==================== design 1
design_1/detail.png
Scale bar: 10 µm. Region (24, 9) to (49, 34) µm. Cells in gray, sequential cells in the stronger gray; small squares are vias.
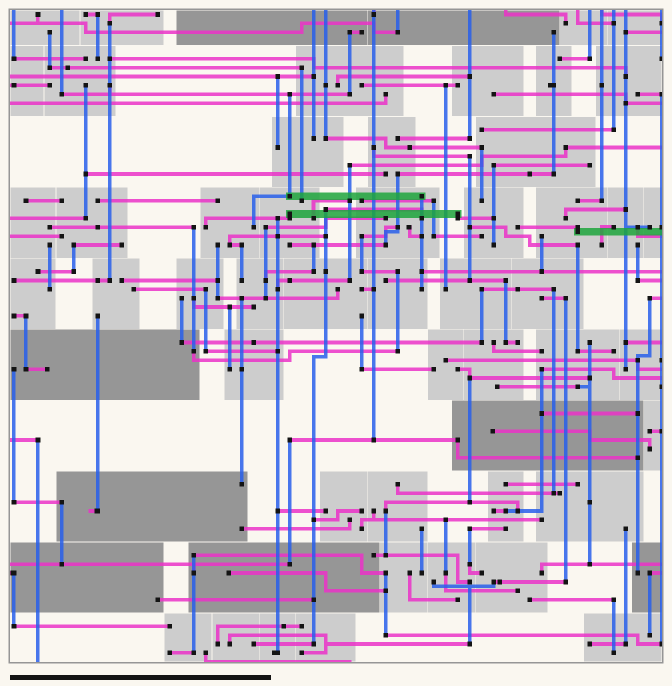

$ cat src/rtl/ui_mode_controller.sv
// ui_mode_controller
//   Menu/mode sequencer for the puzzle UI. A cursor selects one of three
//   activities (manual play, solve, generate). Solve and generate start an
//   engine with a one-cycle start pulse and run until the engine reports
//   done, the user backs out, or a frame-count timeout expires.
//   The renderer-facing mode code and cursor are reloaded only on the frame
//   tick (first cycle of hcount==0 && vcount==HEIGHT), so the picture never
//   changes mid-frame.
//
// Ports
//   clk_in        : clock, rising edge
//   reset_in      : synchronous reset, active low
//   hcount/vcount : raster position (13 bits each)
//   btn_*         : debounced single-cycle button pulses
//   solver_done   : solver finished pulse
//   gen_done      : generator finished pulse
//   state_out     : display mode code (0 idle, 1 manual, 2 solver, 3 generate)
//   cursor_out    : highlighted menu item (0 manual, 1 solve, 2 generate)
//   solver_start  : one-cycle solver start command
//   gen_start     : one-cycle generator start command
//   abort_out     : one-cycle abort of a running engine
//   busy_out      : an engine is running
//   error_out     : sticky timeout flag, cleared by btn_select
module ui_mode_controller #(
  parameter int HEIGHT         = 384,
  parameter int TIMEOUT_FRAMES = 600
) (
  input  logic        clk_in,
  input  logic        reset_in,
  input  logic [12:0] hcount,
  input  logic [12:0] vcount,
  input  logic        btn_up,
  input  logic        btn_down,
  input  logic        btn_select,
  input  logic        btn_back,
  input  logic        solver_done,
  input  logic        gen_done,
  output logic [3:0]  state_out,
  output logic [1:0]  cursor_out,
  output logic        solver_start,
  output logic        gen_start,
  output logic        abort_out,
  output logic        busy_out,
  output logic        error_out
);

  localparam int CNT_W = $clog2(TIMEOUT_FRAMES + 1);

  typedef enum logic [2:0] {
    ST_MENU       = 3'd0,
    ST_MANUAL     = 3'd1,
    ST_SOLVING    = 3'd2,
    ST_SOLVED     = 3'd3,
    ST_GENERATING = 3'd4
  } state_t;

  state_t             state_q;
  logic [1:0]         cursor_q;
  logic [CNT_W-1:0]   frame_cnt_q;
  logic               at_tick_pos_q;

  logic               at_tick_pos_s;
  logic               frame_tick_s;
  logic               timeout_s;

  // Renderer code for each FSM state; SOLVED keeps showing the solver screen.
  function automatic logic [3:0] disp_code(input state_t s);
    case (s)
      ST_MENU:       disp_code = 4'b0000;
      ST_MANUAL:     disp_code = 4'b0001;
      ST_SOLVING:    disp_code = 4'b0010;
      ST_SOLVED:     disp_code = 4'b0010;
      ST_GENERATING: disp_code = 4'b0011;
      default:       disp_code = 4'b0000;
    endcase
  endfunction

  // A raster parked on the tick position counts only on its first cycle.
  assign at_tick_pos_s = (hcount == 13'd0) && (vcount == 13'(HEIGHT));
  assign frame_tick_s  = at_tick_pos_s && !at_tick_pos_q;
  assign timeout_s     = frame_tick_s && (frame_cnt_q == CNT_W'(TIMEOUT_FRAMES - 1));

  // Mode FSM with registered command pulses and frame-aligned display outputs.
  always_ff @(posedge clk_in) begin
    if (!reset_in) begin
      state_q       <= ST_MENU;
      cursor_q      <= 2'd0;
      frame_cnt_q   <= '0;
      at_tick_pos_q <= 1'b0;
      state_out     <= 4'b0000;
      cursor_out    <= 2'd0;
      solver_start  <= 1'b0;
      gen_start     <= 1'b0;
      abort_out     <= 1'b0;
      busy_out      <= 1'b0;
      error_out     <= 1'b0;
    end else begin
      at_tick_pos_q <= at_tick_pos_s;
      solver_start  <= 1'b0;
      gen_start     <= 1'b0;
      abort_out     <= 1'b0;

      // Display registers capture the state as it stands at the tick.
      if (frame_tick_s) begin
        state_out  <= disp_code(state_q);
        cursor_out <= cursor_q;
      end

      // A timeout later in this block overrides this clear.
      if (btn_select) begin
        error_out <= 1'b0;
      end

      case (state_q)
        ST_MENU: begin
          if (btn_select) begin
            frame_cnt_q <= '0;
            case (cursor_q)
              2'd0: state_q <= ST_MANUAL;
              2'd1: begin
                state_q      <= ST_SOLVING;
                solver_start <= 1'b1;
                busy_out     <= 1'b1;
              end
              2'd2: begin
                state_q   <= ST_GENERATING;
                gen_start <= 1'b1;
                busy_out  <= 1'b1;
              end
              default: state_q <= ST_MENU;
            endcase
          end else if (btn_up && !btn_down) begin
            cursor_q <= (cursor_q == 2'd0) ? 2'd2 : cursor_q - 2'd1;
          end else if (btn_down && !btn_up) begin
            cursor_q <= (cursor_q == 2'd2) ? 2'd0 : cursor_q + 2'd1;
          end
        end

        ST_MANUAL, ST_SOLVED: begin
          if (btn_back) begin
            state_q <= ST_MENU;
          end
        end

        ST_SOLVING, ST_GENERATING: begin
          if (btn_back) begin
            state_q   <= ST_MENU;
            abort_out <= 1'b1;
            busy_out  <= 1'b0;
          end else if ((state_q == ST_SOLVING) && solver_done) begin
            state_q  <= ST_SOLVED;
            busy_out <= 1'b0;
          end else if ((state_q == ST_GENERATING) && gen_done) begin
            // Generated puzzle is handed straight to the player.
            state_q  <= ST_MANUAL;
            busy_out <= 1'b0;
          end else if (timeout_s) begin
            state_q   <= ST_MENU;
            abort_out <= 1'b1;
            busy_out  <= 1'b0;
            error_out <= 1'b1;
          end else if (frame_tick_s) begin
            frame_cnt_q <= frame_cnt_q + CNT_W'(1);
          end
        end

        default: begin
          state_q  <= ST_MENU;
          busy_out <= 1'b0;
        end
      endcase
    end
  end

endmodule
$ cat config.mk
export PLATFORM = sky130hd
export DESIGN_NAME = ui_mode_controller
export DESIGN_NICKNAME = d
export VERILOG_FILES = /design/src/rtl/ui_mode_controller.sv
export SDC_FILE = /design/constraint.sdc
export NUM_CORES = 1
export LEC_CHECK = 0
export CAP_MARGIN = 20
export CORE_MARGIN = 2
export CORE_UTILIZATION = 30
export DETAILED_ROUTE_END_ITERATION = 12
export HOLD_SLACK_MARGIN = 0.03
export SETUP_SLACK_MARGIN = 0.15
export SYNTH_ARGS = -nofsm -noshare
export SYNTH_HDL_FRONTEND = slang
export SYNTH_SLANG_ARGS = --single-unit
$ cat constraint.sdc
create_clock -name clk_in -period 2.5 [get_ports clk_in]
set_clock_uncertainty 0.1 [all_clocks]
set_input_delay 0.5 -clock clk_in [delete_from_list [all_inputs] [get_ports clk_in]]
set_output_delay 0.5 -clock clk_in [all_outputs]
set_load 0.01 [all_outputs]
==================== design 2
[src/rtl/isa_pkg.sv]
// Shared ISA definitions for the fetch stage and the decode logic that the
// later hazard/writeback stages will reuse.
package isa_pkg;

  localparam int INSTR_W      = 9;
  localparam int IMM_FLAG_BIT = 8;

  localparam logic [3:0] OP_GET  = 4'b0000;
  localparam logic [3:0] OP_PUT  = 4'b0001;
  localparam logic [3:0] OP_AND  = 4'b0010;
  localparam logic [3:0] OP_OR   = 4'b0011;
  localparam logic [3:0] OP_ADD  = 4'b0100;
  localparam logic [3:0] OP_SUB  = 4'b0101;
  localparam logic [3:0] OP_XOR  = 4'b0110;
  localparam logic [3:0] OP_BT   = 4'b0111;
  localparam logic [3:0] OP_BF   = 4'b1000;
  localparam logic [3:0] OP_SHL  = 4'b1001;
  localparam logic [3:0] OP_SHR  = 4'b1010;
  localparam logic [3:0] OP_INC  = 4'b1011;
  localparam logic [3:0] OP_DEC  = 4'b1100;
  localparam logic [3:0] OP_NOT  = 4'b1101;
  localparam logic [3:0] OP_CMP  = 4'b1110;
  localparam logic [3:0] OP_HALT = 4'b1111;

  typedef enum logic [1:0] {
    REQ   = 2'd0,
    WAIT  = 2'd1,
    ISSUE = 2'd2,
    HALT  = 2'd3
  } fetch_state_t;

endpackage

[src/rtl/instr_decode.sv]
// Combinational field decode of one instruction word. Immediate words
// (flag bit clear) decode to op 0 / reg 0 and never branch or halt.
module instr_decode
  import isa_pkg::*;
(
  input  logic [INSTR_W-1:0] instr,
  output logic [3:0]         op,
  output logic [3:0]         reg_sel,
  output logic               is_branch,
  output logic               is_halt
);

  logic is_reg_op;

  assign is_reg_op = instr[IMM_FLAG_BIT];
  assign op        = is_reg_op ? instr[3:0] : 4'b0000;
  assign reg_sel   = is_reg_op ? instr[7:4] : 4'b0000;
  assign is_branch = is_reg_op && ((instr[3:0] == OP_BT) || (instr[3:0] == OP_BF));
  assign is_halt   = is_reg_op && (instr[3:0] == OP_HALT);

endmodule

[src/rtl/fetch_sequencer.sv]
// Program counter and instruction fetch FSM: request a word, wait for it,
// hold it for the execute stage until accepted, then advance or branch.
module fetch_sequencer
  import isa_pkg::*;
#(
  parameter int PC_W = 10
) (
  input  logic               CLK,
  input  logic               reset_n,
  output logic               imem_req,
  output logic [PC_W-1:0]    imem_addr,
  input  logic [INSTR_W-1:0] imem_rdata,
  input  logic               imem_rvalid,
  input  logic               ex_ready,
  input  logic [7:0]         alu_out,
  output logic               instr_valid,
  output logic [INSTR_W-1:0] instr_immediate,
  output logic [3:0]         instr_op,
  output logic [3:0]         reg_sel,
  output logic [PC_W-1:0]    pc,
  output logic               halted
);

  fetch_state_t       state;
  logic [INSTR_W-1:0] instr_q;
  logic               is_branch;
  logic               is_halt;
  logic [PC_W-1:0]    branch_off;
  logic               branch_taken;

  instr_decode u_decode (
    .instr     (instr_q),
    .op        (instr_op),
    .reg_sel   (reg_sel),
    .is_branch (is_branch),
    .is_halt   (is_halt)
  );

  assign instr_immediate = instr_q;
  assign imem_addr       = pc;

  // alu_out is a signed offset; zero doubles as "condition false".
  assign branch_off   = PC_W'($signed(alu_out));
  assign branch_taken = is_branch && (alu_out != 8'd0);

  // NOTE: every register below uses <= so all updates see the pre-edge
  // values; the latched instruction word is reset too, so decode is defined.
  always_ff @(posedge CLK or negedge reset_n) begin
    if (!reset_n) begin
      state       <= REQ;
      pc          <= '0;
      instr_q     <= '0;
      instr_valid <= 1'b0;
      imem_req    <= 1'b0;
      halted      <= 1'b0;
    end else begin
      case (state)
        REQ: begin
          imem_req <= 1'b1;
          state    <= WAIT;
        end
        WAIT: begin
          imem_req <= 1'b0;
          if (imem_rvalid) begin
            instr_q     <= imem_rdata;
            instr_valid <= 1'b1;
            state       <= ISSUE;
          end
        end
        ISSUE: begin
          if (ex_ready) begin
            instr_valid <= 1'b0;
            if (is_halt) begin
              halted <= 1'b1;
              state  <= HALT;
            end else begin
              pc    <= branch_taken ? pc + branch_off : pc + PC_W'(1);
              state <= REQ;
            end
          end
        end
        HALT: begin
          imem_req    <= 1'b0;
          instr_valid <= 1'b0;
          halted      <= 1'b1;
        end
        default: state <= REQ;
      endcase
    end
  end

endmodule

[config.mk]
export PLATFORM = sky130hd
export DESIGN_NAME = fetch_sequencer
export DESIGN_NICKNAME = d
export VERILOG_FILES = /design/src/rtl/isa_pkg.sv /design/src/rtl/instr_decode.sv /design/src/rtl/fetch_sequencer.sv
export SDC_FILE = /design/constraint.sdc
export NUM_CORES = 1
export LEC_CHECK = 0
export CAP_MARGIN = 15
export CORE_MARGIN = 1
export CORE_UTILIZATION = 47
export CTS_CLUSTER_DIAMETER = 30
export DETAILED_ROUTE_END_ITERATION = 7
export GPL_TIMING_DRIVEN = 0
export PLACE_DENSITY = 0.85
export SETUP_SLACK_MARGIN = 0.05
export SYNTH_ARGS = -nofsm -noshare
export SYNTH_HDL_FRONTEND = slang
export SYNTH_SLANG_ARGS = --single-unit
export TNS_END_PERCENT = 50
[constraint.sdc]
create_clock -name CLK -period 5.4 [get_ports CLK]
set_input_delay 0.81 -clock CLK [delete_from_list [all_inputs] [get_ports CLK]]
set_output_delay 0.81 -clock CLK [all_outputs]
set_load 0.1 [all_outputs]
==================== design 3
`src/rtl/dff_arb_pkg.sv`:
```
// dff_arb_pkg: shared state encoding and default sizing for the shared-register arbiter
package dff_arb_pkg;
    typedef enum logic [1:0] {IDLE, GRANT, LOCKED} state_t;
    localparam int N_REQ_DEF  = 4;
    localparam int DATA_W_DEF = 8;
endpackage

```
`src/rtl/dff.sv`:
```
// dff: single-bit register cell with asynchronous active-low clear
module dff (
    input  logic clk,
    input  logic rstn,
    input  logic d,
    output logic q
);
    always_ff @(posedge clk or negedge rstn)
        if (!rstn) q <= 1'b0;
        else       q <= d;
endmodule

```
`src/rtl/dff_bank_arbiter_rr_pick.sv`:
```
// rr_pick: round-robin winner search starting just after the last owner
module rr_pick #(
    parameter int N_REQ = 4,
    parameter int IW    = $clog2(N_REQ)
) (
    input  logic [N_REQ-1:0] req,
    input  logic [IW-1:0]    last,
    output logic             valid,
    output logic [IW-1:0]    winner
);
    int            idx;
    logic [IW-1:0] idx_l;
    always_comb begin
        valid  = |req;
        winner = '0;
        idx    = 0;
        idx_l  = '0;
        // walk from farthest to nearest so the nearest candidate wins
        for (int k = N_REQ; k >= 1; k--) begin
            idx   = (int'(last) + k) % N_REQ;
            idx_l = IW'(idx);
            winner = req[idx_l] ? idx_l : winner;
        end
    end
endmodule

```
`src/rtl/dff_bank_arbiter.sv`:
```
// dff_bank_arbiter: round-robin owner of a shared register with optional lock bursts
import dff_arb_pkg::*;
module dff_bank_arbiter #(
    parameter int N_REQ  = N_REQ_DEF,
    parameter int DATA_W = DATA_W_DEF
) (
    input  logic                    clk,
    input  logic                    rstn,
    input  logic [N_REQ-1:0]        req,
    input  logic [N_REQ-1:0]        lock,
    input  logic [N_REQ*DATA_W-1:0] wdata,
    output logic [N_REQ-1:0]        gnt,
    output logic [N_REQ-1:0]        ack,
    output logic [DATA_W-1:0]       q,
    output logic                    busy
);
    localparam int IW = $clog2(N_REQ);
    state_t             state_q, state_d;
    logic [N_REQ-1:0]   gnt_q, gnt_d;
    logic [IW-1:0]      own_q, own_d, last_q, last_d, winner;
    logic               valid, wr;
    logic [DATA_W-1:0]  wslice, q_d;

    rr_pick #(.N_REQ(N_REQ), .IW(IW)) u_pick (
        .req    (req),
        .last   (last_q),
        .valid  (valid),
        .winner (winner)
    );

    always_comb begin
        state_d = state_q;
        gnt_d   = gnt_q;
        own_d   = own_q;
        last_d  = last_q;
        case (state_q)
            IDLE: if (valid) begin
                state_d = GRANT;
                own_d   = winner;
                gnt_d   = N_REQ'(1) << winner;
            end
            // a withdrawn request releases regardless of lock
            GRANT: if (req[own_q] && lock[own_q]) state_d = LOCKED;
                   else begin
                       state_d = IDLE;
                       gnt_d   = '0;
                       last_d  = own_q;
                   end
            LOCKED: if (!lock[own_q]) begin
                state_d = IDLE;
                gnt_d   = '0;
                last_d  = own_q;
            end
            default: begin
                state_d = IDLE;
                gnt_d   = '0;
            end
        endcase
    end

    always_ff @(posedge clk or negedge rstn)
        if (!rstn) begin
            state_q <= IDLE;
            gnt_q   <= '0;
            own_q   <= '0;
            last_q  <= IW'(N_REQ - 1);
        end else begin
            state_q <= state_d;
            gnt_q   <= gnt_d;
            own_q   <= own_d;
            last_q  <= last_d;
        end

    assign busy   = state_q != IDLE;
    assign gnt    = gnt_q;
    assign ack    = busy ? (gnt_q & req) : '0;
    assign wr     = |ack;
    assign wslice = DATA_W'(wdata >> (int'(own_q) * DATA_W));
    assign q_d    = wr ? wslice : q;

    for (genvar i = 0; i < DATA_W; i++) begin : g_q
        dff u_dff (.clk(clk), .rstn(rstn), .d(q_d[i]), .q(q[i]));
    end
endmodule

```
`config.mk`:
```
export PLATFORM = sky130hd
export DESIGN_NAME = dff_bank_arbiter
export DESIGN_NICKNAME = d
export VERILOG_FILES = /design/src/rtl/dff_arb_pkg.sv /design/src/rtl/dff.sv /design/src/rtl/dff_bank_arbiter_rr_pick.sv /design/src/rtl/dff_bank_arbiter.sv
export SDC_FILE = /design/constraint.sdc
export NUM_CORES = 1
export LEC_CHECK = 0
export ABC_AREA = 1
export ABC_CLOCK_PERIOD_IN_PS = 2880
export CORE_ASPECT_RATIO = 1.5
export CORE_MARGIN = 4
export CORE_UTILIZATION = 47
export CTS_CLUSTER_DIAMETER = 120
export DETAILED_ROUTE_END_ITERATION = 10
export PLACE_DENSITY_LB_ADDON = 0.3
export SLEW_MARGIN = 20
export SYNTH_ARGS = -nofsm -noshare
export SYNTH_HDL_FRONTEND = slang
export SYNTH_SLANG_ARGS = --single-unit
```
`constraint.sdc`:
```
create_clock -name clk -period 2.88 [get_ports clk]
set_input_delay 0.864 -clock clk [delete_from_list [all_inputs] [get_ports clk]]
set_output_delay 0.864 -clock clk [all_outputs]
set_load 0.05 [all_outputs]
```
design_2/placement.png
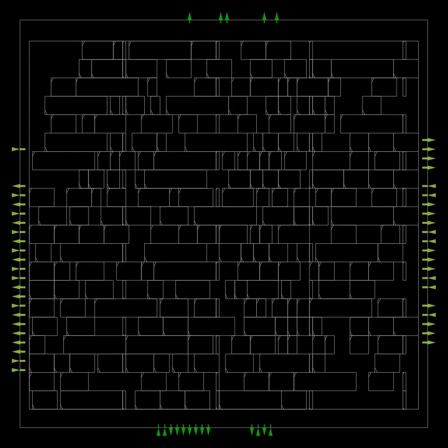
# Taps: 44
post-route insts no fill: 270
final core utilization: 0.736
flop count: 24

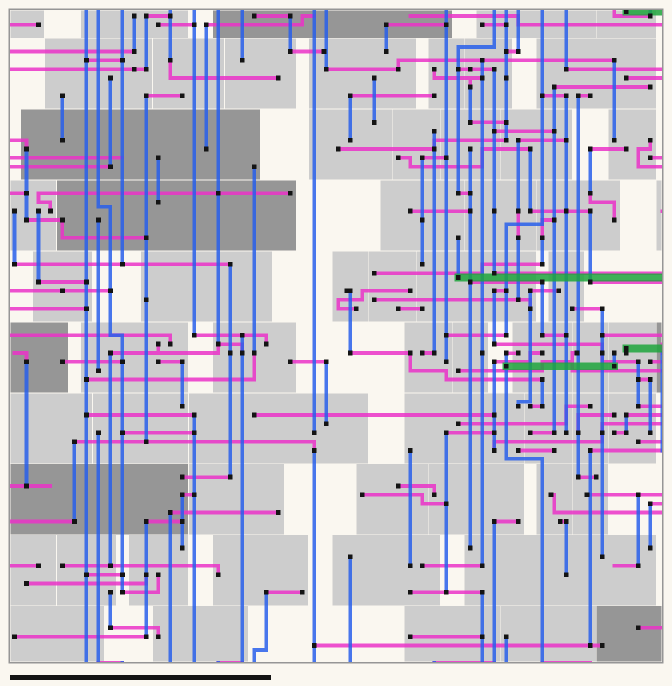
design_2/detail.png
Scale bar: 10 µm. Region (18, 6) to (43, 31) µm. Cells in gray, sequential cells in the stronger gray; small squares are vias.
layer	color
metal 2	blue
metal 1	magenta
metal 3	green
sequential cells in the window	3
cells with their middle in the window	53
most frequent	clkdlybuf4s50_1 (9)
netlist names of flops here include	instr_immediate (3)

==> qor.txt, design 2 <==
Post-Syn Nets = 197
Tmin final = 3050 ps
Kind of critical path = register to output pin
Worst hold start = imem_addr[9]
Dpl cells = 265
Pre-antenna DRT Iters = 4
CTS buffer count = 3
Post-DP HPWL = 3000 µm
Post-synth EDFFs = 0
Vias in the first global route = 1410
Reg-to-Reg End = imem_addr[9]
DP Area = 0.00225 mm²
Fraction of registers with async set/reset = 1.00
Max-capacitance violation count = 0
RD Place Congestion = 0.809
CP endpoint = instr_op[2]
Multiplexer share = 0.0848
Vias post-DR = 1430
Actual slew at the worst max-slew pin = 983 ps
Post-route ant nets = 0
CP required = 4590 ps
Synth warn = 0
Invs w/o clock = 8
CTS Buffer Depth = 2
Post-Synth Adder-Cell Area = 0.122
Hold Path Stages = 1
Ys flop type = dfrtp_1
R2r startpoint = instr_immediate[0]
Nature of the critical path endpoint = output pin
Width of the die = 60.2 µm
Tcrit/Tclk final = 0.564
Post-CTS sizing = 0
IO buf count = 60
Comb area leader = simple AND/OR/NAND/NOR gates
Flop share of the area = 0.261
Cell count after synthesis = 161
Worst rel slew slack = 0.343
Core ar. = 0.00313 mm²
Initial drt markers = 29
Sequential fraction of the synthesis area = 0.377
MI comb cells = 117
GRT met3 Usage = 0.0498
Top cells by count = dfrtp_1, ha_1, and2_1, mux2_2, nand2_1
Final Hold Viols = 0
Worst-path cell chain = nand2_1, inv_1, clkdlybuf4s50_1
Crit-path max FO = 11
Max stage delay on crit path = 1140 ps
Largest net degree at the start of global routing = 25
Syn-to-layout area delta = 44.3%
Status = complete, no violations
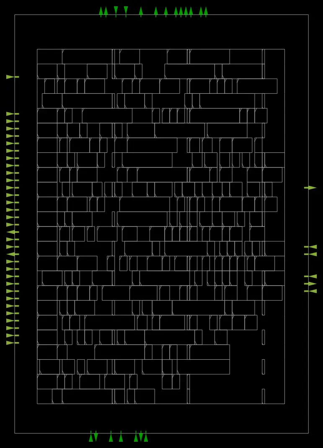
design_3/placement.png
final core utilization: 0.716
flop count: 18

==> qor.txt, design 3 <==
Worst Hold Path EP = gnt[2]
CP endpoint = ack[3]
Hold buffers post-CTS = 0
Synth cell types = 27
FP Util = 0.503
Worst path depth = 4
Final setup fails = 0
Min-delay worst type = register to register
Share of layout cells above drive strength 1 = 0.174
M2 GR Usage = 0.345
Chip height = 77.1 µm
Final Hold Viols = 0
Area leader share = 0.268
GRT met3 Usage = 0.0252
Clock network area share = 0.0259
Setup bufs post-CTS = 0
CTS buffer count = 3
Status = complete, no violations
Flop share of the area = 0.213
Tool Warnings = 26
Leading cell kind = combinational gates
DP Area = 0.00207 mm²
Syn-to-layout area delta = 42.3%
RD Place Congestion = 0.805
Nature of the critical path endpoint = output pin
Logic share of the area = 0.410
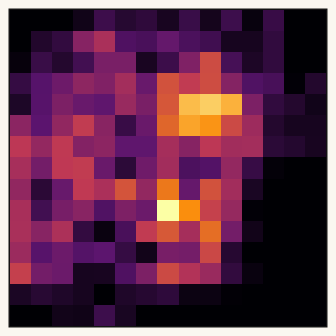
design_1/metal_density.png
The die is cut into 15 by 15 equal tiles; black is low, pale yellow is high, scaled to the fullest tile. Values are wire area over tile area, all layers added.
tiles over half the peak	13%
fullest tile	0.45
nearly empty tiles	22%
emptiest ninth of the die	south-east
densest ninth of the die	center
mean over tiles	0.11

About design_1/detail.png:
layer	color
metal 1	magenta
metal 3	green
metal 2	blue
sequential cells in the window	5
netlist names of flops here include	frame_cnt_q (5)
cells with their middle in the window	46
most frequent	dfxtp_1 (5), buf_4 (5)

==> qor.txt, design 1 <==
Post-synth area from yosys stat = 0.00143 mm²
CTS sink count = 25
Post-DP HPWL = 2730 µm
CP endpoint = state_out[0]
IO buf count = 42
GRT met3 Usage = 0.0359
Most Used Layer, Global Route = met2
Standard-cell row count = 25
Chip height = 73.0 µm
Setup bufs post-CTS = 3
Reg2reg setup slack = 570 ps
Flop count = 25
Vias in the first global route = 1380
Nature of the critical path endpoint = register
Bufs and invs on worst path = 2
Worst path depth = 6
Drt via density = 5.05
Max stage delay on crit path = 530 ps
Post-Syn Area per Cell = 8.31 µm²
TritonCTS clock tree = yes
Width of the die = 73.0 µm
Worst slack, placed = -309 ps
CP max-delay cell = or4_4
DP Area = 0.00206 mm²
Post-CTS sizing = 27
Final core utilization = 0.466
Sequential fraction of the synthesis area = 0.350
IO Pins = 45
Top cells by count = dfxtp_1, nand2_1, a21oi_1, inv_1
R2r startpoint = state_q[2]
Fraction of registers with async set/reset = 0
Nonclk buf count = 64
Post-synth EDFFs = 0
Status = complete, no violations
Vias post-DR = 1449
Largest net degree at the start of global routing = 14
Worst R2R Path Depth = 7
Clk_buf instances = 4

==================== design 4
design_4/placement.png
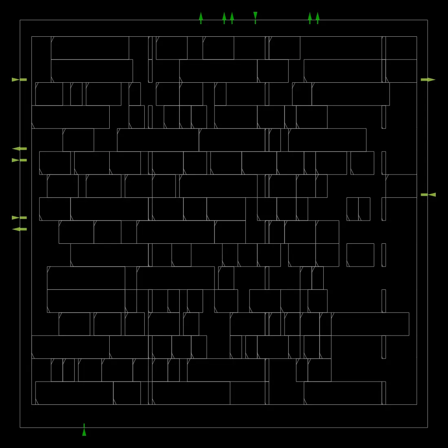

<file path="config.mk">
export PLATFORM = sky130hd
export DESIGN_NAME = clk_speed_ctrl
export DESIGN_NICKNAME = d
export VERILOG_FILES = /design/src/rtl/clk_speed_pkg.sv /design/src/rtl/clk_seq_timer.sv /design/src/rtl/clk_speed_ctrl.sv
export SDC_FILE = /design/constraint.sdc
export NUM_CORES = 1
export LEC_CHECK = 0
export CORE_MARGIN = 1
export CORE_UTILIZATION = 54
export CTS_CLUSTER_DIAMETER = 200
export DETAILED_ROUTE_END_ITERATION = 6
export PLACE_DENSITY = 0.75
export SETUP_SLACK_MARGIN = 0.05
export SLEW_MARGIN = 20
export SYNTH_ARGS = -nofsm -noshare
export SYNTH_HDL_FRONTEND = slang
export SYNTH_SLANG_ARGS = --single-unit
</file>
<file path="constraint.sdc">
create_clock -name local_clk -period 2.75 [get_ports local_clk]
set_input_delay 0.4125 -clock local_clk [delete_from_list [all_inputs] [get_ports local_clk]]
set_output_delay 0.4125 -clock local_clk [all_outputs]
set_load 0.02 [all_outputs]
</file>
<file path="src/rtl/clk_speed_pkg.sv">
// rtl/clk_speed_pkg.sv - shared types, gen-speed codes and defaults for the clock speed sequencer
package clk_speed_pkg;

  typedef enum logic [2:0] {
    ST_INIT_SETTLE,
    ST_READY,
    ST_WAIT_IDLE,
    ST_DRAIN,
    ST_SWITCH,
    ST_SETTLE,
    ST_DONE,
    ST_ERR
  } state_t;

  localparam logic [1:0] GEN_00 = 2'b00;
  localparam logic [1:0] GEN_01 = 2'b01;
  localparam logic [1:0] GEN_10 = 2'b10;
  localparam logic [1:0] GEN_11 = 2'b11;

  localparam int         DEF_DRAIN_CYCLES  = 16;
  localparam int         DEF_SETTLE_CYCLES = 64;
  localparam int         DEF_IDLE_TIMEOUT  = 255;
  localparam int         DEF_CNT_W         = 8;
  localparam logic [1:0] DEF_RESET_GEN     = GEN_00;

  // Output levels owned by each state; registered from the next state so
  // they line up with the state register.
  typedef struct packed {
    logic clk_en;
    logic busy;
    logic req_ready;
    logic done;
    logic err;
    logic div_rst_n;
  } outs_t;

  function automatic outs_t decode_outs(input state_t s);
    outs_t o;
    o.clk_en    = (s == ST_READY) || (s == ST_WAIT_IDLE) ||
                  (s == ST_DONE)  || (s == ST_ERR);
    o.busy      = (s != ST_READY);
    o.req_ready = (s == ST_READY);
    o.done      = (s == ST_DONE);
    o.err       = (s == ST_ERR);
    o.div_rst_n = (s != ST_SWITCH);
    return o;
  endfunction

endpackage

</file>
<file path="src/rtl/clk_seq_timer.sv">
// rtl/clk_seq_timer.sv - saturating interval counter with synchronous clear and terminal compare
module clk_seq_timer
  import clk_speed_pkg::*;
#(
  parameter int CNT_W = DEF_CNT_W
) (
  input  logic             local_clk,
  input  logic             rst,
  input  logic             clr,
  input  logic [CNT_W-1:0] term,
  output logic             hit
);

  logic [CNT_W-1:0] count;

  // Count up from zero after each clear; hold at all-ones instead of wrapping.
  always_ff @(posedge local_clk or negedge rst) begin
    if (!rst) begin
      count <= '0;
    end else if (clr) begin
      count <= '0;
    end else if (count != {CNT_W{1'b1}}) begin
      count <= count + 1'b1;
    end
  end

  assign hit = (count == term);

endmodule

</file>
<file path="src/rtl/clk_speed_ctrl.sv">
// rtl/clk_speed_ctrl.sv - gen-speed change sequencer with clock gating, drain and settle intervals
module clk_speed_ctrl
  import clk_speed_pkg::*;
#(
  parameter int         DRAIN_CYCLES  = DEF_DRAIN_CYCLES,
  parameter int         SETTLE_CYCLES = DEF_SETTLE_CYCLES,
  parameter int         IDLE_TIMEOUT  = DEF_IDLE_TIMEOUT,
  parameter int         CNT_W         = DEF_CNT_W,
  parameter logic [1:0] RESET_GEN     = DEF_RESET_GEN
) (
  input  logic       local_clk,
  input  logic       rst,
  input  logic       req_valid,
  input  logic [1:0] req_gen,
  output logic       req_ready,
  input  logic       link_idle,
  output logic [1:0] gen_speed,
  output logic       div_rst_n,
  output logic       clk_en,
  output logic       busy,
  output logic       done,
  output logic       err
);

  state_t           state;
  state_t           state_nxt;
  logic [1:0]       target;
  logic [CNT_W-1:0] term;
  logic             hit;
  logic             clr;
  outs_t            outs_nxt;

  // Transition rules; link_idle wins over the idle timeout in the same cycle.
  always_comb begin
    state_nxt = state;
    case (state)
      ST_INIT_SETTLE: if (hit) state_nxt = ST_READY;
      ST_READY: begin
        if (req_valid) state_nxt = (req_gen == gen_speed) ? ST_DONE : ST_WAIT_IDLE;
      end
      ST_WAIT_IDLE: begin
        if (link_idle)  state_nxt = ST_DRAIN;
        else if (hit)   state_nxt = ST_ERR;
      end
      ST_DRAIN:       if (hit) state_nxt = ST_SWITCH;
      ST_SWITCH:      state_nxt = ST_SETTLE;
      ST_SETTLE:      if (hit) state_nxt = ST_DONE;
      ST_DONE:        state_nxt = ST_READY;
      ST_ERR:         state_nxt = ST_READY;
      default:        state_nxt = ST_INIT_SETTLE;
    endcase
  end

  // Terminal count for the interval owned by the current state.
  always_comb begin
    case (state)
      ST_INIT_SETTLE: term = CNT_W'(SETTLE_CYCLES - 1);
      ST_SETTLE:      term = CNT_W'(SETTLE_CYCLES - 1);
      ST_DRAIN:       term = CNT_W'(DRAIN_CYCLES - 1);
      ST_WAIT_IDLE:   term = CNT_W'(IDLE_TIMEOUT);
      default:        term = '0;
    endcase
  end

  assign clr      = (state_nxt != state);
  assign outs_nxt = decode_outs(state_nxt);

  clk_seq_timer #(
    .CNT_W (CNT_W)
  ) u_timer (
    .local_clk (local_clk),
    .rst       (rst),
    .clr       (clr),
    .term      (term),
    .hit       (hit)
  );

  // State register, registered outputs, latched target and gen_speed update on SWITCH entry.
  always_ff @(posedge local_clk or negedge rst) begin
    if (!rst) begin
      state     <= ST_INIT_SETTLE;
      gen_speed <= RESET_GEN;
      target    <= RESET_GEN;
      clk_en    <= 1'b0;
      busy      <= 1'b1;
      req_ready <= 1'b0;
      done      <= 1'b0;
      err       <= 1'b0;
      div_rst_n <= 1'b1;
    end else begin
      state     <= state_nxt;
      clk_en    <= outs_nxt.clk_en;
      busy      <= outs_nxt.busy;
      req_ready <= outs_nxt.req_ready;
      done      <= outs_nxt.done;
      err       <= outs_nxt.err;
      div_rst_n <= outs_nxt.div_rst_n;
      if (state == ST_READY && req_valid) begin
        target <= req_gen;
      end
      if (state_nxt == ST_SWITCH && state != ST_SWITCH) begin
        gen_speed <= target;
      end
    end
  end

endmodule

</file>
==================== design 5
### src/rtl/conv_job_sequencer.sv
// conv_job_sequencer: queues conv job descriptors and launches them one at a time on the accelerator
// Ports:
//   clk, reset            clock, asynchronous active-high reset
//   job_*                 host job queue write port (valid/ready, image/kernal/conv addresses)
//   acc_*                 accelerator command (start, addresses) and status (offset, busy, done)
//   res_*                 result record to host (valid/ready, offset, elapsed cycles, timeout flag)
//   seq_busy              a job is in flight or queued
module conv_job_sequencer #(
    parameter int ADDR_WIDTH     = 15,
    parameter int OFFSET_WIDTH   = 16,
    parameter int FIFO_DEPTH     = 4,
    parameter int START_CYCLES   = 2,
    parameter int TIMEOUT_CYCLES = 200000,
    parameter int CYCLE_WIDTH    = 32
) (
    input  logic                    clk,
    input  logic                    reset,
    input  logic                    job_valid,
    output logic                    job_ready,
    input  logic [ADDR_WIDTH-1:0]   job_addr_image,
    input  logic [ADDR_WIDTH-1:0]   job_addr_kernal,
    input  logic [ADDR_WIDTH-1:0]   job_addr_conv,
    output logic                    acc_start,
    output logic [ADDR_WIDTH-1:0]   acc_addr_image,
    output logic [ADDR_WIDTH-1:0]   acc_addr_kernal,
    output logic [ADDR_WIDTH-1:0]   acc_addr_conv,
    input  logic [OFFSET_WIDTH-1:0] acc_offset,
    input  logic                    acc_busy,
    input  logic                    acc_done,
    output logic                    res_valid,
    input  logic                    res_ready,
    output logic [OFFSET_WIDTH-1:0] res_offset,
    output logic [CYCLE_WIDTH-1:0]  res_cycles,
    output logic                    res_timeout,
    output logic                    seq_busy
);
    localparam int PW = $clog2(FIFO_DEPTH);
    localparam int JW = 3 * ADDR_WIDTH;
    localparam logic [CYCLE_WIDTH-1:0] START_LAST   = CYCLE_WIDTH'(START_CYCLES);
    localparam logic [CYCLE_WIDTH-1:0] TIMEOUT_LAST = CYCLE_WIDTH'(TIMEOUT_CYCLES);
    localparam logic [PW:0]            FULL_COUNT   = (PW + 1)'(FIFO_DEPTH);

    typedef enum logic [2:0] {IDLE, LAUNCH, RUN, REPORT, DRAIN} state_t;

    state_t                 state, state_nxt;
    logic [JW-1:0]          mem [FIFO_DEPTH];
    logic [PW-1:0]          wr_ptr, rd_ptr;
    logic [PW:0]            count;
    logic [CYCLE_WIDTH-1:0] cycles;
    logic                   push, pop, done_hit, timeout_hit;

    assign job_ready   = count != FULL_COUNT;
    assign push        = job_valid && job_ready;
    assign pop         = state == IDLE && |count && !acc_busy;
    assign done_hit    = state == RUN && acc_done;
    // done in the timeout cycle takes priority
    assign timeout_hit = state == RUN && !acc_done && cycles >= TIMEOUT_LAST;
    // decoded from the async-reset state so start drops the moment reset rises
    assign acc_start   = state == LAUNCH;
    assign res_valid   = state == REPORT;
    assign seq_busy    = state != IDLE || |count;

    always_comb begin
        state_nxt = state;
        case (state)
            IDLE:    state_nxt = pop ? LAUNCH : IDLE;
            // the cycle counter doubles as the start-pulse length counter
            LAUNCH:  state_nxt = cycles >= START_LAST ? RUN : LAUNCH;
            RUN:     state_nxt = done_hit || timeout_hit ? REPORT : RUN;
            REPORT:  state_nxt = !res_ready ? REPORT : res_timeout ? DRAIN : IDLE;
            DRAIN:   state_nxt = acc_busy ? DRAIN : IDLE;
            default: state_nxt = IDLE;
        endcase
    end

    always_ff @(posedge clk) begin
        if (push) mem[wr_ptr] <= {job_addr_image, job_addr_kernal, job_addr_conv};
    end

    always_ff @(posedge clk or posedge reset) begin
        if (reset) begin
            state           <= IDLE;
            wr_ptr          <= '0;
            rd_ptr          <= '0;
            count           <= '0;
            cycles          <= '0;
            acc_addr_image  <= '0;
            acc_addr_kernal <= '0;
            acc_addr_conv   <= '0;
            res_offset      <= '0;
            res_cycles      <= '0;
            res_timeout     <= 1'b0;
        end else begin
            state <= state_nxt;
            count <= count + (PW + 1)'(push) - (PW + 1)'(pop);
            if (push) wr_ptr <= wr_ptr + 1'b1;
            if (pop) begin
                rd_ptr <= rd_ptr + 1'b1;
                {acc_addr_image, acc_addr_kernal, acc_addr_conv} <= mem[rd_ptr];
            end
            if (pop) cycles <= CYCLE_WIDTH'(1);
            else if ((state == LAUNCH || state == RUN) && cycles != '1) cycles <= cycles + 1'b1;
            if (done_hit || timeout_hit) begin
                res_offset  <= done_hit ? acc_offset : '0;
                res_cycles  <= cycles;
                res_timeout <= timeout_hit;
            end
        end
    end
endmodule

### config.mk
export PLATFORM = sky130hd
export DESIGN_NAME = conv_job_sequencer
export DESIGN_NICKNAME = d
export VERILOG_FILES = /design/src/rtl/conv_job_sequencer.sv
export SDC_FILE = /design/constraint.sdc
export NUM_CORES = 1
export LEC_CHECK = 0
export CORE_ASPECT_RATIO = 2
export CORE_MARGIN = 10
export CORE_UTILIZATION = 25
export CTS_BUF_LIST = sky130_fd_sc_hd__clkbuf_4
export CTS_CLUSTER_DIAMETER = 150
export CTS_CLUSTER_SIZE = 20
export DETAILED_ROUTE_END_ITERATION = 6
export HOLD_SLACK_MARGIN = 0.02
export MAX_ROUTING_LAYER = met4
export PLACE_DENSITY = 0.43
export SLEW_MARGIN = 0
export SYNTH_ARGS = -nofsm -noshare
export SYNTH_HDL_FRONTEND = slang
export SYNTH_SLANG_ARGS = --single-unit
### constraint.sdc
create_clock -name clk -period 9.6 [get_ports clk]
set_input_delay 1.92 -clock clk [delete_from_list [all_inputs] [get_ports clk]]
set_output_delay 1.92 -clock clk [all_outputs]
set_load 0.01 [all_outputs]
design_5/placement.png
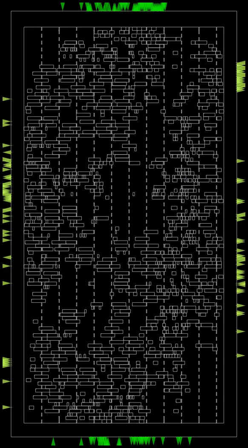
post-route insts no fill: 1634
count of filler cells inserted in the layout: 4952

==> qor.txt, design 5 <==
Hold buffers post-CTS = 0
Invs w/o clock = 15
Status = complete, no violations
MI comb cells = 447
Tcrit/Tclk final = 0.454
CTS sink count = 316
Met3 wire length = 1440 µm
Worst R2R Path Depth = 10
NonClk Buf Share = 0.113
Biggest register = mem
Insertion Delay late pin = 770 ps
Cell count listed in synth_stat.txt = 820
Switching share of power = 0.335
Pwr Density = 256 mW/mm²
Tool Warnings = 31
Bufs and invs on worst path = 2
MI comb area = 0.00346 mm²
Clock share of power = 0.153
Final Instance Area = 0.0151 mm²
Initial drt markers = 419
M2 GR Usage = 0.217
Final wirelength = 34400 µm
Kind of critical path = register to output pin
Clk power = 0.593 mW
Grt total ovfl = 0
Sw Pwr = 1.30 mW
CP Launch Type = register
RD Place Congestion = 0.764
IO buf count = 164
Post-Syn Area per Cell = 15.3 µm²
Worst slack, placed = 5430 ps
Area leader share = 0.432
Flop count = 316
Actual slew at the worst max-slew pin = 1100 ps
Final core utilization = 0.307
Diodes inserted = 7
CP required = 7680 ps
Synth cell types = 47
DRC viols = 0
Simple-Gate Area Share = 0.107
Max Freq = 230 MHz
Fraction of registers with async set/reset = 0.430
NumNets Final = 1049
Standard-cell row count = 115
Nonclk buf count = 174
First-pass GRT wire length = 51900 µm
CP max-delay cell = dfrtp_1
Synth area leader = edfxtp_1
Post-Syn Nets = 896
Clk_buf instances = 31
Top cell excl fill/tap = edfxtp_1
Worst setup margin = 5240 ps
Flop pwr share = 0.505
Min-delay worst type = register to register
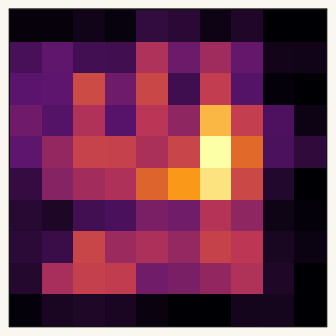
design_4/metal_density.png
The die is cut into 10 by 10 equal tiles; black is low, pale yellow is high, scaled to the fullest tile. Values are wire area over tile area, all layers added.
tiles over half the peak	18%
mean over tiles	0.14
fullest tile	0.51
densest ninth of the die	center

Notes on design_4/placement.png above:
final core utilization: 0.672
# Taps: 27
standard-cell row count: 16
Core ar.: 0.00198 mm²
post-route insts no fill: 153

==> qor.txt, design 4 <==
Invs w/o clock = 4
Aggregate global-route resource usage = 0.222
Final setup fails = 0
Worst-path cell chain = nand2b_4, or3_1, and3_1, o41a_1, o211ai_2, nand3_2, mux2_1
CP required = 2940 ps
CTS buffer count = 3
Flop share of the area = 0.397
Synth cell types = 44
Die Size = 0.00232 mm²
Max reg flops = 8
Crit path from = state[2]
Area occupied by registers = 528 µm²
Switching share of power = 0.406
Count of filler cells inserted in the layout = 152
Synth Register Bits = 21
DR top layer = met4
Tool Warnings = 26
Hold WS = 443 ps
Grt total ovfl = 0
Most frequent cell after synthesis = dfrtp_1
Internal power = 0.806 mW
P_seq = 0.515 mW
FP Util = 0.581
Post-Syn Area per Cell = 10.5 µm²
CP max-delay cell = dfrtp_1
Setup bufs post-CTS = 0
NumNets Final = 134
Final Hold Viols = 0
Largest Pwr Group = combinational logic
NonClk Buf Share = 0.115
Biggest regs = u_timer.count x8, state x3
Nature of the critical path endpoint = register
Pleak = 0.582 nW
Average routed wire per standard cell = 13.7 µm
Multiplexer share = 0.0749
Bufs and invs on worst path = 0
Top cell excl fill/tap = dfrtp_1
Flop count = 21
Max VDD drop = 0.698 mV
Status = complete, no violations
Worst Skew = 10.5 ps
CP delay by family, top = simple AND/OR/NAND/NOR gates
GRT met3 Usage = 0.0296
IO Pins = 14
Max-slew violation count = 0
MI comb cells = 81
Worst path depth = 7
Sequential fraction of the synthesis area = 0.458
RSZ-0062 raised after global routing = no

==================== design 6
design_6/clk_routes.png
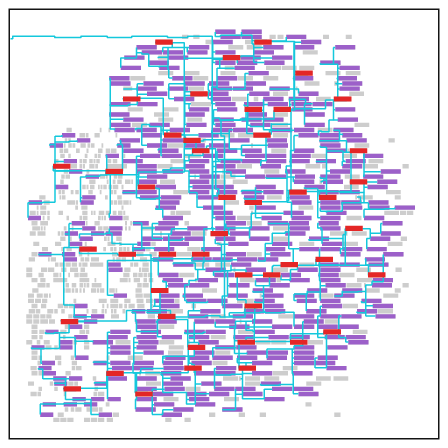

--- src/rtl/io_trace_capture.sv ---
`default_nettype none
// ============================================================================
// Module      : io_trace_capture
// Description : Pin-level trace harness. Registers host stimulus onto ui_in,
//               arms on a masked uo_out trigger, then logs every uo_out change
//               with a timestamp into a FIFO drained over valid/ready.
//               Build option IO_TRACE_DELTA_EN: saturating per-entry delta
//               timestamps instead of an absolute wrapping timestamp.
// Revision    : 1.0 - initial release
// ============================================================================
module io_trace_capture #(
  parameter int IN_W  = 8,
  parameter int OUT_W = 8,
  parameter int DEPTH = 16,
  parameter int TS_W  = 16
) (
  input  logic                      clk,
  input  logic                      rst_n,
  input  logic                      ena,
  input  logic [IN_W-1:0]           stim_in,
  output logic [IN_W-1:0]           ui_in,
  input  logic [OUT_W-1:0]          uo_out,
  input  logic                      arm,
  input  logic                      clear,
  input  logic [OUT_W-1:0]          trig_mask,
  input  logic [OUT_W-1:0]          trig_value,
  output logic [TS_W+OUT_W-1:0]     trace_data,
  output logic                      trace_valid,
  input  logic                      trace_ready,
  output logic [$clog2(DEPTH):0]    trace_count,
  output logic                      overflow,
  output logic [1:0]                state
);

  localparam int                  c_PTR_W = $clog2(DEPTH);
  localparam int                  c_ENT_W = TS_W + OUT_W;
  localparam logic [c_PTR_W:0]    c_FULL  = (c_PTR_W + 1)'(DEPTH);

  typedef enum logic [1:0] {
    S_IDLE    = 2'd0,
    S_ARMED   = 2'd1,
    S_CAPTURE = 2'd2
  } state_t;

  state_t               r_state;
  state_t               w_state_nxt;
  logic [IN_W-1:0]      r_ui_in;
  logic [OUT_W-1:0]     r_s;
  logic [OUT_W-1:0]     r_prev;
  logic [TS_W-1:0]      r_ts;
  logic [TS_W-1:0]      w_ts_inc;
  logic [TS_W-1:0]      w_ts_nxt;
  logic [TS_W-1:0]      w_stamp;
  logic                 w_trig;
  logic                 w_push;
  logic                 w_push_ok;
  logic                 w_pop;
  logic                 w_full;
  logic [c_ENT_W-1:0]   r_mem [DEPTH];
  logic [c_PTR_W-1:0]   r_wr_ptr;
  logic [c_PTR_W-1:0]   r_rd_ptr;
  logic [c_PTR_W:0]     r_count;
  logic                 r_ovf;

  assign w_trig    = ((r_s ^ trig_value) & trig_mask) == '0;
  assign w_full    = (r_count == c_FULL);
  assign w_pop     = trace_valid && trace_ready;
  // A full FIFO still accepts a push when the head leaves on the same edge.
  assign w_push_ok = w_push && (!w_full || w_pop);

`ifdef IO_TRACE_DELTA_EN
  assign w_ts_inc = (r_ts == {TS_W{1'b1}}) ? r_ts : r_ts + TS_W'(1);
`else
  assign w_ts_inc = r_ts + TS_W'(1);
`endif

  always_comb begin
    w_state_nxt = r_state;
    w_push      = 1'b0;
    w_stamp     = '0;
    w_ts_nxt    = r_ts;
    if (ena) begin
      unique case (r_state)
        S_IDLE: begin
          if (arm) w_state_nxt = S_ARMED;
        end
        S_ARMED: begin
          if (w_trig) begin
            w_state_nxt = S_CAPTURE;
            w_push      = 1'b1;
            w_ts_nxt    = '0;
          end
        end
        S_CAPTURE: begin
          w_stamp = w_ts_inc;
          w_push  = (r_s != r_prev);
`ifdef IO_TRACE_DELTA_EN
          // Delta restarts only once an entry actually lands in the FIFO.
          w_ts_nxt = w_push_ok ? '0 : w_ts_inc;
`else
          w_ts_nxt = w_ts_inc;
`endif
        end
        default: w_state_nxt = S_IDLE;
      endcase
    end
  end

  always_ff @(posedge clk) begin
    if (!rst_n) begin
      r_ui_in  <= '0;
      r_s      <= '0;
      r_prev   <= '0;
      r_state  <= S_IDLE;
      r_ts     <= '0;
      r_wr_ptr <= '0;
      r_rd_ptr <= '0;
      r_count  <= '0;
      r_ovf    <= 1'b0;
    end else begin
      r_ui_in <= stim_in;
      r_s     <= uo_out;
      r_prev  <= r_s;
      if (clear) begin
        r_state  <= S_IDLE;
        r_ts     <= '0;
        r_wr_ptr <= '0;
        r_rd_ptr <= '0;
        r_count  <= '0;
        r_ovf    <= 1'b0;
      end else begin
        r_state <= w_state_nxt;
        r_ts    <= w_ts_nxt;
        if (w_push_ok) r_wr_ptr <= r_wr_ptr + c_PTR_W'(1);
        if (w_pop)     r_rd_ptr <= r_rd_ptr + c_PTR_W'(1);
        case ({w_push_ok, w_pop})
          2'b10:   r_count <= r_count + (c_PTR_W + 1)'(1);
          2'b01:   r_count <= r_count - (c_PTR_W + 1)'(1);
          default: r_count <= r_count;
        endcase
        if (w_push && !w_push_ok) r_ovf <= 1'b1;
      end
    end
  end

  always_ff @(posedge clk) begin
    if (rst_n && !clear && w_push_ok) begin
      r_mem[r_wr_ptr] <= {w_stamp, r_s};
    end
  end

  assign ui_in       = r_ui_in;
  assign trace_data  = r_mem[r_rd_ptr];
  assign trace_valid = (r_count != '0);
  assign trace_count = r_count;
  assign overflow    = r_ovf;
  assign state       = r_state;

endmodule
`default_nettype wire

--- config.mk ---
export PLATFORM = sky130hd
export DESIGN_NAME = io_trace_capture
export DESIGN_NICKNAME = d
export VERILOG_FILES = /design/src/rtl/io_trace_capture.sv
export SDC_FILE = /design/constraint.sdc
export NUM_CORES = 1
export LEC_CHECK = 0
export ABC_AREA = 0
export CAP_MARGIN = 10
export CORE_MARGIN = 8
export CORE_UTILIZATION = 40
export DETAILED_ROUTE_END_ITERATION = 6
export PLACE_DENSITY = 0.58
export SLEW_MARGIN = 0
export SYNTH_ARGS = -nofsm -noshare
export SYNTH_HDL_FRONTEND = slang
export SYNTH_SLANG_ARGS = --single-unit
--- constraint.sdc ---
create_clock -name clk -period 5.7 [get_ports clk]
set_input_delay 1.14 -clock clk [delete_from_list [all_inputs] [get_ports clk]]
set_output_delay 1.14 -clock clk [all_outputs]
set_load 0.01 [all_outputs]
==================== design 7
[src/rtl/dvi_stream_timing.sv]
// dvi_stream_timing: video timing generator and pixel-stream aligner for the DVI pin stage.
// Generates DE/HSYNC/VSYNC on the dot clock. It pulls 24-bit RGB beats from a valid/ready
// stream during the active area only, and uses the SOF marker to lock that stream to the
// frame origin. Fill pixels are output while seeking and on underflow.
//
// Ports:
//   clk_dot        dot clock
//   reset_n        asynchronous active-low reset
//   enable         runs the timing when high; low returns to IDLE on the next clock
//   pix_valid/pix_sof/pix_rgb/pix_ready   input pixel stream (valid/ready)
//   vid_de/vid_hs/vid_vs/vid_rgb          registered video outputs to the pin stage
//   frame_start    one-cycle pulse with output pixel (0,0)
//   sof_err        one-cycle pulse on loss of frame alignment
//   underflow_cnt  saturating count of underflowed active pixels
//
// Optional feature macro: DVI_STREAM_TIMING_TEST_PATTERN_EN
//   defined   : fill pixels are 8 vertical colour bars
//   undefined : fill pixels are black
module dvi_stream_timing #(
  parameter int unsigned H_ACTIVE = 800,
  parameter int unsigned H_FP     = 40,
  parameter int unsigned H_SYNC   = 128,
  parameter int unsigned H_BP     = 88,
  parameter int unsigned V_ACTIVE = 600,
  parameter int unsigned V_FP     = 1,
  parameter int unsigned V_SYNC   = 4,
  parameter int unsigned V_BP     = 23,
  parameter bit          HS_POL   = 1'b1,
  parameter bit          VS_POL   = 1'b1
) (
  input  logic        clk_dot,
  input  logic        reset_n,
  input  logic        enable,
  input  logic        pix_valid,
  input  logic        pix_sof,
  input  logic [23:0] pix_rgb,
  output logic        pix_ready,
  output logic        vid_de,
  output logic        vid_hs,
  output logic        vid_vs,
  output logic [23:0] vid_rgb,
  output logic        frame_start,
  output logic        sof_err,
  output logic [15:0] underflow_cnt
);

  localparam int unsigned H_TOTAL = H_ACTIVE + H_FP + H_SYNC + H_BP;
  localparam int unsigned V_TOTAL = V_ACTIVE + V_FP + V_SYNC + V_BP;
  localparam int unsigned HW      = $clog2(H_TOTAL + 1);
  localparam int unsigned VW      = $clog2(V_TOTAL + 1);

  typedef enum logic [1:0] {
    IDLE   = 2'd0,
    SEEK   = 2'd1,
    LOCKED = 2'd2
  } state_t;

  state_t        state;
  logic [HW-1:0] h_cnt;
  logic [VW-1:0] v_cnt;
  logic          h_last;
  logic          v_last;
  logic          active;
  logic          hs_on;
  logic          vs_on;
  logic          origin;
  logic          eof;
  logic          sof_head;
  logic          take;
  logic [23:0]   fill_rgb;

  // Position decode and stream handshake from registered state/counters.
  always_comb begin
    h_last    = (h_cnt == HW'(H_TOTAL - 1));
    v_last    = (v_cnt == VW'(V_TOTAL - 1));
    active    = (h_cnt < HW'(H_ACTIVE)) && (v_cnt < VW'(V_ACTIVE));
    hs_on     = (h_cnt >= HW'(H_ACTIVE + H_FP)) && (h_cnt < HW'(H_ACTIVE + H_FP + H_SYNC));
    vs_on     = (v_cnt >= VW'(V_ACTIVE + V_FP)) && (v_cnt < VW'(V_ACTIVE + V_FP + V_SYNC));
    origin    = (h_cnt == '0) && (v_cnt == '0);
    eof       = h_last && v_last;
    sof_head  = pix_valid && pix_sof;
    pix_ready = 1'b0;
    case (state)
      // Drain everything up to the SOF beat, then hold it for the origin.
      SEEK:    pix_ready = !sof_head;
      // An SOF beat is only taken at the origin.
      LOCKED:  pix_ready = active && !(sof_head && !origin);
      default: pix_ready = 1'b0;
    endcase
    take = pix_valid && pix_ready;
  end

`ifdef DVI_STREAM_TIMING_TEST_PATTERN_EN
  localparam int unsigned BAR_W = ((H_ACTIVE / 8) > 0) ? (H_ACTIVE / 8) : 1;
  localparam int unsigned BW    = $clog2(BAR_W + 1);

  logic [2:0]    bar_idx;
  logic [BW-1:0] bar_pos;

  // Bar index tracks h_cnt without a divider; the last bar absorbs leftover pixels.
  always_ff @(posedge clk_dot or negedge reset_n) begin
    if (!reset_n) begin
      bar_idx <= '0;
      bar_pos <= '0;
    end else if (!enable || (state == IDLE) || h_last) begin
      bar_idx <= '0;
      bar_pos <= '0;
    end else if (bar_pos == BW'(BAR_W - 1)) begin
      bar_pos <= '0;
      if (bar_idx != 3'd7) bar_idx <= bar_idx + 3'd1;
    end else begin
      bar_pos <= bar_pos + BW'(1);
    end
  end

  // Colour bar lookup.
  always_comb begin
    fill_rgb = 24'h000000;
    case (bar_idx)
      3'd0:    fill_rgb = 24'hFFFFFF;
      3'd1:    fill_rgb = 24'hFFFF00;
      3'd2:    fill_rgb = 24'h00FFFF;
      3'd3:    fill_rgb = 24'h00FF00;
      3'd4:    fill_rgb = 24'hFF00FF;
      3'd5:    fill_rgb = 24'hFF0000;
      3'd6:    fill_rgb = 24'h0000FF;
      default: fill_rgb = 24'h000000;
    endcase
  end
`else
  assign fill_rgb = 24'h000000;
`endif

  // State, counters and registered video outputs.
  always_ff @(posedge clk_dot or negedge reset_n) begin
    if (!reset_n) begin
      state         <= IDLE;
      h_cnt         <= '0;
      v_cnt         <= '0;
      vid_de        <= 1'b0;
      vid_hs        <= !HS_POL;
      vid_vs        <= !VS_POL;
      vid_rgb       <= '0;
      frame_start   <= 1'b0;
      sof_err       <= 1'b0;
      underflow_cnt <= '0;
    end else begin
      // Idle levels unless the timing runs this cycle.
      vid_de      <= 1'b0;
      vid_hs      <= !HS_POL;
      vid_vs      <= !VS_POL;
      vid_rgb     <= '0;
      frame_start <= 1'b0;
      sof_err     <= 1'b0;
      if (!enable) begin
        state <= IDLE;
        h_cnt <= '0;
        v_cnt <= '0;
      end else if (state == IDLE) begin
        state <= SEEK;
      end else begin
        h_cnt <= h_last ? '0 : h_cnt + HW'(1);
        if (h_last) v_cnt <= v_last ? '0 : v_cnt + VW'(1);
        vid_de      <= active;
        vid_hs      <= hs_on ? HS_POL : !HS_POL;
        vid_vs      <= vs_on ? VS_POL : !VS_POL;
        frame_start <= origin;
        if (active) vid_rgb <= fill_rgb;
        if (state == SEEK) begin
          if (eof && sof_head) state <= LOCKED;
        end else if (active) begin
          if (take) begin
            vid_rgb <= pix_rgb;
            // A non-SOF beat at the origin means the stream slipped.
            if (origin && !pix_sof) begin
              sof_err <= 1'b1;
              state   <= SEEK;
            end
          end else if (pix_valid) begin
            // Early SOF at the head: leave it for the next origin.
            sof_err <= 1'b1;
            state   <= SEEK;
          end else if (underflow_cnt != 16'hFFFF) begin
            underflow_cnt <= underflow_cnt + 16'd1;
          end
        end
      end
    end
  end

endmodule

[config.mk]
export PLATFORM = sky130hd
export DESIGN_NAME = dvi_stream_timing
export DESIGN_NICKNAME = d
export VERILOG_FILES = /design/src/rtl/dvi_stream_timing.sv
export SDC_FILE = /design/constraint.sdc
export NUM_CORES = 1
export LEC_CHECK = 0
export CAP_MARGIN = 25
export CELL_PAD_IN_SITES_DETAIL_PLACEMENT = 1
export CELL_PAD_IN_SITES_GLOBAL_PLACEMENT = 2
export CORE_ASPECT_RATIO = 1.75
export CORE_MARGIN = 1
export CORE_UTILIZATION = 29
export CTS_BUF_LIST = sky130_fd_sc_hd__clkbuf_2 sky130_fd_sc_hd__clkbuf_4 sky130_fd_sc_hd__clkbuf_8
export CTS_CLUSTER_SIZE = 12
export DETAILED_ROUTE_END_ITERATION = 16
export HOLD_SLACK_MARGIN = 0.03
export PLACE_DENSITY_LB_ADDON = 0.1
export SLEW_MARGIN = 30
export SYNTH_ARGS = -nofsm -noshare
export SYNTH_HDL_FRONTEND = slang
export SYNTH_SLANG_ARGS = --single-unit
[constraint.sdc]
create_clock -name clk_dot -period 2.11 [get_ports clk_dot]
set_input_delay 0.422 -clock clk_dot [delete_from_list [all_inputs] [get_ports clk_dot]]
set_output_delay 0.422 -clock clk_dot [all_outputs]
set_load 0.02 [all_outputs]
==================== design 8
File: src/rtl/tree_feed_pkg.sv
// Shared constants for the tree feed controller: FSM encoding and counter width.
package tree_feed_pkg;

  localparam int unsigned CNT_W = 16;

  typedef logic [1:0] fsm_state_t;

  localparam fsm_state_t ST_IDLE  = 2'd0;
  localparam fsm_state_t ST_RUN   = 2'd1;
  localparam fsm_state_t ST_DRAIN = 2'd2;

endpackage

File: src/rtl/tree_feed_fifo.sv
// Input buffer for tree_feed_ctrl: power-of-2 circular FIFO with a separate occupancy count.
// Callers gate push with !full and pop with !empty; flush empties the buffer and wins over both.
module tree_feed_fifo #(
  parameter int unsigned DATA_WIDTH = 16,
  parameter int unsigned DEPTH      = 4,
  localparam int unsigned PTR_W     = $clog2(DEPTH)
) (
  input  logic                  clk,
  input  logic                  rst_n,
  input  logic                  flush,
  input  logic                  push,
  input  logic                  pop,
  input  logic [DATA_WIDTH-1:0] wr_data,
  output logic [DATA_WIDTH-1:0] rd_data,
  output logic [PTR_W:0]        count,
  output logic                  full,
  output logic                  empty
);

  logic [DATA_WIDTH-1:0] mem [DEPTH];
  logic [PTR_W-1:0]      wr_ptr;
  logic [PTR_W-1:0]      rd_ptr;

  assign rd_data = mem[rd_ptr];
  assign full    = (count == (PTR_W+1)'(DEPTH));
  assign empty   = (count == '0);

  always_ff @(posedge clk) begin
    if (push && !flush)
      mem[wr_ptr] <= wr_data;
  end

  always_ff @(posedge clk or negedge rst_n) begin
    if (!rst_n) begin
      wr_ptr <= '0;
      rd_ptr <= '0;
      count  <= '0;
    end else if (flush) begin
      wr_ptr <= '0;
      rd_ptr <= '0;
      count  <= '0;
    end else begin
      if (push)
        wr_ptr <= wr_ptr + 1'b1;
      if (pop)
        rd_ptr <= rd_ptr + 1'b1;
      count <= count + (PTR_W+1)'(push) - (PTR_W+1)'(pop);
    end
  end

endmodule

File: src/rtl/tree_feed_ctrl.sv
// Feeds a fan-out register tree from a small input FIFO; tracks tree latency with a valid shift.
// Optional macro TREE_FEED_BUBBLE_ZERO_EN: zero tree_in on bubbles instead of holding the last word.
module tree_feed_ctrl
  import tree_feed_pkg::*;
#(
  parameter int unsigned DATA_WIDTH = 16,
  parameter int unsigned FIFO_DEPTH = 4,
  parameter int unsigned TREE_LAT   = 5
) (
  input  logic                  clk,
  input  logic                  rst_n,
  input  logic                  in_valid,
  input  logic [DATA_WIDTH-1:0] in_data,
  output logic                  in_ready,
  input  logic                  pause,
  input  logic                  flush,
  output logic [DATA_WIDTH-1:0] tree_in,
  output logic                  tree_valid,
  output logic                  out_valid,
  output logic                  busy,
  output logic [CNT_W-1:0]      issued_cnt
);

  localparam int unsigned CW = $clog2(FIFO_DEPTH) + 1;

  logic [DATA_WIDTH-1:0] fifo_head;
  logic [CW-1:0]         fifo_count;
  logic [CW-1:0]         count_nxt;
  logic                  fifo_full;
  logic                  fifo_empty;
  logic                  accept;
  logic                  issue;
  logic [TREE_LAT-1:0]   vshift;
  logic [TREE_LAT-1:0]   vshift_nxt;
  fsm_state_t            state;
  fsm_state_t            state_nxt;

  assign in_ready  = !fifo_full && !flush;
  assign accept    = in_valid && in_ready;
  assign issue     = !fifo_empty && !pause && !flush;
  assign count_nxt = fifo_count + CW'(accept) - CW'(issue);
  assign out_valid = vshift[TREE_LAT-1];
  assign busy      = (state != ST_IDLE);

  tree_feed_fifo #(
    .DATA_WIDTH (DATA_WIDTH),
    .DEPTH      (FIFO_DEPTH)
  ) u_fifo (
    .clk     (clk),
    .rst_n   (rst_n),
    .flush   (flush),
    .push    (accept),
    .pop     (issue),
    .wr_data (in_data),
    .rd_data (fifo_head),
    .count   (fifo_count),
    .full    (fifo_full),
    .empty   (fifo_empty)
  );

  generate
    if (TREE_LAT == 1) begin : g_shift1
      assign vshift_nxt = flush ? 1'b0 : tree_valid;
    end else begin : g_shiftn
      assign vshift_nxt = flush ? '0 : {vshift[TREE_LAT-2:0], tree_valid};
    end
  endgenerate

  // DRAIN exit looks at next-cycle valids so busy drops the cycle after out_valid's last pulse.
  always_comb begin
    state_nxt = state;
    if (flush) begin
      state_nxt = ST_IDLE;
    end else begin
      case (state)
        ST_IDLE:  if (accept) state_nxt = ST_RUN;
        ST_RUN:   if (count_nxt == '0) state_nxt = ST_DRAIN;
        ST_DRAIN: begin
          if (accept)
            state_nxt = ST_RUN;
          else if (!issue && (vshift_nxt == '0))
            state_nxt = ST_IDLE;
        end
        default:  state_nxt = ST_IDLE;
      endcase
    end
  end

  always_ff @(posedge clk or negedge rst_n) begin
    if (!rst_n) begin
      state      <= ST_IDLE;
      tree_in    <= '0;
      tree_valid <= 1'b0;
      vshift     <= '0;
      issued_cnt <= '0;
    end else begin
      state      <= state_nxt;
      tree_valid <= issue;
      vshift     <= vshift_nxt;
      if (issue) begin
        tree_in    <= fifo_head;
        issued_cnt <= issued_cnt + 1'b1;
      end
`ifdef TREE_FEED_BUBBLE_ZERO_EN
      else begin
        tree_in <= '0;
      end
`endif
    end
  end

endmodule
File: config.mk
export PLATFORM = sky130hd
export DESIGN_NAME = tree_feed_ctrl
export DESIGN_NICKNAME = d
export VERILOG_FILES = /design/src/rtl/tree_feed_pkg.sv /design/src/rtl/tree_feed_fifo.sv /design/src/rtl/tree_feed_ctrl.sv
export SDC_FILE = /design/constraint.sdc
export NUM_CORES = 1
export LEC_CHECK = 0
export CAP_MARGIN = 10
export CORE_UTILIZATION = 55
export CTS_CLUSTER_SIZE = 10
export DETAILED_ROUTE_END_ITERATION = 8
export PLACE_DENSITY = 0.88
export SKIP_LAST_GASP = 1
export SLEW_MARGIN = 30
export SYNTH_ARGS = -nofsm -noshare
export SYNTH_HDL_FRONTEND = slang
export SYNTH_HIERARCHICAL = 1
export SYNTH_SLANG_ARGS = --single-unit
File: constraint.sdc
create_clock -name clk -period 3.27 [get_ports clk]
set_input_delay 0.4905 -clock clk [delete_from_list [all_inputs] [get_ports clk]]
set_output_delay 0.4905 -clock clk [all_outputs]
set_load 0.02 [all_outputs]
design_7/logic_types.png
Scale bar: 20 µm.
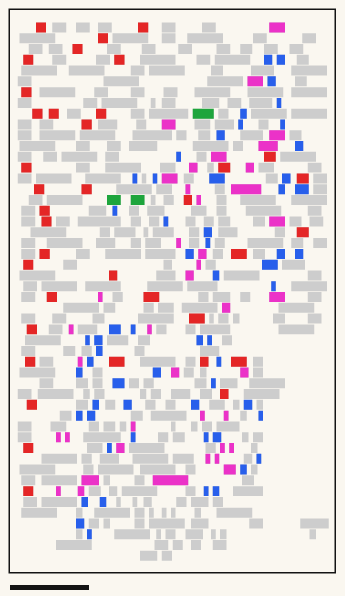
family	color	cells	most used
multiplexers	green	3	mux2i_1
AND and OR gates	red	37	and2_2
NOR gates	magenta	40	nor2_1
NAND gates	blue	58	nand2_1

==> qor.txt, design 7 <==
MI comb cells = 212
Clock network area share = 0.0384
Final setup fails = 42
RSZ-0062 raised after global routing = yes
Worst path depth = 7
Vias in the first global route = 3133
Switching share of power = 0.328
Nature of the critical path endpoint = output pin
Syn-to-layout area delta = 60.3%
Setup bufs post-CTS = 6
Average routed wire per standard cell = 16.5 µm
Total design power = 4.02 mW
Grt total ovfl = 0
Post-route ant nets = 0
CTS clk-pin slew, worst paths = 80 ps
Reg2reg setup slack = -260 ps
Clk power = 1.11 mW
Clk_buf instances = 9
Post-Synth Adder-Cell Area = 0.0425
Worst setup margin = -432 ps
Diodes inserted = 0
DR top layer = met4
Synth cell types = 44
Met3 wire length = 278 µm
Status = complete, but fails checks
CP Launch Type = register
NumNets Final = 492
Standard-cell row count = 50
R2r startpoint = h_cnt[1]
Kind of critical path = register to output pin
Nonclk buf count = 148
Mapped Area = 0.00324 mm²
Biggest register = vid_rgb
Post-CTS sizing = 49
Chip height = 142 µm
Failing checks = negative setup slack
Share of layout cells above drive strength 1 = 0.361
Max-slew violation count = 0
Drt via density = 4.88
Max VDD drop = 0.470 mV
Area leader share = 0.526
Final Instance Area = 0.00519 mm²
Synth warn = 0
Internal power = 2.70 mW
Post-Syn Area per Cell = 10.6 µm²
M2 GR Usage = 0.341
Bufs and invs on worst path = 2
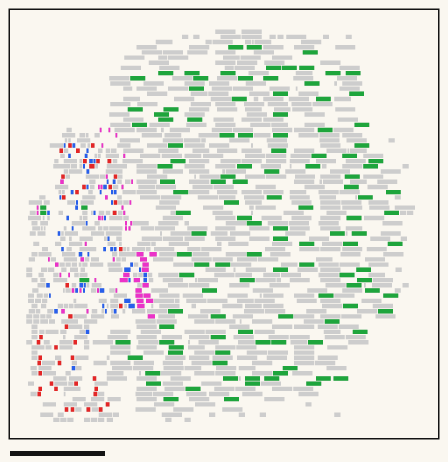
design_6/logic_types.png
Scale bar: 50 µm.
family	color	cells	most used
NAND gates	blue	56	nand2_1
NOR gates	magenta	53	nor2_1
multiplexers	green	124	mux4_2
AND and OR gates	red	43	and2_1

## Picture notes: design_6/clk_routes.png
[clock drivers] red | count: 46
[flip-flops] purple | count: 444
[clock wires] cyan | length: 5070 µm
routed clock nets	47

==> qor.txt, design 6 <==
Invs w/o clock = 8
TritonCTS clock tree = yes
H-tree Lvls = 2
M2 GR Usage = 0.242
Reg-to-Reg End = r_mem[13][0]
Standard-cell row count = 76
Post-Syn Nets = 936
FP Util = 0.405
Area leader share = 0.660
Initial drt markers = 614
Routed met2 length = 17800 µm
Post-synth EDFFs = 384
Ys flop type = edfxtp_1
Max-capacitance violation count = 0
Status = complete, no violations
Max Freq = 230 MHz
Area occupied by registers = 0.0127 mm²
Nonclk buf count = 102
Largest Pwr Group = sequential cells
Max VDD drop = 0.207 mV
Internal power = 5.24 mW
Multiplexer share = 0.157
CP endpoint = trace_data[13]
Chip height = 225 µm
RD Place Congestion = 0.775
Core ar. = 0.0431 mm²
MI comb area = 0.00457 mm²
CP delay by family, top = multiplexers
Comb area leader = multiplexers
Switching share of power = 0.189
GRT met3 Usage = 0.0273
Post-Synth Adder-Cell Area = 0.00975
Max reg flops = 384
RSZ-0062 raised after global routing = no
Worst-path cell chain = buf_4, mux4_2, mux4_2, clkdlybuf4s50_1
Tool Warnings = 31
Simple-Gate Area Share = 0.0444
Worst R2R Path Depth = 7
Max stage delay on crit path = 590 ps
Met3 wire length = 1780 µm
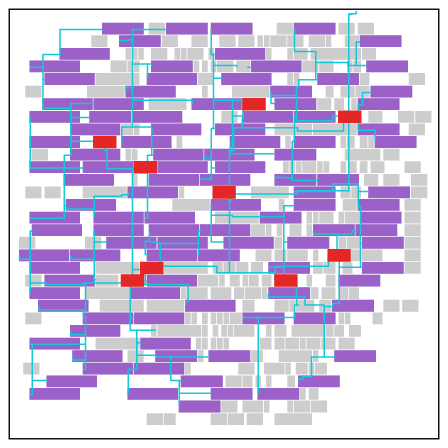
design_8/clk_routes.png
[flip-flops] purple | count: 111
[clock wires] cyan | length: 1090 µm
[clock drivers] red | count: 9
flops lie	widely spread
routed clock nets	10

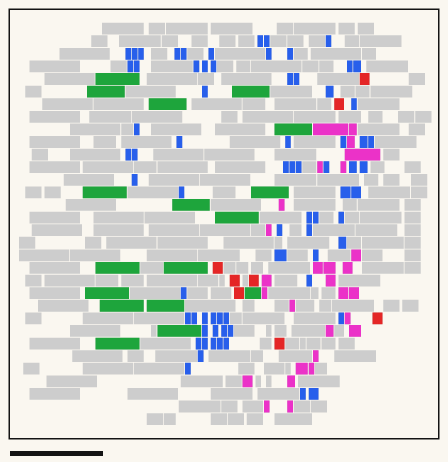
design_8/logic_types.png
Scale bar: 20 µm.
family	color	cells	most used
NOR gates	magenta	28	nor2_1
NAND gates	blue	71	nand2_1
multiplexers	green	17	mux4_1
AND and OR gates	red	8	and2_1

==> qor.txt, design 8 <==
Sequential fraction of the synthesis area = 0.689
CP required = 3520 ps
Biggest register = u_fifo/mem
Standard-cell row count = 32
Post-synth EDFFs = 64
Crit-path max FO = 9
DR top layer = met4
Mapped Area = 0.00450 mm²
Most Used Layer, Global Route = met2
Synth area leader = edfxtp_1
Worst rel slew slack = 0.512
Final Instance Area = 0.00539 mm²
Reg2reg setup slack = 480 ps
Routed length on met1 = 3230 µm
Post-CTS sizing = 0
Count of filler cells inserted in the layout = 516
Kind of critical path = register to register
Worst-path cell chain = nor3_1, or3_1, inv_1, o21ai_0, nand2_1, ha_1, fa_1, xnor2_1, xnor2_1, nor3_1, a32o_1
Clock share of power = 0.233
Tcrit/Tclk final = 0.853
NonClk Buf Share = 0.117
Pwr Density = 665 mW/mm²
Yosys aoi share = 0.0120
Clock network area share = 0.0383
Width of the die = 92.4 µm
Top cell excl fill/tap = edfxtp_1
RD Place Congestion = 0.756
FP Util = 0.576
Post-route ant nets = 0
RSZ-0062 raised after global routing = no
Max-capacitance violation count = 0
Setup bufs post-CTS = 0
Initial antenna violation count = 0
Drt via density = 5.44
Worst path depth = 11
Final setup fails = 0
Simple-Gate Area Share = 0.114
Nature of the critical path endpoint = register
Nonclk buf count = 66
Tool Warnings = 29
Min-delay worst type = input port to async pin
Post-DP HPWL = 5210 µm
P_seq = 1.78 mW
Syn-to-layout area delta = 19.9%
Cell count listed in synth_stat.txt = 289
Grt total ovfl = 0
CP max-delay cell = dfrtp_1
Top cells by count = edfxtp_1, nand2_1, dfrtp_1, xnor2_1, nor2_1
Max Freq = 358 MHz
Internal power = 2.50 mW
Status = complete, no violations
Share of layout cells above drive strength 1 = 0.102
Synth Register Bits = 111
GRT met3 Usage = 0.0509
Flop share of the area = 0.575

## Gallery

Layout detail.
Plate I
Scale bar: 10 µm. Region (100, 55) to (125, 80) µm. Cells in gray, sequential cells in the stronger gray; small squares are vias.
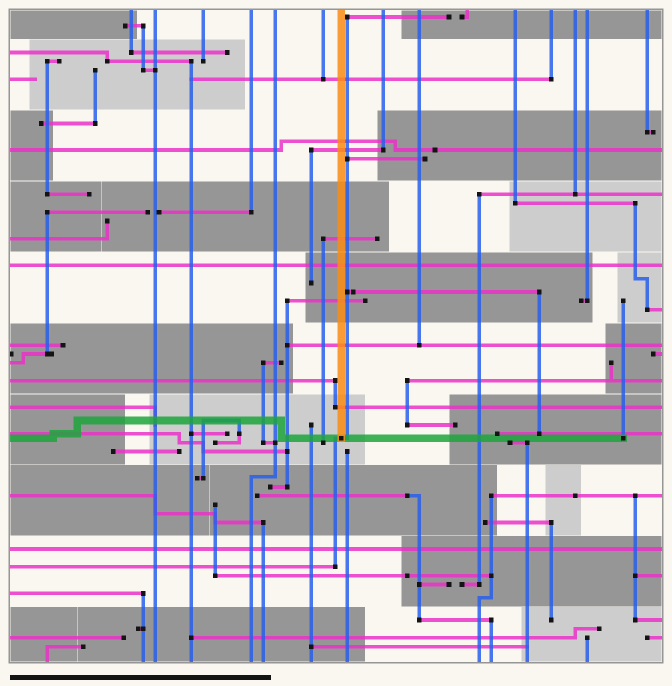
Plate II
Scale bar: 10 µm. Region (34, 15) to (59, 40) µm. Cells in gray, sequential cells in the stronger gray; small squares are vias.
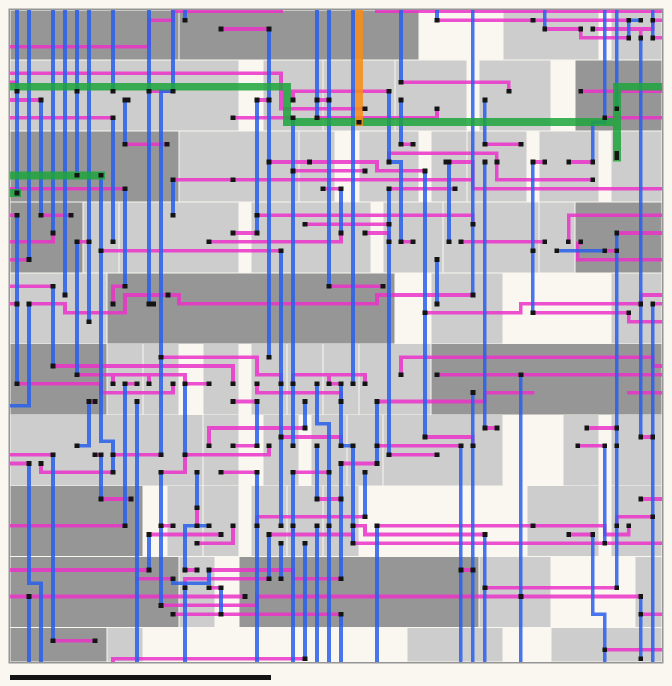
Plate III
Scale bar: 10 µm. Region (28, 30) to (53, 55) µm. Cells in gray, sequential cells in the stronger gray; small squares are vias.
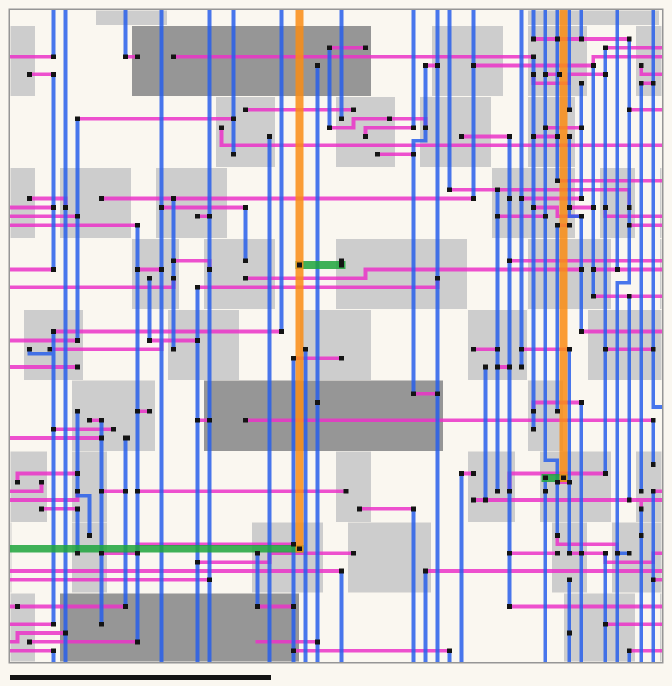
The one with the largest die is Plate I.
The one with the smallest die is Plate II.
| picture | from |
|---|---|
| Plate III | design 7 |
| Plate II | design 8 |
| Plate I | design 6 |

Key to Plate III:
layer	color
metal 3	green
metal 1	magenta
metal 2	blue
metal 4	orange
sequential cells in the window	3
cells with their middle in the window	36
most frequent	buf_4 (10), nand2_1 (4)
netlist names of flops here include	v_cnt (2), h_cnt (1)


==================== design 9
**config.mk**
```make
export PLATFORM = sky130hd
export DESIGN_NAME = shifter_arbiter
export DESIGN_NICKNAME = d
export VERILOG_FILES = /design/src/rtl/shifter_arbiter_pkg.sv /design/src/rtl/shifter_arbiter_shifter.sv /design/src/rtl/shifter_arbiter.sv
export SDC_FILE = /design/constraint.sdc
export NUM_CORES = 1
export LEC_CHECK = 0
export ABC_AREA = 1
export ABC_CLOCK_PERIOD_IN_PS = 2600
export CAP_MARGIN = 0
export CELL_PAD_IN_SITES_DETAIL_PLACEMENT = 0
export CELL_PAD_IN_SITES_GLOBAL_PLACEMENT = 1
export CORE_MARGIN = 1.5
export CORE_UTILIZATION = 44
export CTS_CLUSTER_DIAMETER = 30
export DETAILED_ROUTE_END_ITERATION = 16
export DONT_BUFFER_PORTS = 1
export PLACE_DENSITY_LB_ADDON = 0.25
export SYNTH_ARGS = -nofsm -noshare
export SYNTH_HDL_FRONTEND = slang
export SYNTH_SLANG_ARGS = --single-unit
```
**constraint.sdc**
```tcl
create_clock -name clock -period 2.6 [get_ports clock]
set_input_delay 0.52 -clock clock [delete_from_list [all_inputs] [get_ports clock]]
set_output_delay 0.52 -clock clock [all_outputs]
set_load 0.02 [all_outputs]
```
**src/rtl/shifter_arbiter_pkg.sv**
```systemverilog
// Shared definitions for the shifter arbiter: shifter control codes, port-id width,
// lock-owner encoding and the stage-E operand record.
package shifter_arbiter_pkg;

    localparam int DATA_W    = 32;
    localparam int CTRL_W    = 3;
    localparam int PORT_ID_W = 1;

    localparam logic [CTRL_W-1:0] SHIFT_MOVHI = 3'b010;
    localparam logic [CTRL_W-1:0] SHIFT_CMOV  = 3'b011;
    localparam logic [CTRL_W-1:0] SHIFT_SLL   = 3'b100;
    localparam logic [CTRL_W-1:0] SHIFT_SRL   = 3'b101;
    localparam logic [CTRL_W-1:0] SHIFT_SRA   = 3'b110;
    localparam logic [CTRL_W-1:0] SHIFT_ROR   = 3'b111;

    typedef enum logic [1:0] {
        OWN_NONE = 2'd0,
        OWN_P0   = 2'd1,
        OWN_P1   = 2'd2
    } owner_t;

    typedef struct packed {
        logic                 valid;
        logic [PORT_ID_W-1:0] id;
        logic [CTRL_W-1:0]    ctrl;
        logic                 flag;
        logic [DATA_W-1:0]    opA;
        logic [DATA_W-1:0]    opB;
    } stage_e_t;

endpackage

```
**src/rtl/shifter_arbiter_shifter.sv**
```systemverilog
// Single-cycle or1420 shifter datapath: movhi, cmov and the four shift/rotate ops.
// Codes outside that set produce zero.
module shifter_arbiter_shifter
    import shifter_arbiter_pkg::*;
(
    input  logic [CTRL_W-1:0] i_ctrl,
    input  logic              i_flag,
    input  logic [DATA_W-1:0] i_opA,
    input  logic [DATA_W-1:0] i_opB,
    output logic [DATA_W-1:0] o_result
);

    logic [4:0] w_amt;

    assign w_amt = i_opB[4:0];

    always_comb begin
        o_result = '0;
        case (i_ctrl)
            SHIFT_MOVHI: o_result = {i_opB[15:0], 16'h0000};
            SHIFT_CMOV:  o_result = i_flag ? i_opA : i_opB;
            SHIFT_SLL:   o_result = i_opA << w_amt;
            SHIFT_SRL:   o_result = i_opA >> w_amt;
            SHIFT_SRA:   o_result = $signed(i_opA) >>> w_amt;
            // A zero rotate shifts the left term out completely, leaving opA intact.
            SHIFT_ROR:   o_result = (i_opA >> w_amt) | (i_opA << (6'd32 - {1'b0, w_amt}));
            default:     o_result = '0;
        endcase
    end

endmodule

```
**src/rtl/shifter_arbiter.sv**
```systemverilog
// Two-port arbiter in front of one shared shifter; 2-cycle latency, one op per cycle.
// Define SHIFTER_ARBITER_RR_EN for round-robin priority, otherwise port 0 has fixed priority.
module shifter_arbiter
    import shifter_arbiter_pkg::*;
(
    input  logic              clock,
    input  logic              reset,
    input  logic              req0,
    input  logic              req1,
    input  logic [CTRL_W-1:0] ctrl0,
    input  logic [CTRL_W-1:0] ctrl1,
    input  logic              flag0,
    input  logic              flag1,
    input  logic [DATA_W-1:0] opA0,
    input  logic [DATA_W-1:0] opA1,
    input  logic [DATA_W-1:0] opB0,
    input  logic [DATA_W-1:0] opB1,
    input  logic              lock0,
    input  logic              lock1,
    output logic              ack0,
    output logic              ack1,
    output logic              done0,
    output logic              done1,
    output logic [DATA_W-1:0] resultData
);

    owner_t               r_owner;
    stage_e_t             r_stageE;
    logic                 r_wValid;
    logic [PORT_ID_W-1:0] r_wId;
    logic [DATA_W-1:0]    r_result;
`ifdef SHIFTER_ARBITER_RR_EN
    logic                 r_ptr;
`endif

    logic                 w_grant0;
    logic                 w_grant1;
    stage_e_t             w_nextE;
    logic [DATA_W-1:0]    w_shiftOut;

    // A requesting lock owner always wins; otherwise fall back to the priority scheme.
    always_comb begin
        w_grant0 = 1'b0;
        w_grant1 = 1'b0;
        if (r_owner == OWN_P0 && req0) begin
            w_grant0 = 1'b1;
        end else if (r_owner == OWN_P1 && req1) begin
            w_grant1 = 1'b1;
        end else begin
`ifdef SHIFTER_ARBITER_RR_EN
            if (r_ptr == 1'b0) begin
                w_grant0 = req0;
                w_grant1 = req1 & ~req0;
            end else begin
                w_grant1 = req1;
                w_grant0 = req0 & ~req1;
            end
`else
            w_grant0 = req0;
            w_grant1 = req1 & ~req0;
`endif
        end
    end

    assign ack0 = w_grant0 & ~reset;
    assign ack1 = w_grant1 & ~reset;

    always_comb begin
        w_nextE       = '0;
        w_nextE.valid = ack0 | ack1;
        w_nextE.id    = ack1;
        w_nextE.ctrl  = ack1 ? ctrl1 : ctrl0;
        w_nextE.flag  = ack1 ? flag1 : flag0;
        w_nextE.opA   = ack1 ? opA1  : opA0;
        w_nextE.opB   = ack1 ? opB1  : opB0;
    end

    shifter_arbiter_shifter u_shifter (
        .i_ctrl   (r_stageE.ctrl),
        .i_flag   (r_stageE.flag),
        .i_opA    (r_stageE.opA),
        .i_opB    (r_stageE.opB),
        .o_result (w_shiftOut)
    );

    // Ownership lasts only while the owner keeps being accepted with its lock set.
    always_ff @(posedge clock) begin
        if (reset) begin
            r_owner  <= OWN_NONE;
            r_stageE <= '0;
            r_wValid <= 1'b0;
            r_wId    <= '0;
            r_result <= '0;
`ifdef SHIFTER_ARBITER_RR_EN
            r_ptr    <= 1'b0;
`endif
        end else begin
            r_stageE <= w_nextE;
            r_wValid <= r_stageE.valid;
            r_wId    <= r_stageE.id;
            if (r_stageE.valid) begin
                r_result <= w_shiftOut;
            end
            if (ack0) begin
                r_owner <= lock0 ? OWN_P0 : OWN_NONE;
            end else if (ack1) begin
                r_owner <= lock1 ? OWN_P1 : OWN_NONE;
            end else begin
                r_owner <= OWN_NONE;
            end
`ifdef SHIFTER_ARBITER_RR_EN
            if (ack0 | ack1) begin
                r_ptr <= ack0;
            end
`endif
        end
    end

    assign done0      = r_wValid & (r_wId == 1'b0);
    assign done1      = r_wValid & (r_wId == 1'b1);
    assign resultData = r_result;

endmodule

```
==================== design 10
--- src/rtl/gate_pkg.sv ---
// Shared definitions for the shared gate arbiter slice: gate opcodes,
// output slot states, the statistics counter width and a saturating
// increment helper used by the optional statistics counters.
package gate_pkg;

    localparam logic [1:0] OP_AND  = 2'b00;
    localparam logic [1:0] OP_OR   = 2'b01;
    localparam logic [1:0] OP_XOR  = 2'b10;
    localparam logic [1:0] OP_NAND = 2'b11;

    localparam int STAT_W = 16;

    // The single result slot is either empty or holding one result.
    typedef enum logic {
        SLOT_EMPTY = 1'b0,
        SLOT_FULL  = 1'b1
    } slot_state_e;

    // Counter increment that sticks at all-ones instead of wrapping.
    function automatic logic [STAT_W-1:0] sat_inc(input logic [STAT_W-1:0] v);
        logic [STAT_W-1:0] r;
        if (v == {STAT_W{1'b1}}) begin
            r = v;
        end else begin
            r = v + STAT_W'(1);
        end
        return r;
    endfunction

endpackage

--- src/rtl/bitwise_gate_unit.sv ---
// Combinational bitwise gate: AND, OR, XOR or NAND of two WIDTH-bit
// operands, selected by a 2-bit opcode. No carries between bits.
module bitwise_gate_unit
    import gate_pkg::*;
#(
    parameter int WIDTH = 8
) (
    input  logic [WIDTH-1:0] a,
    input  logic [WIDTH-1:0] b,
    input  logic [1:0]       op,
    output logic [WIDTH-1:0] y
);

    // Select the gate function for the current opcode.
    always_comb begin
        y = a & b;
        case (op)
            OP_AND:  y = a & b;
            OP_OR:   y = a | b;
            OP_XOR:  y = a ^ b;
            OP_NAND: y = ~(a & b);
            default: y = a & b;
        endcase
    end

endmodule

--- src/rtl/shared_gate_arbiter.sv ---
// Round-robin arbiter sharing one bitwise gate unit between N_REQ
// requesters. One grant per cycle when the single output slot is free,
// result registered with one cycle latency and held until accepted.
// Optional feature macro: SHARED_GATE_STATS_EN adds saturating counters
// stat_ops (completed transfers) and stat_stall (cycles the slot is held
// because the consumer is not ready).
module shared_gate_arbiter
    import gate_pkg::*;
#(
    parameter int N_REQ = 4,
    parameter int WIDTH = 8,
    parameter int ID_W  = 2
) (
    input  logic                   clk,
    input  logic                   rst,
    input  logic [N_REQ-1:0]       req_valid,
    output logic [N_REQ-1:0]       req_ready,
    input  logic [N_REQ*WIDTH-1:0] req_a,
    input  logic [N_REQ*WIDTH-1:0] req_b,
    input  logic [N_REQ*2-1:0]     req_op,
    output logic                   rsp_valid,
    input  logic                   rsp_ready,
    output logic [WIDTH-1:0]       rsp_data,
    output logic [ID_W-1:0]        rsp_id
`ifdef SHARED_GATE_STATS_EN
   ,output logic [STAT_W-1:0]      stat_ops,
    output logic [STAT_W-1:0]      stat_stall
`endif
);

    slot_state_e      slot_q, slot_d;
    logic [WIDTH-1:0] data_q, data_d;
    logic [ID_W-1:0]  id_q,   id_d;
    logic [ID_W-1:0]  ptr_q,  ptr_d;

    logic             slot_free;
    logic             grant_found;
    logic [ID_W-1:0]  grant_idx;
    logic [N_REQ-1:0] grant_oh;
    logic [WIDTH-1:0] sel_a;
    logic [WIDTH-1:0] sel_b;
    logic [1:0]       sel_op;
    logic [WIDTH-1:0] gate_y;

    int               cand;
    logic [ID_W-1:0]  cand_id;

    // A new result may be accepted when the slot is empty or drains this cycle.
    assign slot_free = (slot_q == SLOT_EMPTY) || rsp_ready;

    // Round-robin search starting at the pointer; no grant during reset or when blocked.
    always_comb begin
        grant_found = 1'b0;
        grant_idx   = '0;
        grant_oh    = '0;
        cand        = 0;
        cand_id     = '0;
        if (!rst && slot_free) begin
            for (int i = 0; i < N_REQ; i++) begin
                cand = 32'(ptr_q) + i;
                if (cand >= N_REQ) begin
                    cand = cand - N_REQ;
                end
                cand_id = ID_W'(cand);
                if (!grant_found && req_valid[cand_id]) begin
                    grant_found = 1'b1;
                    grant_idx   = cand_id;
                end
            end
        end
        if (grant_found) begin
            grant_oh[grant_idx] = 1'b1;
        end
    end

    assign req_ready = grant_oh;

    // Route the granted requester's operands and opcode to the shared gate.
    always_comb begin
        sel_a  = '0;
        sel_b  = '0;
        sel_op = OP_AND;
        for (int i = 0; i < N_REQ; i++) begin
            if (grant_oh[i]) begin
                sel_a  = req_a[i*WIDTH +: WIDTH];
                sel_b  = req_b[i*WIDTH +: WIDTH];
                sel_op = req_op[i*2 +: 2];
            end
        end
    end

    bitwise_gate_unit #(
        .WIDTH (WIDTH)
    ) u_gate (
        .a  (sel_a),
        .b  (sel_b),
        .op (sel_op),
        .y  (gate_y)
    );

    // Next slot contents and pointer: load on a transfer, drain on accept, else hold.
    always_comb begin
        slot_d = slot_q;
        data_d = data_q;
        id_d   = id_q;
        ptr_d  = ptr_q;
        if (grant_found) begin
            slot_d = SLOT_FULL;
            data_d = gate_y;
            id_d   = grant_idx;
            if (grant_idx == ID_W'(N_REQ - 1)) begin
                ptr_d = '0;
            end else begin
                ptr_d = grant_idx + ID_W'(1);
            end
        end else if (rsp_ready) begin
            slot_d = SLOT_EMPTY;
        end
    end

    // Slot and pointer registers with synchronous reset.
    always_ff @(posedge clk) begin
        if (rst) begin
            slot_q <= SLOT_EMPTY;
            data_q <= '0;
            id_q   <= '0;
            ptr_q  <= '0;
        end else begin
            slot_q <= slot_d;
            data_q <= data_d;
            id_q   <= id_d;
            ptr_q  <= ptr_d;
        end
    end

    assign rsp_valid = (slot_q == SLOT_FULL);
    assign rsp_data  = data_q;
    assign rsp_id    = id_q;

`ifdef SHARED_GATE_STATS_EN
    logic [STAT_W-1:0] stat_ops_q,   stat_ops_d;
    logic [STAT_W-1:0] stat_stall_q, stat_stall_d;

    // Count transfers and held-slot cycles, sticking at the maximum value.
    always_comb begin
        stat_ops_d   = stat_ops_q;
        stat_stall_d = stat_stall_q;
        if (grant_found) begin
            stat_ops_d = sat_inc(stat_ops_q);
        end
        if ((slot_q == SLOT_FULL) && !rsp_ready) begin
            stat_stall_d = sat_inc(stat_stall_q);
        end
    end

    // Statistics registers, cleared by reset.
    always_ff @(posedge clk) begin
        if (rst) begin
            stat_ops_q   <= '0;
            stat_stall_q <= '0;
        end else begin
            stat_ops_q   <= stat_ops_d;
            stat_stall_q <= stat_stall_d;
        end
    end

    assign stat_ops   = stat_ops_q;
    assign stat_stall = stat_stall_q;
`else
    // Without the statistics option there are no counters or ports.
`endif

endmodule

--- config.mk ---
export PLATFORM = sky130hd
export DESIGN_NAME = shared_gate_arbiter
export DESIGN_NICKNAME = d
export VERILOG_FILES = /design/src/rtl/gate_pkg.sv /design/src/rtl/bitwise_gate_unit.sv /design/src/rtl/shared_gate_arbiter.sv
export SDC_FILE = /design/constraint.sdc
export NUM_CORES = 1
export LEC_CHECK = 0
export ABC_AREA = 1
export CORE_MARGIN = 2
export CORE_UTILIZATION = 40
export CTS_CLUSTER_SIZE = 30
export DETAILED_ROUTE_END_ITERATION = 10
export PLACE_DENSITY = 0.76
export SYNTH_ARGS = -nofsm -noshare
export SYNTH_HDL_FRONTEND = slang
export SYNTH_SLANG_ARGS = --single-unit
--- constraint.sdc ---
create_clock -name clk -period 4.7 [get_ports clk]
set_clock_uncertainty 0.05 [all_clocks]
set_input_delay 0.47 -clock clk [delete_from_list [all_inputs] [get_ports clk]]
set_output_delay 0.47 -clock clk [all_outputs]
set_load 0.03 [all_outputs]
==================== design 11
--- src/rtl/dbg_guv_cmd_seq.sv ---
// Debug governor command sequencer: queues 64-bit commands written through
// cmd_hi/cmd_lo and serializes them MSB-first as CMD_W-bit daisy-chain beats.
module dbg_guv_cmd_seq #(
  parameter int unsigned CMD_W      = 8,
  parameter int unsigned FIFO_DEPTH = 4
) (
  input  logic                          axi_aclk,
  input  logic                          axi_aresetn,
  input  logic [31:0]                   cmd_lo_value,
  input  logic [31:0]                   cmd_hi_value,
  input  logic                          cmd_hi_strobe,
  output logic [CMD_W-1:0]              cmd_TDATA,
  output logic                          cmd_TVALID,
  output logic                          cmd_TLAST,
  input  logic                          cmd_TREADY,
  output logic                          busy,
  output logic [$clog2(FIFO_DEPTH):0]   fifo_level,
  output logic                          drop_pulse,
  output logic [15:0]                   drop_cnt
);

  localparam int unsigned NB    = 64 / CMD_W;
  localparam int unsigned CNT_W = $clog2(NB);
  localparam int unsigned PTR_W = $clog2(FIFO_DEPTH);
  localparam int unsigned LVL_W = PTR_W + 1;

  typedef enum logic {IDLE = 1'b0, SEND = 1'b1} state_t;

  state_t             state_q, state_d;
  logic [63:0]        mem_q [FIFO_DEPTH];
  logic [PTR_W-1:0]   wr_ptr_q, wr_ptr_d;
  logic [PTR_W-1:0]   rd_ptr_q, rd_ptr_d;
  logic [LVL_W-1:0]   level_q, level_d;
  logic [63:0]        sh_q, sh_d;
  logic [CNT_W-1:0]   cnt_q, cnt_d;
  logic               tvalid_q, tvalid_d;
  logic               tlast_q, tlast_d;
  logic               busy_q, busy_d;
  logic               drop_pulse_q, drop_pulse_d;
  logic [15:0]        drop_cnt_q, drop_cnt_d;

  logic push, drop, pop, hs, last_beat, not_empty;

  // Admission and pop decisions are made on the registered level only.
  always_comb begin
    not_empty = (level_q != '0);
    push      = cmd_hi_strobe && (level_q < LVL_W'(FIFO_DEPTH));
    drop      = cmd_hi_strobe && !push;
    hs        = tvalid_q && cmd_TREADY;
    last_beat = (cnt_q == CNT_W'(NB - 1));
  end

  always_comb begin
    state_d      = state_q;
    sh_d         = sh_q;
    cnt_d        = cnt_q;
    tvalid_d     = tvalid_q;
    tlast_d      = tlast_q;
    pop          = 1'b0;
    case (state_q)
      IDLE: begin
        if (not_empty) begin
          pop      = 1'b1;
          sh_d     = mem_q[rd_ptr_q];
          cnt_d    = '0;
          tvalid_d = 1'b1;
          tlast_d  = 1'b0;
          state_d  = SEND;
        end
      end
      SEND: begin
        if (hs) begin
          if (!last_beat) begin
            sh_d    = sh_q << CMD_W;
            cnt_d   = cnt_q + CNT_W'(1);
            tlast_d = (cnt_q == CNT_W'(NB - 2));
          end else if (not_empty) begin
            // Chain straight into the next command without a bubble.
            pop     = 1'b1;
            sh_d    = mem_q[rd_ptr_q];
            cnt_d   = '0;
            tlast_d = 1'b0;
          end else begin
            tvalid_d = 1'b0;
            tlast_d  = 1'b0;
            state_d  = IDLE;
          end
        end
      end
      default: state_d = IDLE;
    endcase

    wr_ptr_d     = push ? wr_ptr_q + PTR_W'(1) : wr_ptr_q;
    rd_ptr_d     = pop  ? rd_ptr_q + PTR_W'(1) : rd_ptr_q;
    level_d      = level_q + LVL_W'(push) - LVL_W'(pop);
    busy_d       = (level_d != '0) || (state_d != IDLE);
    drop_pulse_d = drop;
    drop_cnt_d   = (drop && (drop_cnt_q != 16'hFFFF)) ? drop_cnt_q + 16'd1 : drop_cnt_q;
  end

  always_ff @(posedge axi_aclk or negedge axi_aresetn) begin
    if (!axi_aresetn) begin
      state_q      <= IDLE;
      wr_ptr_q     <= '0;
      rd_ptr_q     <= '0;
      level_q      <= '0;
      sh_q         <= '0;
      cnt_q        <= '0;
      tvalid_q     <= 1'b0;
      tlast_q      <= 1'b0;
      busy_q       <= 1'b0;
      drop_pulse_q <= 1'b0;
      drop_cnt_q   <= '0;
    end else begin
      state_q      <= state_d;
      wr_ptr_q     <= wr_ptr_d;
      rd_ptr_q     <= rd_ptr_d;
      level_q      <= level_d;
      sh_q         <= sh_d;
      cnt_q        <= cnt_d;
      tvalid_q     <= tvalid_d;
      tlast_q      <= tlast_d;
      busy_q       <= busy_d;
      drop_pulse_q <= drop_pulse_d;
      drop_cnt_q   <= drop_cnt_d;
    end
  end

  // Entry storage; validity is tracked by the pointers, so no reset needed.
  always_ff @(posedge axi_aclk) begin
    if (push) mem_q[wr_ptr_q] <= {cmd_hi_value, cmd_lo_value};
  end

  assign cmd_TDATA  = sh_q[63 -: CMD_W];
  assign cmd_TVALID = tvalid_q;
  assign cmd_TLAST  = tlast_q;
  assign busy       = busy_q;
  assign fifo_level = level_q;
  assign drop_pulse = drop_pulse_q;
  assign drop_cnt   = drop_cnt_q;

endmodule

--- config.mk ---
export PLATFORM = sky130hd
export DESIGN_NAME = dbg_guv_cmd_seq
export DESIGN_NICKNAME = d
export VERILOG_FILES = /design/src/rtl/dbg_guv_cmd_seq.sv
export SDC_FILE = /design/constraint.sdc
export NUM_CORES = 1
export LEC_CHECK = 0
export ABC_AREA = 1
export CAP_MARGIN = 25
export CORE_MARGIN = 10
export CORE_UTILIZATION = 41
export DETAILED_ROUTE_END_ITERATION = 8
export GPL_TIMING_DRIVEN = 0
export PLACE_DENSITY_LB_ADDON = 0.25
export SLEW_MARGIN = 20
export SYNTH_ARGS = -nofsm -noshare
export SYNTH_HDL_FRONTEND = slang
export SYNTH_SLANG_ARGS = --single-unit
--- constraint.sdc ---
create_clock -name axi_aclk -period 7.04 [get_ports axi_aclk]
set_clock_uncertainty 0.05 [all_clocks]
set_input_delay 2.112 -clock axi_aclk [delete_from_list [all_inputs] [get_ports axi_aclk]]
set_output_delay 2.112 -clock axi_aclk [all_outputs]
set_load 0.02 [all_outputs]
==================== design 12
===== src/rtl/dma_fifo_sequencer.sv =====
// Memory-to-memory DMA sequencer: reads a burst from src into an external registered
// FIFO, then replays it beat by beat to dst, with error abort and completion pulse.
//
// state  | meaning
// IDLE   | waiting for start; bus and FIFO strobes quiet
// READ   | bus read beats at src, each accepted beat pushed into the FIFO
// FETCH  | one-cycle pop; FIFO data appears in the following WRITE cycle
// WRITE  | bus write beat at dst carrying the popped FIFO word
// FINISH | completion: done + fifo_response pulse
// FAIL   | bad length or bus error: error set, done + fifo_response pulse
module dma_fifo_sequencer #(
  parameter int DATA_WIDTH = 16,
  parameter int FIFO_DEPTH = 8,
  parameter int ADDR_WIDTH = 32
) (
  input  logic                          clk,
  input  logic                          rst,
  input  logic                          start,
  input  logic [ADDR_WIDTH-1:0]         src_addr,
  input  logic [ADDR_WIDTH-1:0]         dst_addr,
  input  logic [$clog2(FIFO_DEPTH):0]   beat_count,
  output logic                          busy,
  output logic                          done,
  output logic                          error,
  output logic                          bus_req,
  output logic                          bus_write,
  output logic [ADDR_WIDTH-1:0]         bus_addr,
  output logic [DATA_WIDTH-1:0]         bus_wdata,
  input  logic                          bus_ready,
  input  logic [DATA_WIDTH-1:0]         bus_rdata,
  input  logic                          bus_err,
  output logic                          fifo_wr_en,
  output logic [DATA_WIDTH-1:0]         fifo_wdata,
  output logic                          fifo_rd_en,
  input  logic [DATA_WIDTH-1:0]         fifo_rdata,
  output logic                          fifo_response
);

  localparam int CW = $clog2(FIFO_DEPTH) + 1;
  localparam logic [CW-1:0] DEPTH_C = CW'(FIFO_DEPTH);
  localparam logic [CW-1:0] ONE_C = CW'(1);
  localparam logic [ADDR_WIDTH-1:0] STEP = ADDR_WIDTH'(DATA_WIDTH / 8);

  typedef enum logic [2:0] {
    S_IDLE, S_READ, S_FETCH, S_WRITE, S_FINISH, S_FAIL
  } state_t;

  state_t                state;
  logic [CW-1:0]         beats_q;
  logic [CW-1:0]         rd_cnt;
  logic [CW-1:0]         wr_cnt;
  logic [ADDR_WIDTH-1:0] wr_addr_q;
  logic                  wr_first;
  logic [DATA_WIDTH-1:0] wdata_q;

  // Push happens in the accepting cycle itself, so it cannot be registered.
  assign fifo_wr_en = (state == S_READ) && bus_ready && !bus_err;
  assign fifo_wdata = fifo_wr_en ? bus_rdata : '0;

  // The FIFO word is only guaranteed in the first WRITE cycle; hold it for stalls.
  assign bus_wdata = (state != S_WRITE) ? '0 : (wr_first ? fifo_rdata : wdata_q);

  always_ff @(posedge clk) begin
    if (rst) begin
      state         <= S_IDLE;
      busy          <= 1'b0;
      done          <= 1'b0;
      error         <= 1'b0;
      bus_req       <= 1'b0;
      bus_write     <= 1'b0;
      bus_addr      <= '0;
      fifo_rd_en    <= 1'b0;
      fifo_response <= 1'b0;
      beats_q       <= '0;
      rd_cnt        <= '0;
      wr_cnt        <= '0;
      wr_addr_q     <= '0;
      wr_first      <= 1'b0;
      wdata_q       <= '0;
    end else begin
      done          <= 1'b0;
      fifo_response <= 1'b0;
      fifo_rd_en    <= 1'b0;
      case (state)
        S_IDLE: begin
          if (start) begin
            beats_q   <= beat_count;
            wr_addr_q <= dst_addr;
            rd_cnt    <= '0;
            wr_cnt    <= '0;
            error     <= 1'b0;
            busy      <= 1'b1;
            if (beat_count == '0) begin
              state <= S_FINISH;
            end else if (beat_count > DEPTH_C) begin
              state <= S_FAIL;
            end else begin
              state     <= S_READ;
              bus_req   <= 1'b1;
              bus_write <= 1'b0;
              bus_addr  <= src_addr;
            end
          end
        end
        S_READ: begin
          if (bus_ready) begin
            if (bus_err) begin
              state   <= S_FAIL;
              bus_req <= 1'b0;
            end else begin
              rd_cnt <= rd_cnt + ONE_C;
              if (rd_cnt + ONE_C == beats_q) begin
                state      <= S_FETCH;
                bus_req    <= 1'b0;
                fifo_rd_en <= 1'b1;
              end else begin
                bus_addr <= bus_addr + STEP;
              end
            end
          end
        end
        S_FETCH: begin
          state     <= S_WRITE;
          bus_req   <= 1'b1;
          bus_write <= 1'b1;
          bus_addr  <= wr_addr_q;
          wr_first  <= 1'b1;
        end
        S_WRITE: begin
          if (wr_first) begin
            wdata_q  <= fifo_rdata;
            wr_first <= 1'b0;
          end
          if (bus_ready) begin
            bus_req   <= 1'b0;
            bus_write <= 1'b0;
            if (bus_err) begin
              state <= S_FAIL;
            end else begin
              wr_cnt    <= wr_cnt + ONE_C;
              wr_addr_q <= wr_addr_q + STEP;
              if (wr_cnt + ONE_C == beats_q) begin
                state <= S_FINISH;
              end else begin
                state      <= S_FETCH;
                fifo_rd_en <= 1'b1;
              end
            end
          end
        end
        S_FINISH: begin
          state         <= S_IDLE;
          busy          <= 1'b0;
          done          <= 1'b1;
          fifo_response <= 1'b1;
        end
        S_FAIL: begin
          state         <= S_IDLE;
          busy          <= 1'b0;
          error         <= 1'b1;
          done          <= 1'b1;
          fifo_response <= 1'b1;
        end
        default: begin
          state   <= S_IDLE;
          busy    <= 1'b0;
          bus_req <= 1'b0;
        end
      endcase
    end
  end

endmodule


===== config.mk =====
export PLATFORM = sky130hd
export DESIGN_NAME = dma_fifo_sequencer
export DESIGN_NICKNAME = d
export VERILOG_FILES = /design/src/rtl/dma_fifo_sequencer.sv
export SDC_FILE = /design/constraint.sdc
export NUM_CORES = 1
export LEC_CHECK = 0
export ABC_CLOCK_PERIOD_IN_PS = 6100
export CELL_PAD_IN_SITES_DETAIL_PLACEMENT = 1
export CELL_PAD_IN_SITES_GLOBAL_PLACEMENT = 2
export CORE_ASPECT_RATIO = 1.1
export CORE_MARGIN = 5
export CORE_UTILIZATION = 28
export DETAILED_ROUTE_END_ITERATION = 12
export HOLD_SLACK_MARGIN = 0.06
export PLACE_DENSITY_LB_ADDON = 0.1
export SKIP_LAST_GASP = 1
export SYNTH_ARGS = -nofsm -noshare
export SYNTH_HDL_FRONTEND = slang
export SYNTH_SLANG_ARGS = --single-unit

===== constraint.sdc =====
create_clock -name clk -period 6.1 [get_ports clk]
set_clock_uncertainty 0.2 [all_clocks]
set_input_delay 0.915 -clock clk [delete_from_list [all_inputs] [get_ports clk]]
set_output_delay 0.915 -clock clk [all_outputs]
set_load 0.1 [all_outputs]

design_12/placement.png
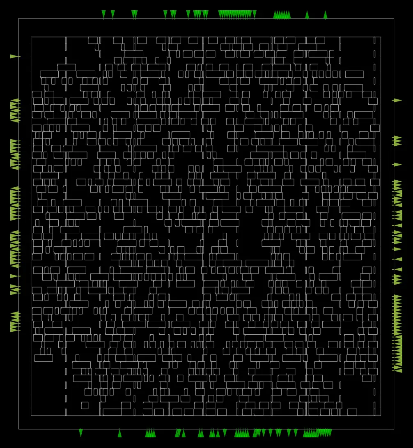
flop count: 102
flop share of the area: 0.243
count of filler cells inserted in the layout: 2639

==> qor.txt, design 12 <==
H-tree Lvls = 3
CP required = 4980 ps
Syn-to-layout area delta = 37.0%
Worst setup margin = 1550 ps
Status = complete, no violations
Max VDD drop = 0.149 mV
First-pass GRT wire length = 38000 µm
Final setup fails = 0
Pre-antenna DRT Iters = 5
Max Freq = 220 MHz
Final wirelength = 24200 µm
DR top layer = met5
Insertion Delay late pin = 350 ps
Top cells, area = dfxtp_1, a21oi_1, nand2_1
Nonclk buf count = 190
Area occupied by registers = 0.00204 mm²
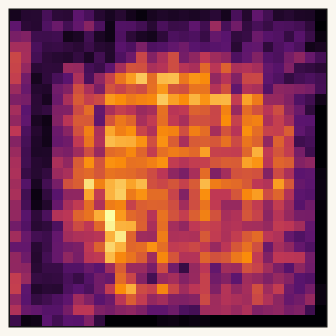
design_9/metal_density.png
The die is cut into 30 by 30 equal tiles; black is low, pale yellow is high, scaled to the fullest tile. Values are wire area over tile area, all layers added.
mean over tiles	0.36
fullest tile	0.91
nearly empty tiles	3.8%
densest ninth of the die	center
tiles over half the peak	34%

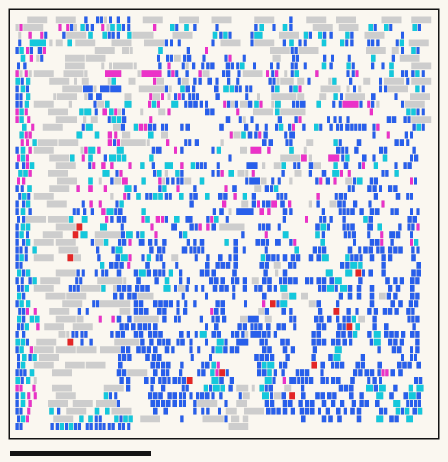
design_9/logic_types.png
Scale bar: 50 µm.
family	color	cells	most used
NAND gates	blue	1057	nand2_1
inverting AOI/OAI gates	cyan	246	a21oi_1
AND and OR gates	red	12	and2_1
NOR gates	magenta	151	nor2_1

==> qor.txt, design 9 <==
TritonCTS clock tree = yes
Synth Register Bits = 106
Met3 wire length = 5000 µm
H-tree Lvls = 3
Simple-Gate Area Share = 0.551
Max-capacitance violation count = 0
Max Freq = 389 MHz
RD Place Congestion = 1.08
RSZ-0062 raised after global routing = no
Comb area leader = simple AND/OR/NAND/NOR gates
Worst rel slew slack = 0.505
Total design power = 5.62 mW
CP Launch Type = register
XORs/XNORs by Area = 0
Post-DP HPWL = 36500 µm
CTS Buffer Depth = 2
Hold buffers post-CTS = 0
Drt via density = 6.31
Count of filler cells inserted in the layout = 2488
Most Used Layer, Global Route = met2
Setup bufs post-CTS = 0
Post-synth EDFFs = 0
Nature of the critical path endpoint = register
Core ar. = 0.0218 mm²
Insertion Delay late pin = 380 ps
Worst hold start = reset
Largest Pwr Group = combinational logic
CP most frequent cell = nand2_1
P_seq = 1.87 mW
Internal power = 3.16 mW
M1 GR Usage = 0.520
Most frequent cell after synthesis = nand2_1
Mapped Area = 0.00973 mm²
Grt total ovfl = 0
Top cells, area = nand3_1, nand2_1, dfxtp_1
Min-delay worst type = input port to register
Dpl cells = 1970
Worst setup margin = 31.1 ps
Cell count after synthesis = 1761
Worst R2R Path Depth = 11
Standard-cell row count = 54
Hold Path Stages = 1
Logic share of the area = 0.661
Top cell excl fill/tap = nand2_1
Post-Synth Adder-Cell Area = 0.00129
Largest net degree at the start of global routing = 90
Status = complete, no violations
Worst Skew = 20.5 ps
Chip height = 152 µm
Vias in the first global route = 11.3k
Top cells by count = nand2_1, nand3_1, nor2_1, dfxtp_1, a21oi_1
Worst path depth = 11
Flop pwr share = 0.332
Die Size = 0.0230 mm²
Multiplexer share = 0
Hold WS = 215 ps
Share of layout cells above drive strength 1 = 0.0668
Fraction of registers with async set/reset = 0
Final Instance Area = 0.0102 mm²
MI comb area = 0.00678 mm²
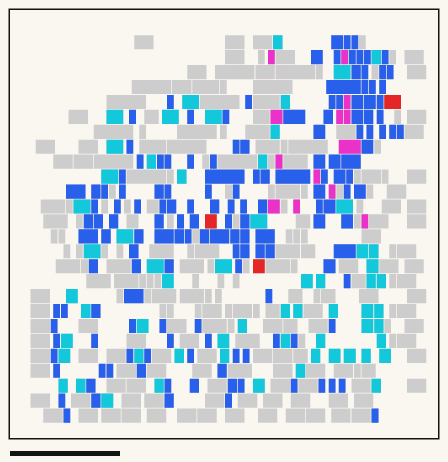
design_10/logic_types.png
Scale bar: 20 µm.
family	color	cells	most used
NOR gates	magenta	13	nor2_1
inverting AOI/OAI gates	cyan	61	o21ai_0
NAND gates	blue	156	nand2_1
AND and OR gates	red	3	or2_0

==> qor.txt, design 10 <==
CP max-delay cell = clkdlybuf4s50_1
Diodes inserted = 0
Synth area leader = nand2_1
Pre-antenna DRT Iters = 4
CP delay by family, top = simple AND/OR/NAND/NOR gates
Max reg flops = 8
Nature of the critical path endpoint = output pin
Insertion Delay late pin = 240 ps
Invs w/o clock = 71
Status = complete, no violations
Post-Syn Nets = 460
Top Layout Cells = clkdlybuf4s50_1, nand2_1, inv_1, nand3_1, ha_1
Die Size = 0.00608 mm²
Reg2reg setup slack = 590 ps
# Taps = 70
Hold buffers post-CTS = 0
NonClk Buf Share = 0.300
Average routed wire per standard cell = 12.4 µm
Width of the die = 77.9 µm
DP Area = 0.00313 mm²
Worst hold start = rsp_data[7]
Grt total ovfl = 0
Flop count = 13
Total design power = 1.51 mW
Final setup fails = 0
RSZ-0062 raised after global routing = no
Post-CTS sizing = 0
FP Util = 0.420
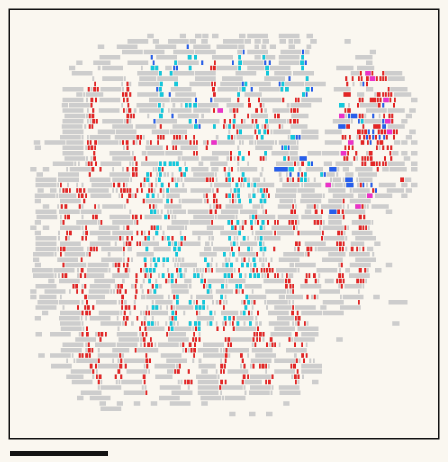
design_11/logic_types.png
Scale bar: 50 µm.
family	color	cells	most used
NOR gates	blue	59	nor2_1
XOR/XNOR gates	magenta	13	xor2_1
inverting AOI/OAI gates	cyan	200	o21ai_1
NAND gates	red	656	nand2_1

==> qor.txt, design 11 <==
Worst path depth = 14
Max Freq = 237 MHz
Max VDD drop = 0.224 mV
Worst Hold Path EP = sh_q[60]
CTS clk-pin slew, worst paths = 60 ps
IO Pins = 99
Nature of the critical path endpoint = register
GRT met3 Usage = 0.0276
Top cells by count = nand2_1, inv_1, edfxtp_1, nand3_1, dfrtp_1
Flop count = 351
Internal power = 4.66 mW
Vias in the first global route = 11.5k
Routed length on met1 = 17700 µm
R2r startpoint = cnt_q[0]
Post-synth area from yosys stat = 0.0162 mm²
Initial drt markers = 804
DP Area = 0.0181 mm²
Final Instance Area = 0.0194 mm²
Clk power = 1.95 mW
Aggregate global-route resource usage = 0.163
Hold Path Stages = 2
Crit-path max FO = 10
Simple-Gate Area Share = 0.180
RSZ-0062 raised after global routing = no
Post-route insts no fill = 2458
Multiplexer share = 0
Synth cell types = 32
Synth Register Bits = 351
Status = complete, no violations
Share of layout cells above drive strength 1 = 0.0784
FP Util = 0.417
Crit path from = cmd_TREADY
Post-CTS sizing = 0
CP delay by family, top = buffers and inverters
DR top layer = met4
Final setup fails = 0
Syn-to-layout area delta = 19.6%
Biggest register = mem_q
Pwr Density = 376 mW/mm²
Post-Synth Adder-Cell Area = 0.00897
Post-synth EDFFs = 256
Pre-antenna DRT Iters = 5
Sw Pwr = 2.61 mW
Flop pwr share = 0.391
Worst-path cell chain = clkdlybuf4s50_1, nand2_2, nand2_1, nand2_1, nor2_1, buf_2, ha_1, inv_1, ha_1, fa_1, xnor2_1, xor2_1, nor2_1, nand2_1
Pleak = 9.14 nW
Worst slack, placed = 2310 ps
Clock network area share = 0.0628
Average routed wire per standard cell = 15.7 µm
Nonclk buf count = 199
Post-Syn Area per Cell = 9.20 µm²
CP Launch Type = input port
First-pass GRT wire length = 61500 µm
Kind of critical path = input port to register
Post-route ant nets = 0
Core ar. = 0.0388 mm²
Actual slew at the worst max-slew pin = 641 ps
Top Layout Cells = nand2_1, inv_1, edfxtp_1, nand3_1, clkdlybuf4s50_1
Worst setup margin = 2820 ps
Drt via density = 4.71
Top cells, area = edfxtp_1, dfrtp_1, nand2_1
Max-slew violation count = 0
MI comb area = 0.00423 mm²
CP max-delay cell = clkdlybuf4s50_1


==> notes/layouts.md <==
Pictures saved along the way, in no particular order.

Signal metal coverage by tile.
shot_01.png
The die is cut into 16 by 16 equal tiles; black is low, pale yellow is high, scaled to the fullest tile. Values are wire area over tile area, all layers added.
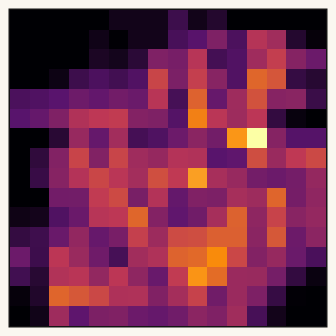
shot_02.png
The die is cut into 22 by 22 equal tiles; black is low, pale yellow is high, scaled to the fullest tile. Values are wire area over tile area, all layers added.
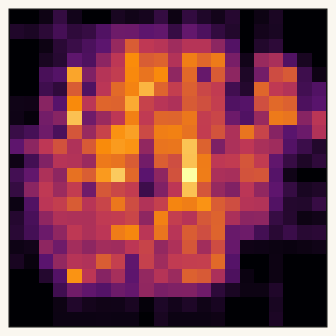
shot_03.png
The die is cut into 18 by 34 equal tiles; black is low, pale yellow is high, scaled to the fullest tile. Values are wire area over tile area, all layers added.
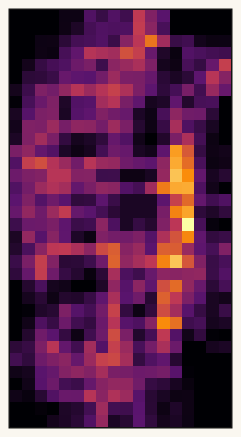
shot_04.png
The die is cut into 18 by 18 equal tiles; black is low, pale yellow is high, scaled to the fullest tile. Values are wire area over tile area, all layers added.
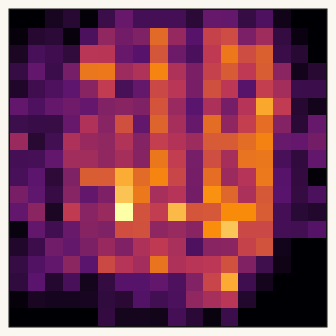
shot_05.png
The die is cut into 30 by 33 equal tiles; black is low, pale yellow is high, scaled to the fullest tile. Values are wire area over tile area, all layers added.
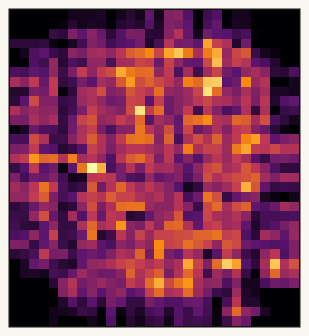
shot_06.png
The die is cut into 11 by 15 equal tiles; black is low, pale yellow is high, scaled to the fullest tile. Values are wire area over tile area, all layers added.
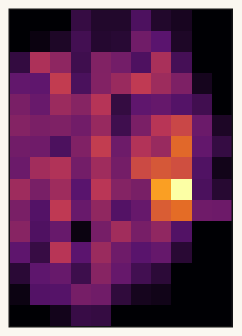
shot_03.png: design 5
shot_05.png: design 12
shot_04.png: design 8
shot_06.png: design 3
shot_02.png: design 11
shot_01.png: design 10

Key to shot_01.png:
mean over tiles	0.17
emptiest ninth of the die	north-west
nearly empty tiles	14%
densest ninth of the die	south
fullest tile	0.56
tiles over half the peak	17%


==> layout pictures side by side <==
Layout detail.
picture 1
Scale bar: 10 µm. Region (63, 37) to (88, 62) µm. Cells in gray, sequential cells in the stronger gray; small squares are vias.
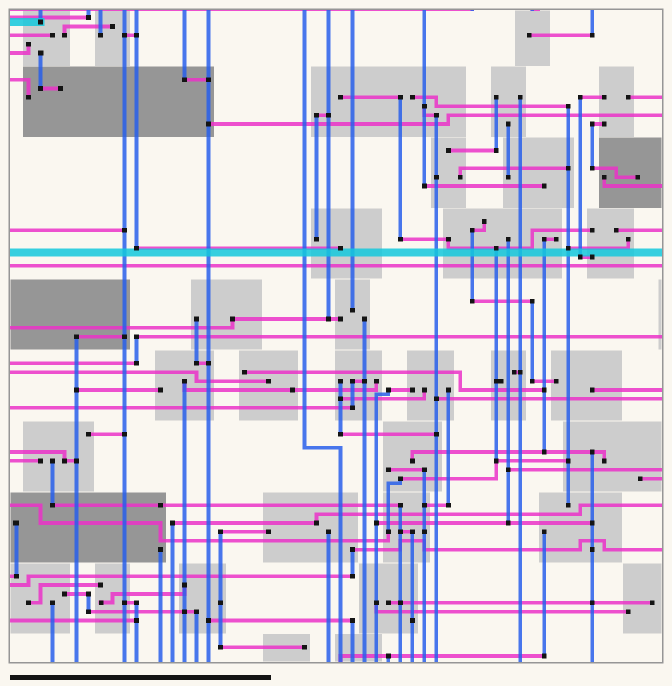
picture 2
Scale bar: 10 µm. Region (77, 88) to (102, 113) µm. Cells in gray, sequential cells in the stronger gray; small squares are vias.
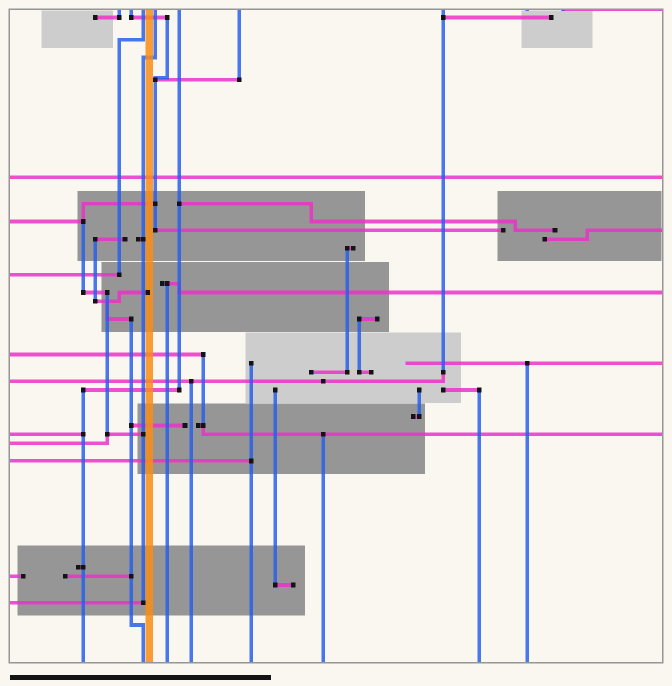
picture 3
Scale bar: 10 µm. Region (12, 2) to (37, 27) µm. Cells in gray, sequential cells in the stronger gray; small squares are vias.
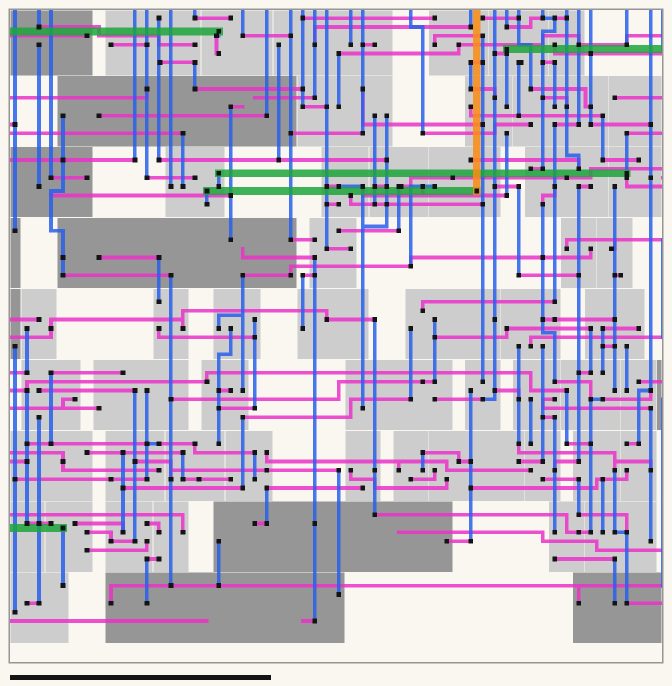
picture 4
Scale bar: 10 µm. Region (15, 11) to (40, 36) µm. Cells in gray, sequential cells in the stronger gray; small squares are vias.
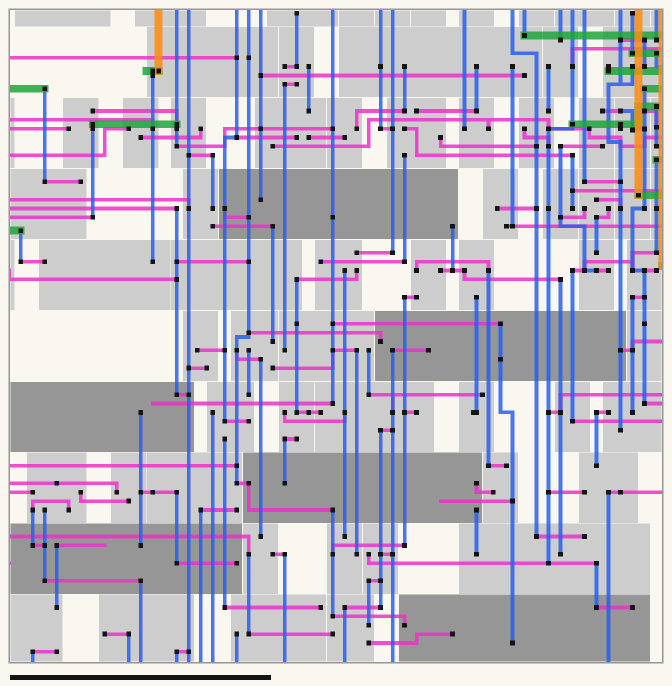
picture 5
Scale bar: 10 µm. Region (97, 53) to (122, 78) µm. Cells in gray, sequential cells in the stronger gray; small squares are vias.
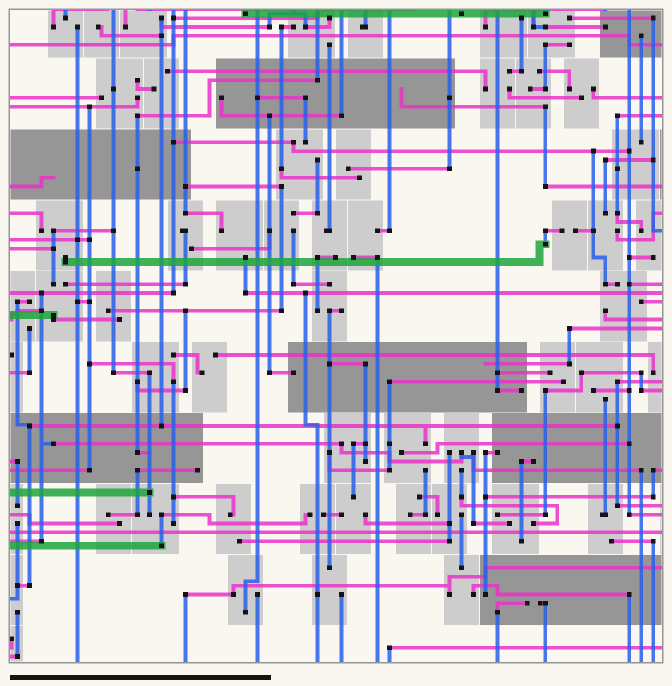
picture 6
Scale bar: 10 µm. Region (26, 11) to (51, 36) µm. Cells in gray, sequential cells in the stronger gray; small squares are vias.
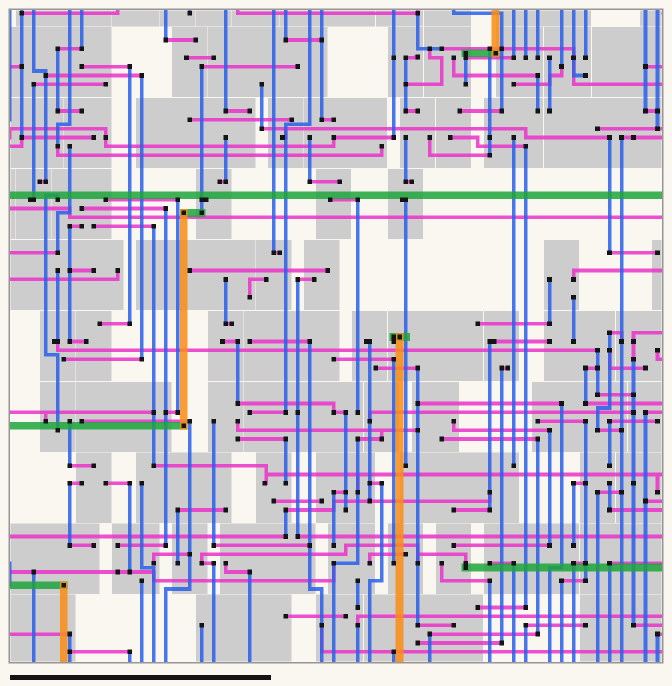
picture 3: design 4
picture 2: design 5
picture 5: design 11
picture 4: design 3
picture 1: design 12
picture 6: design 10
- largest die: picture 2
- smallest die: picture 3

Key to picture 5:
layer	color
metal 3	green
metal 1	magenta
metal 2	blue
netlist names of flops here include	sh_q (5), mem_q (1)
cells with their middle in the window	54
sequential cells in the window	6
most frequent	inv_1 (16), o21ai_1 (13), nand2_1 (12)

Power and IR drop assume default switching activity.
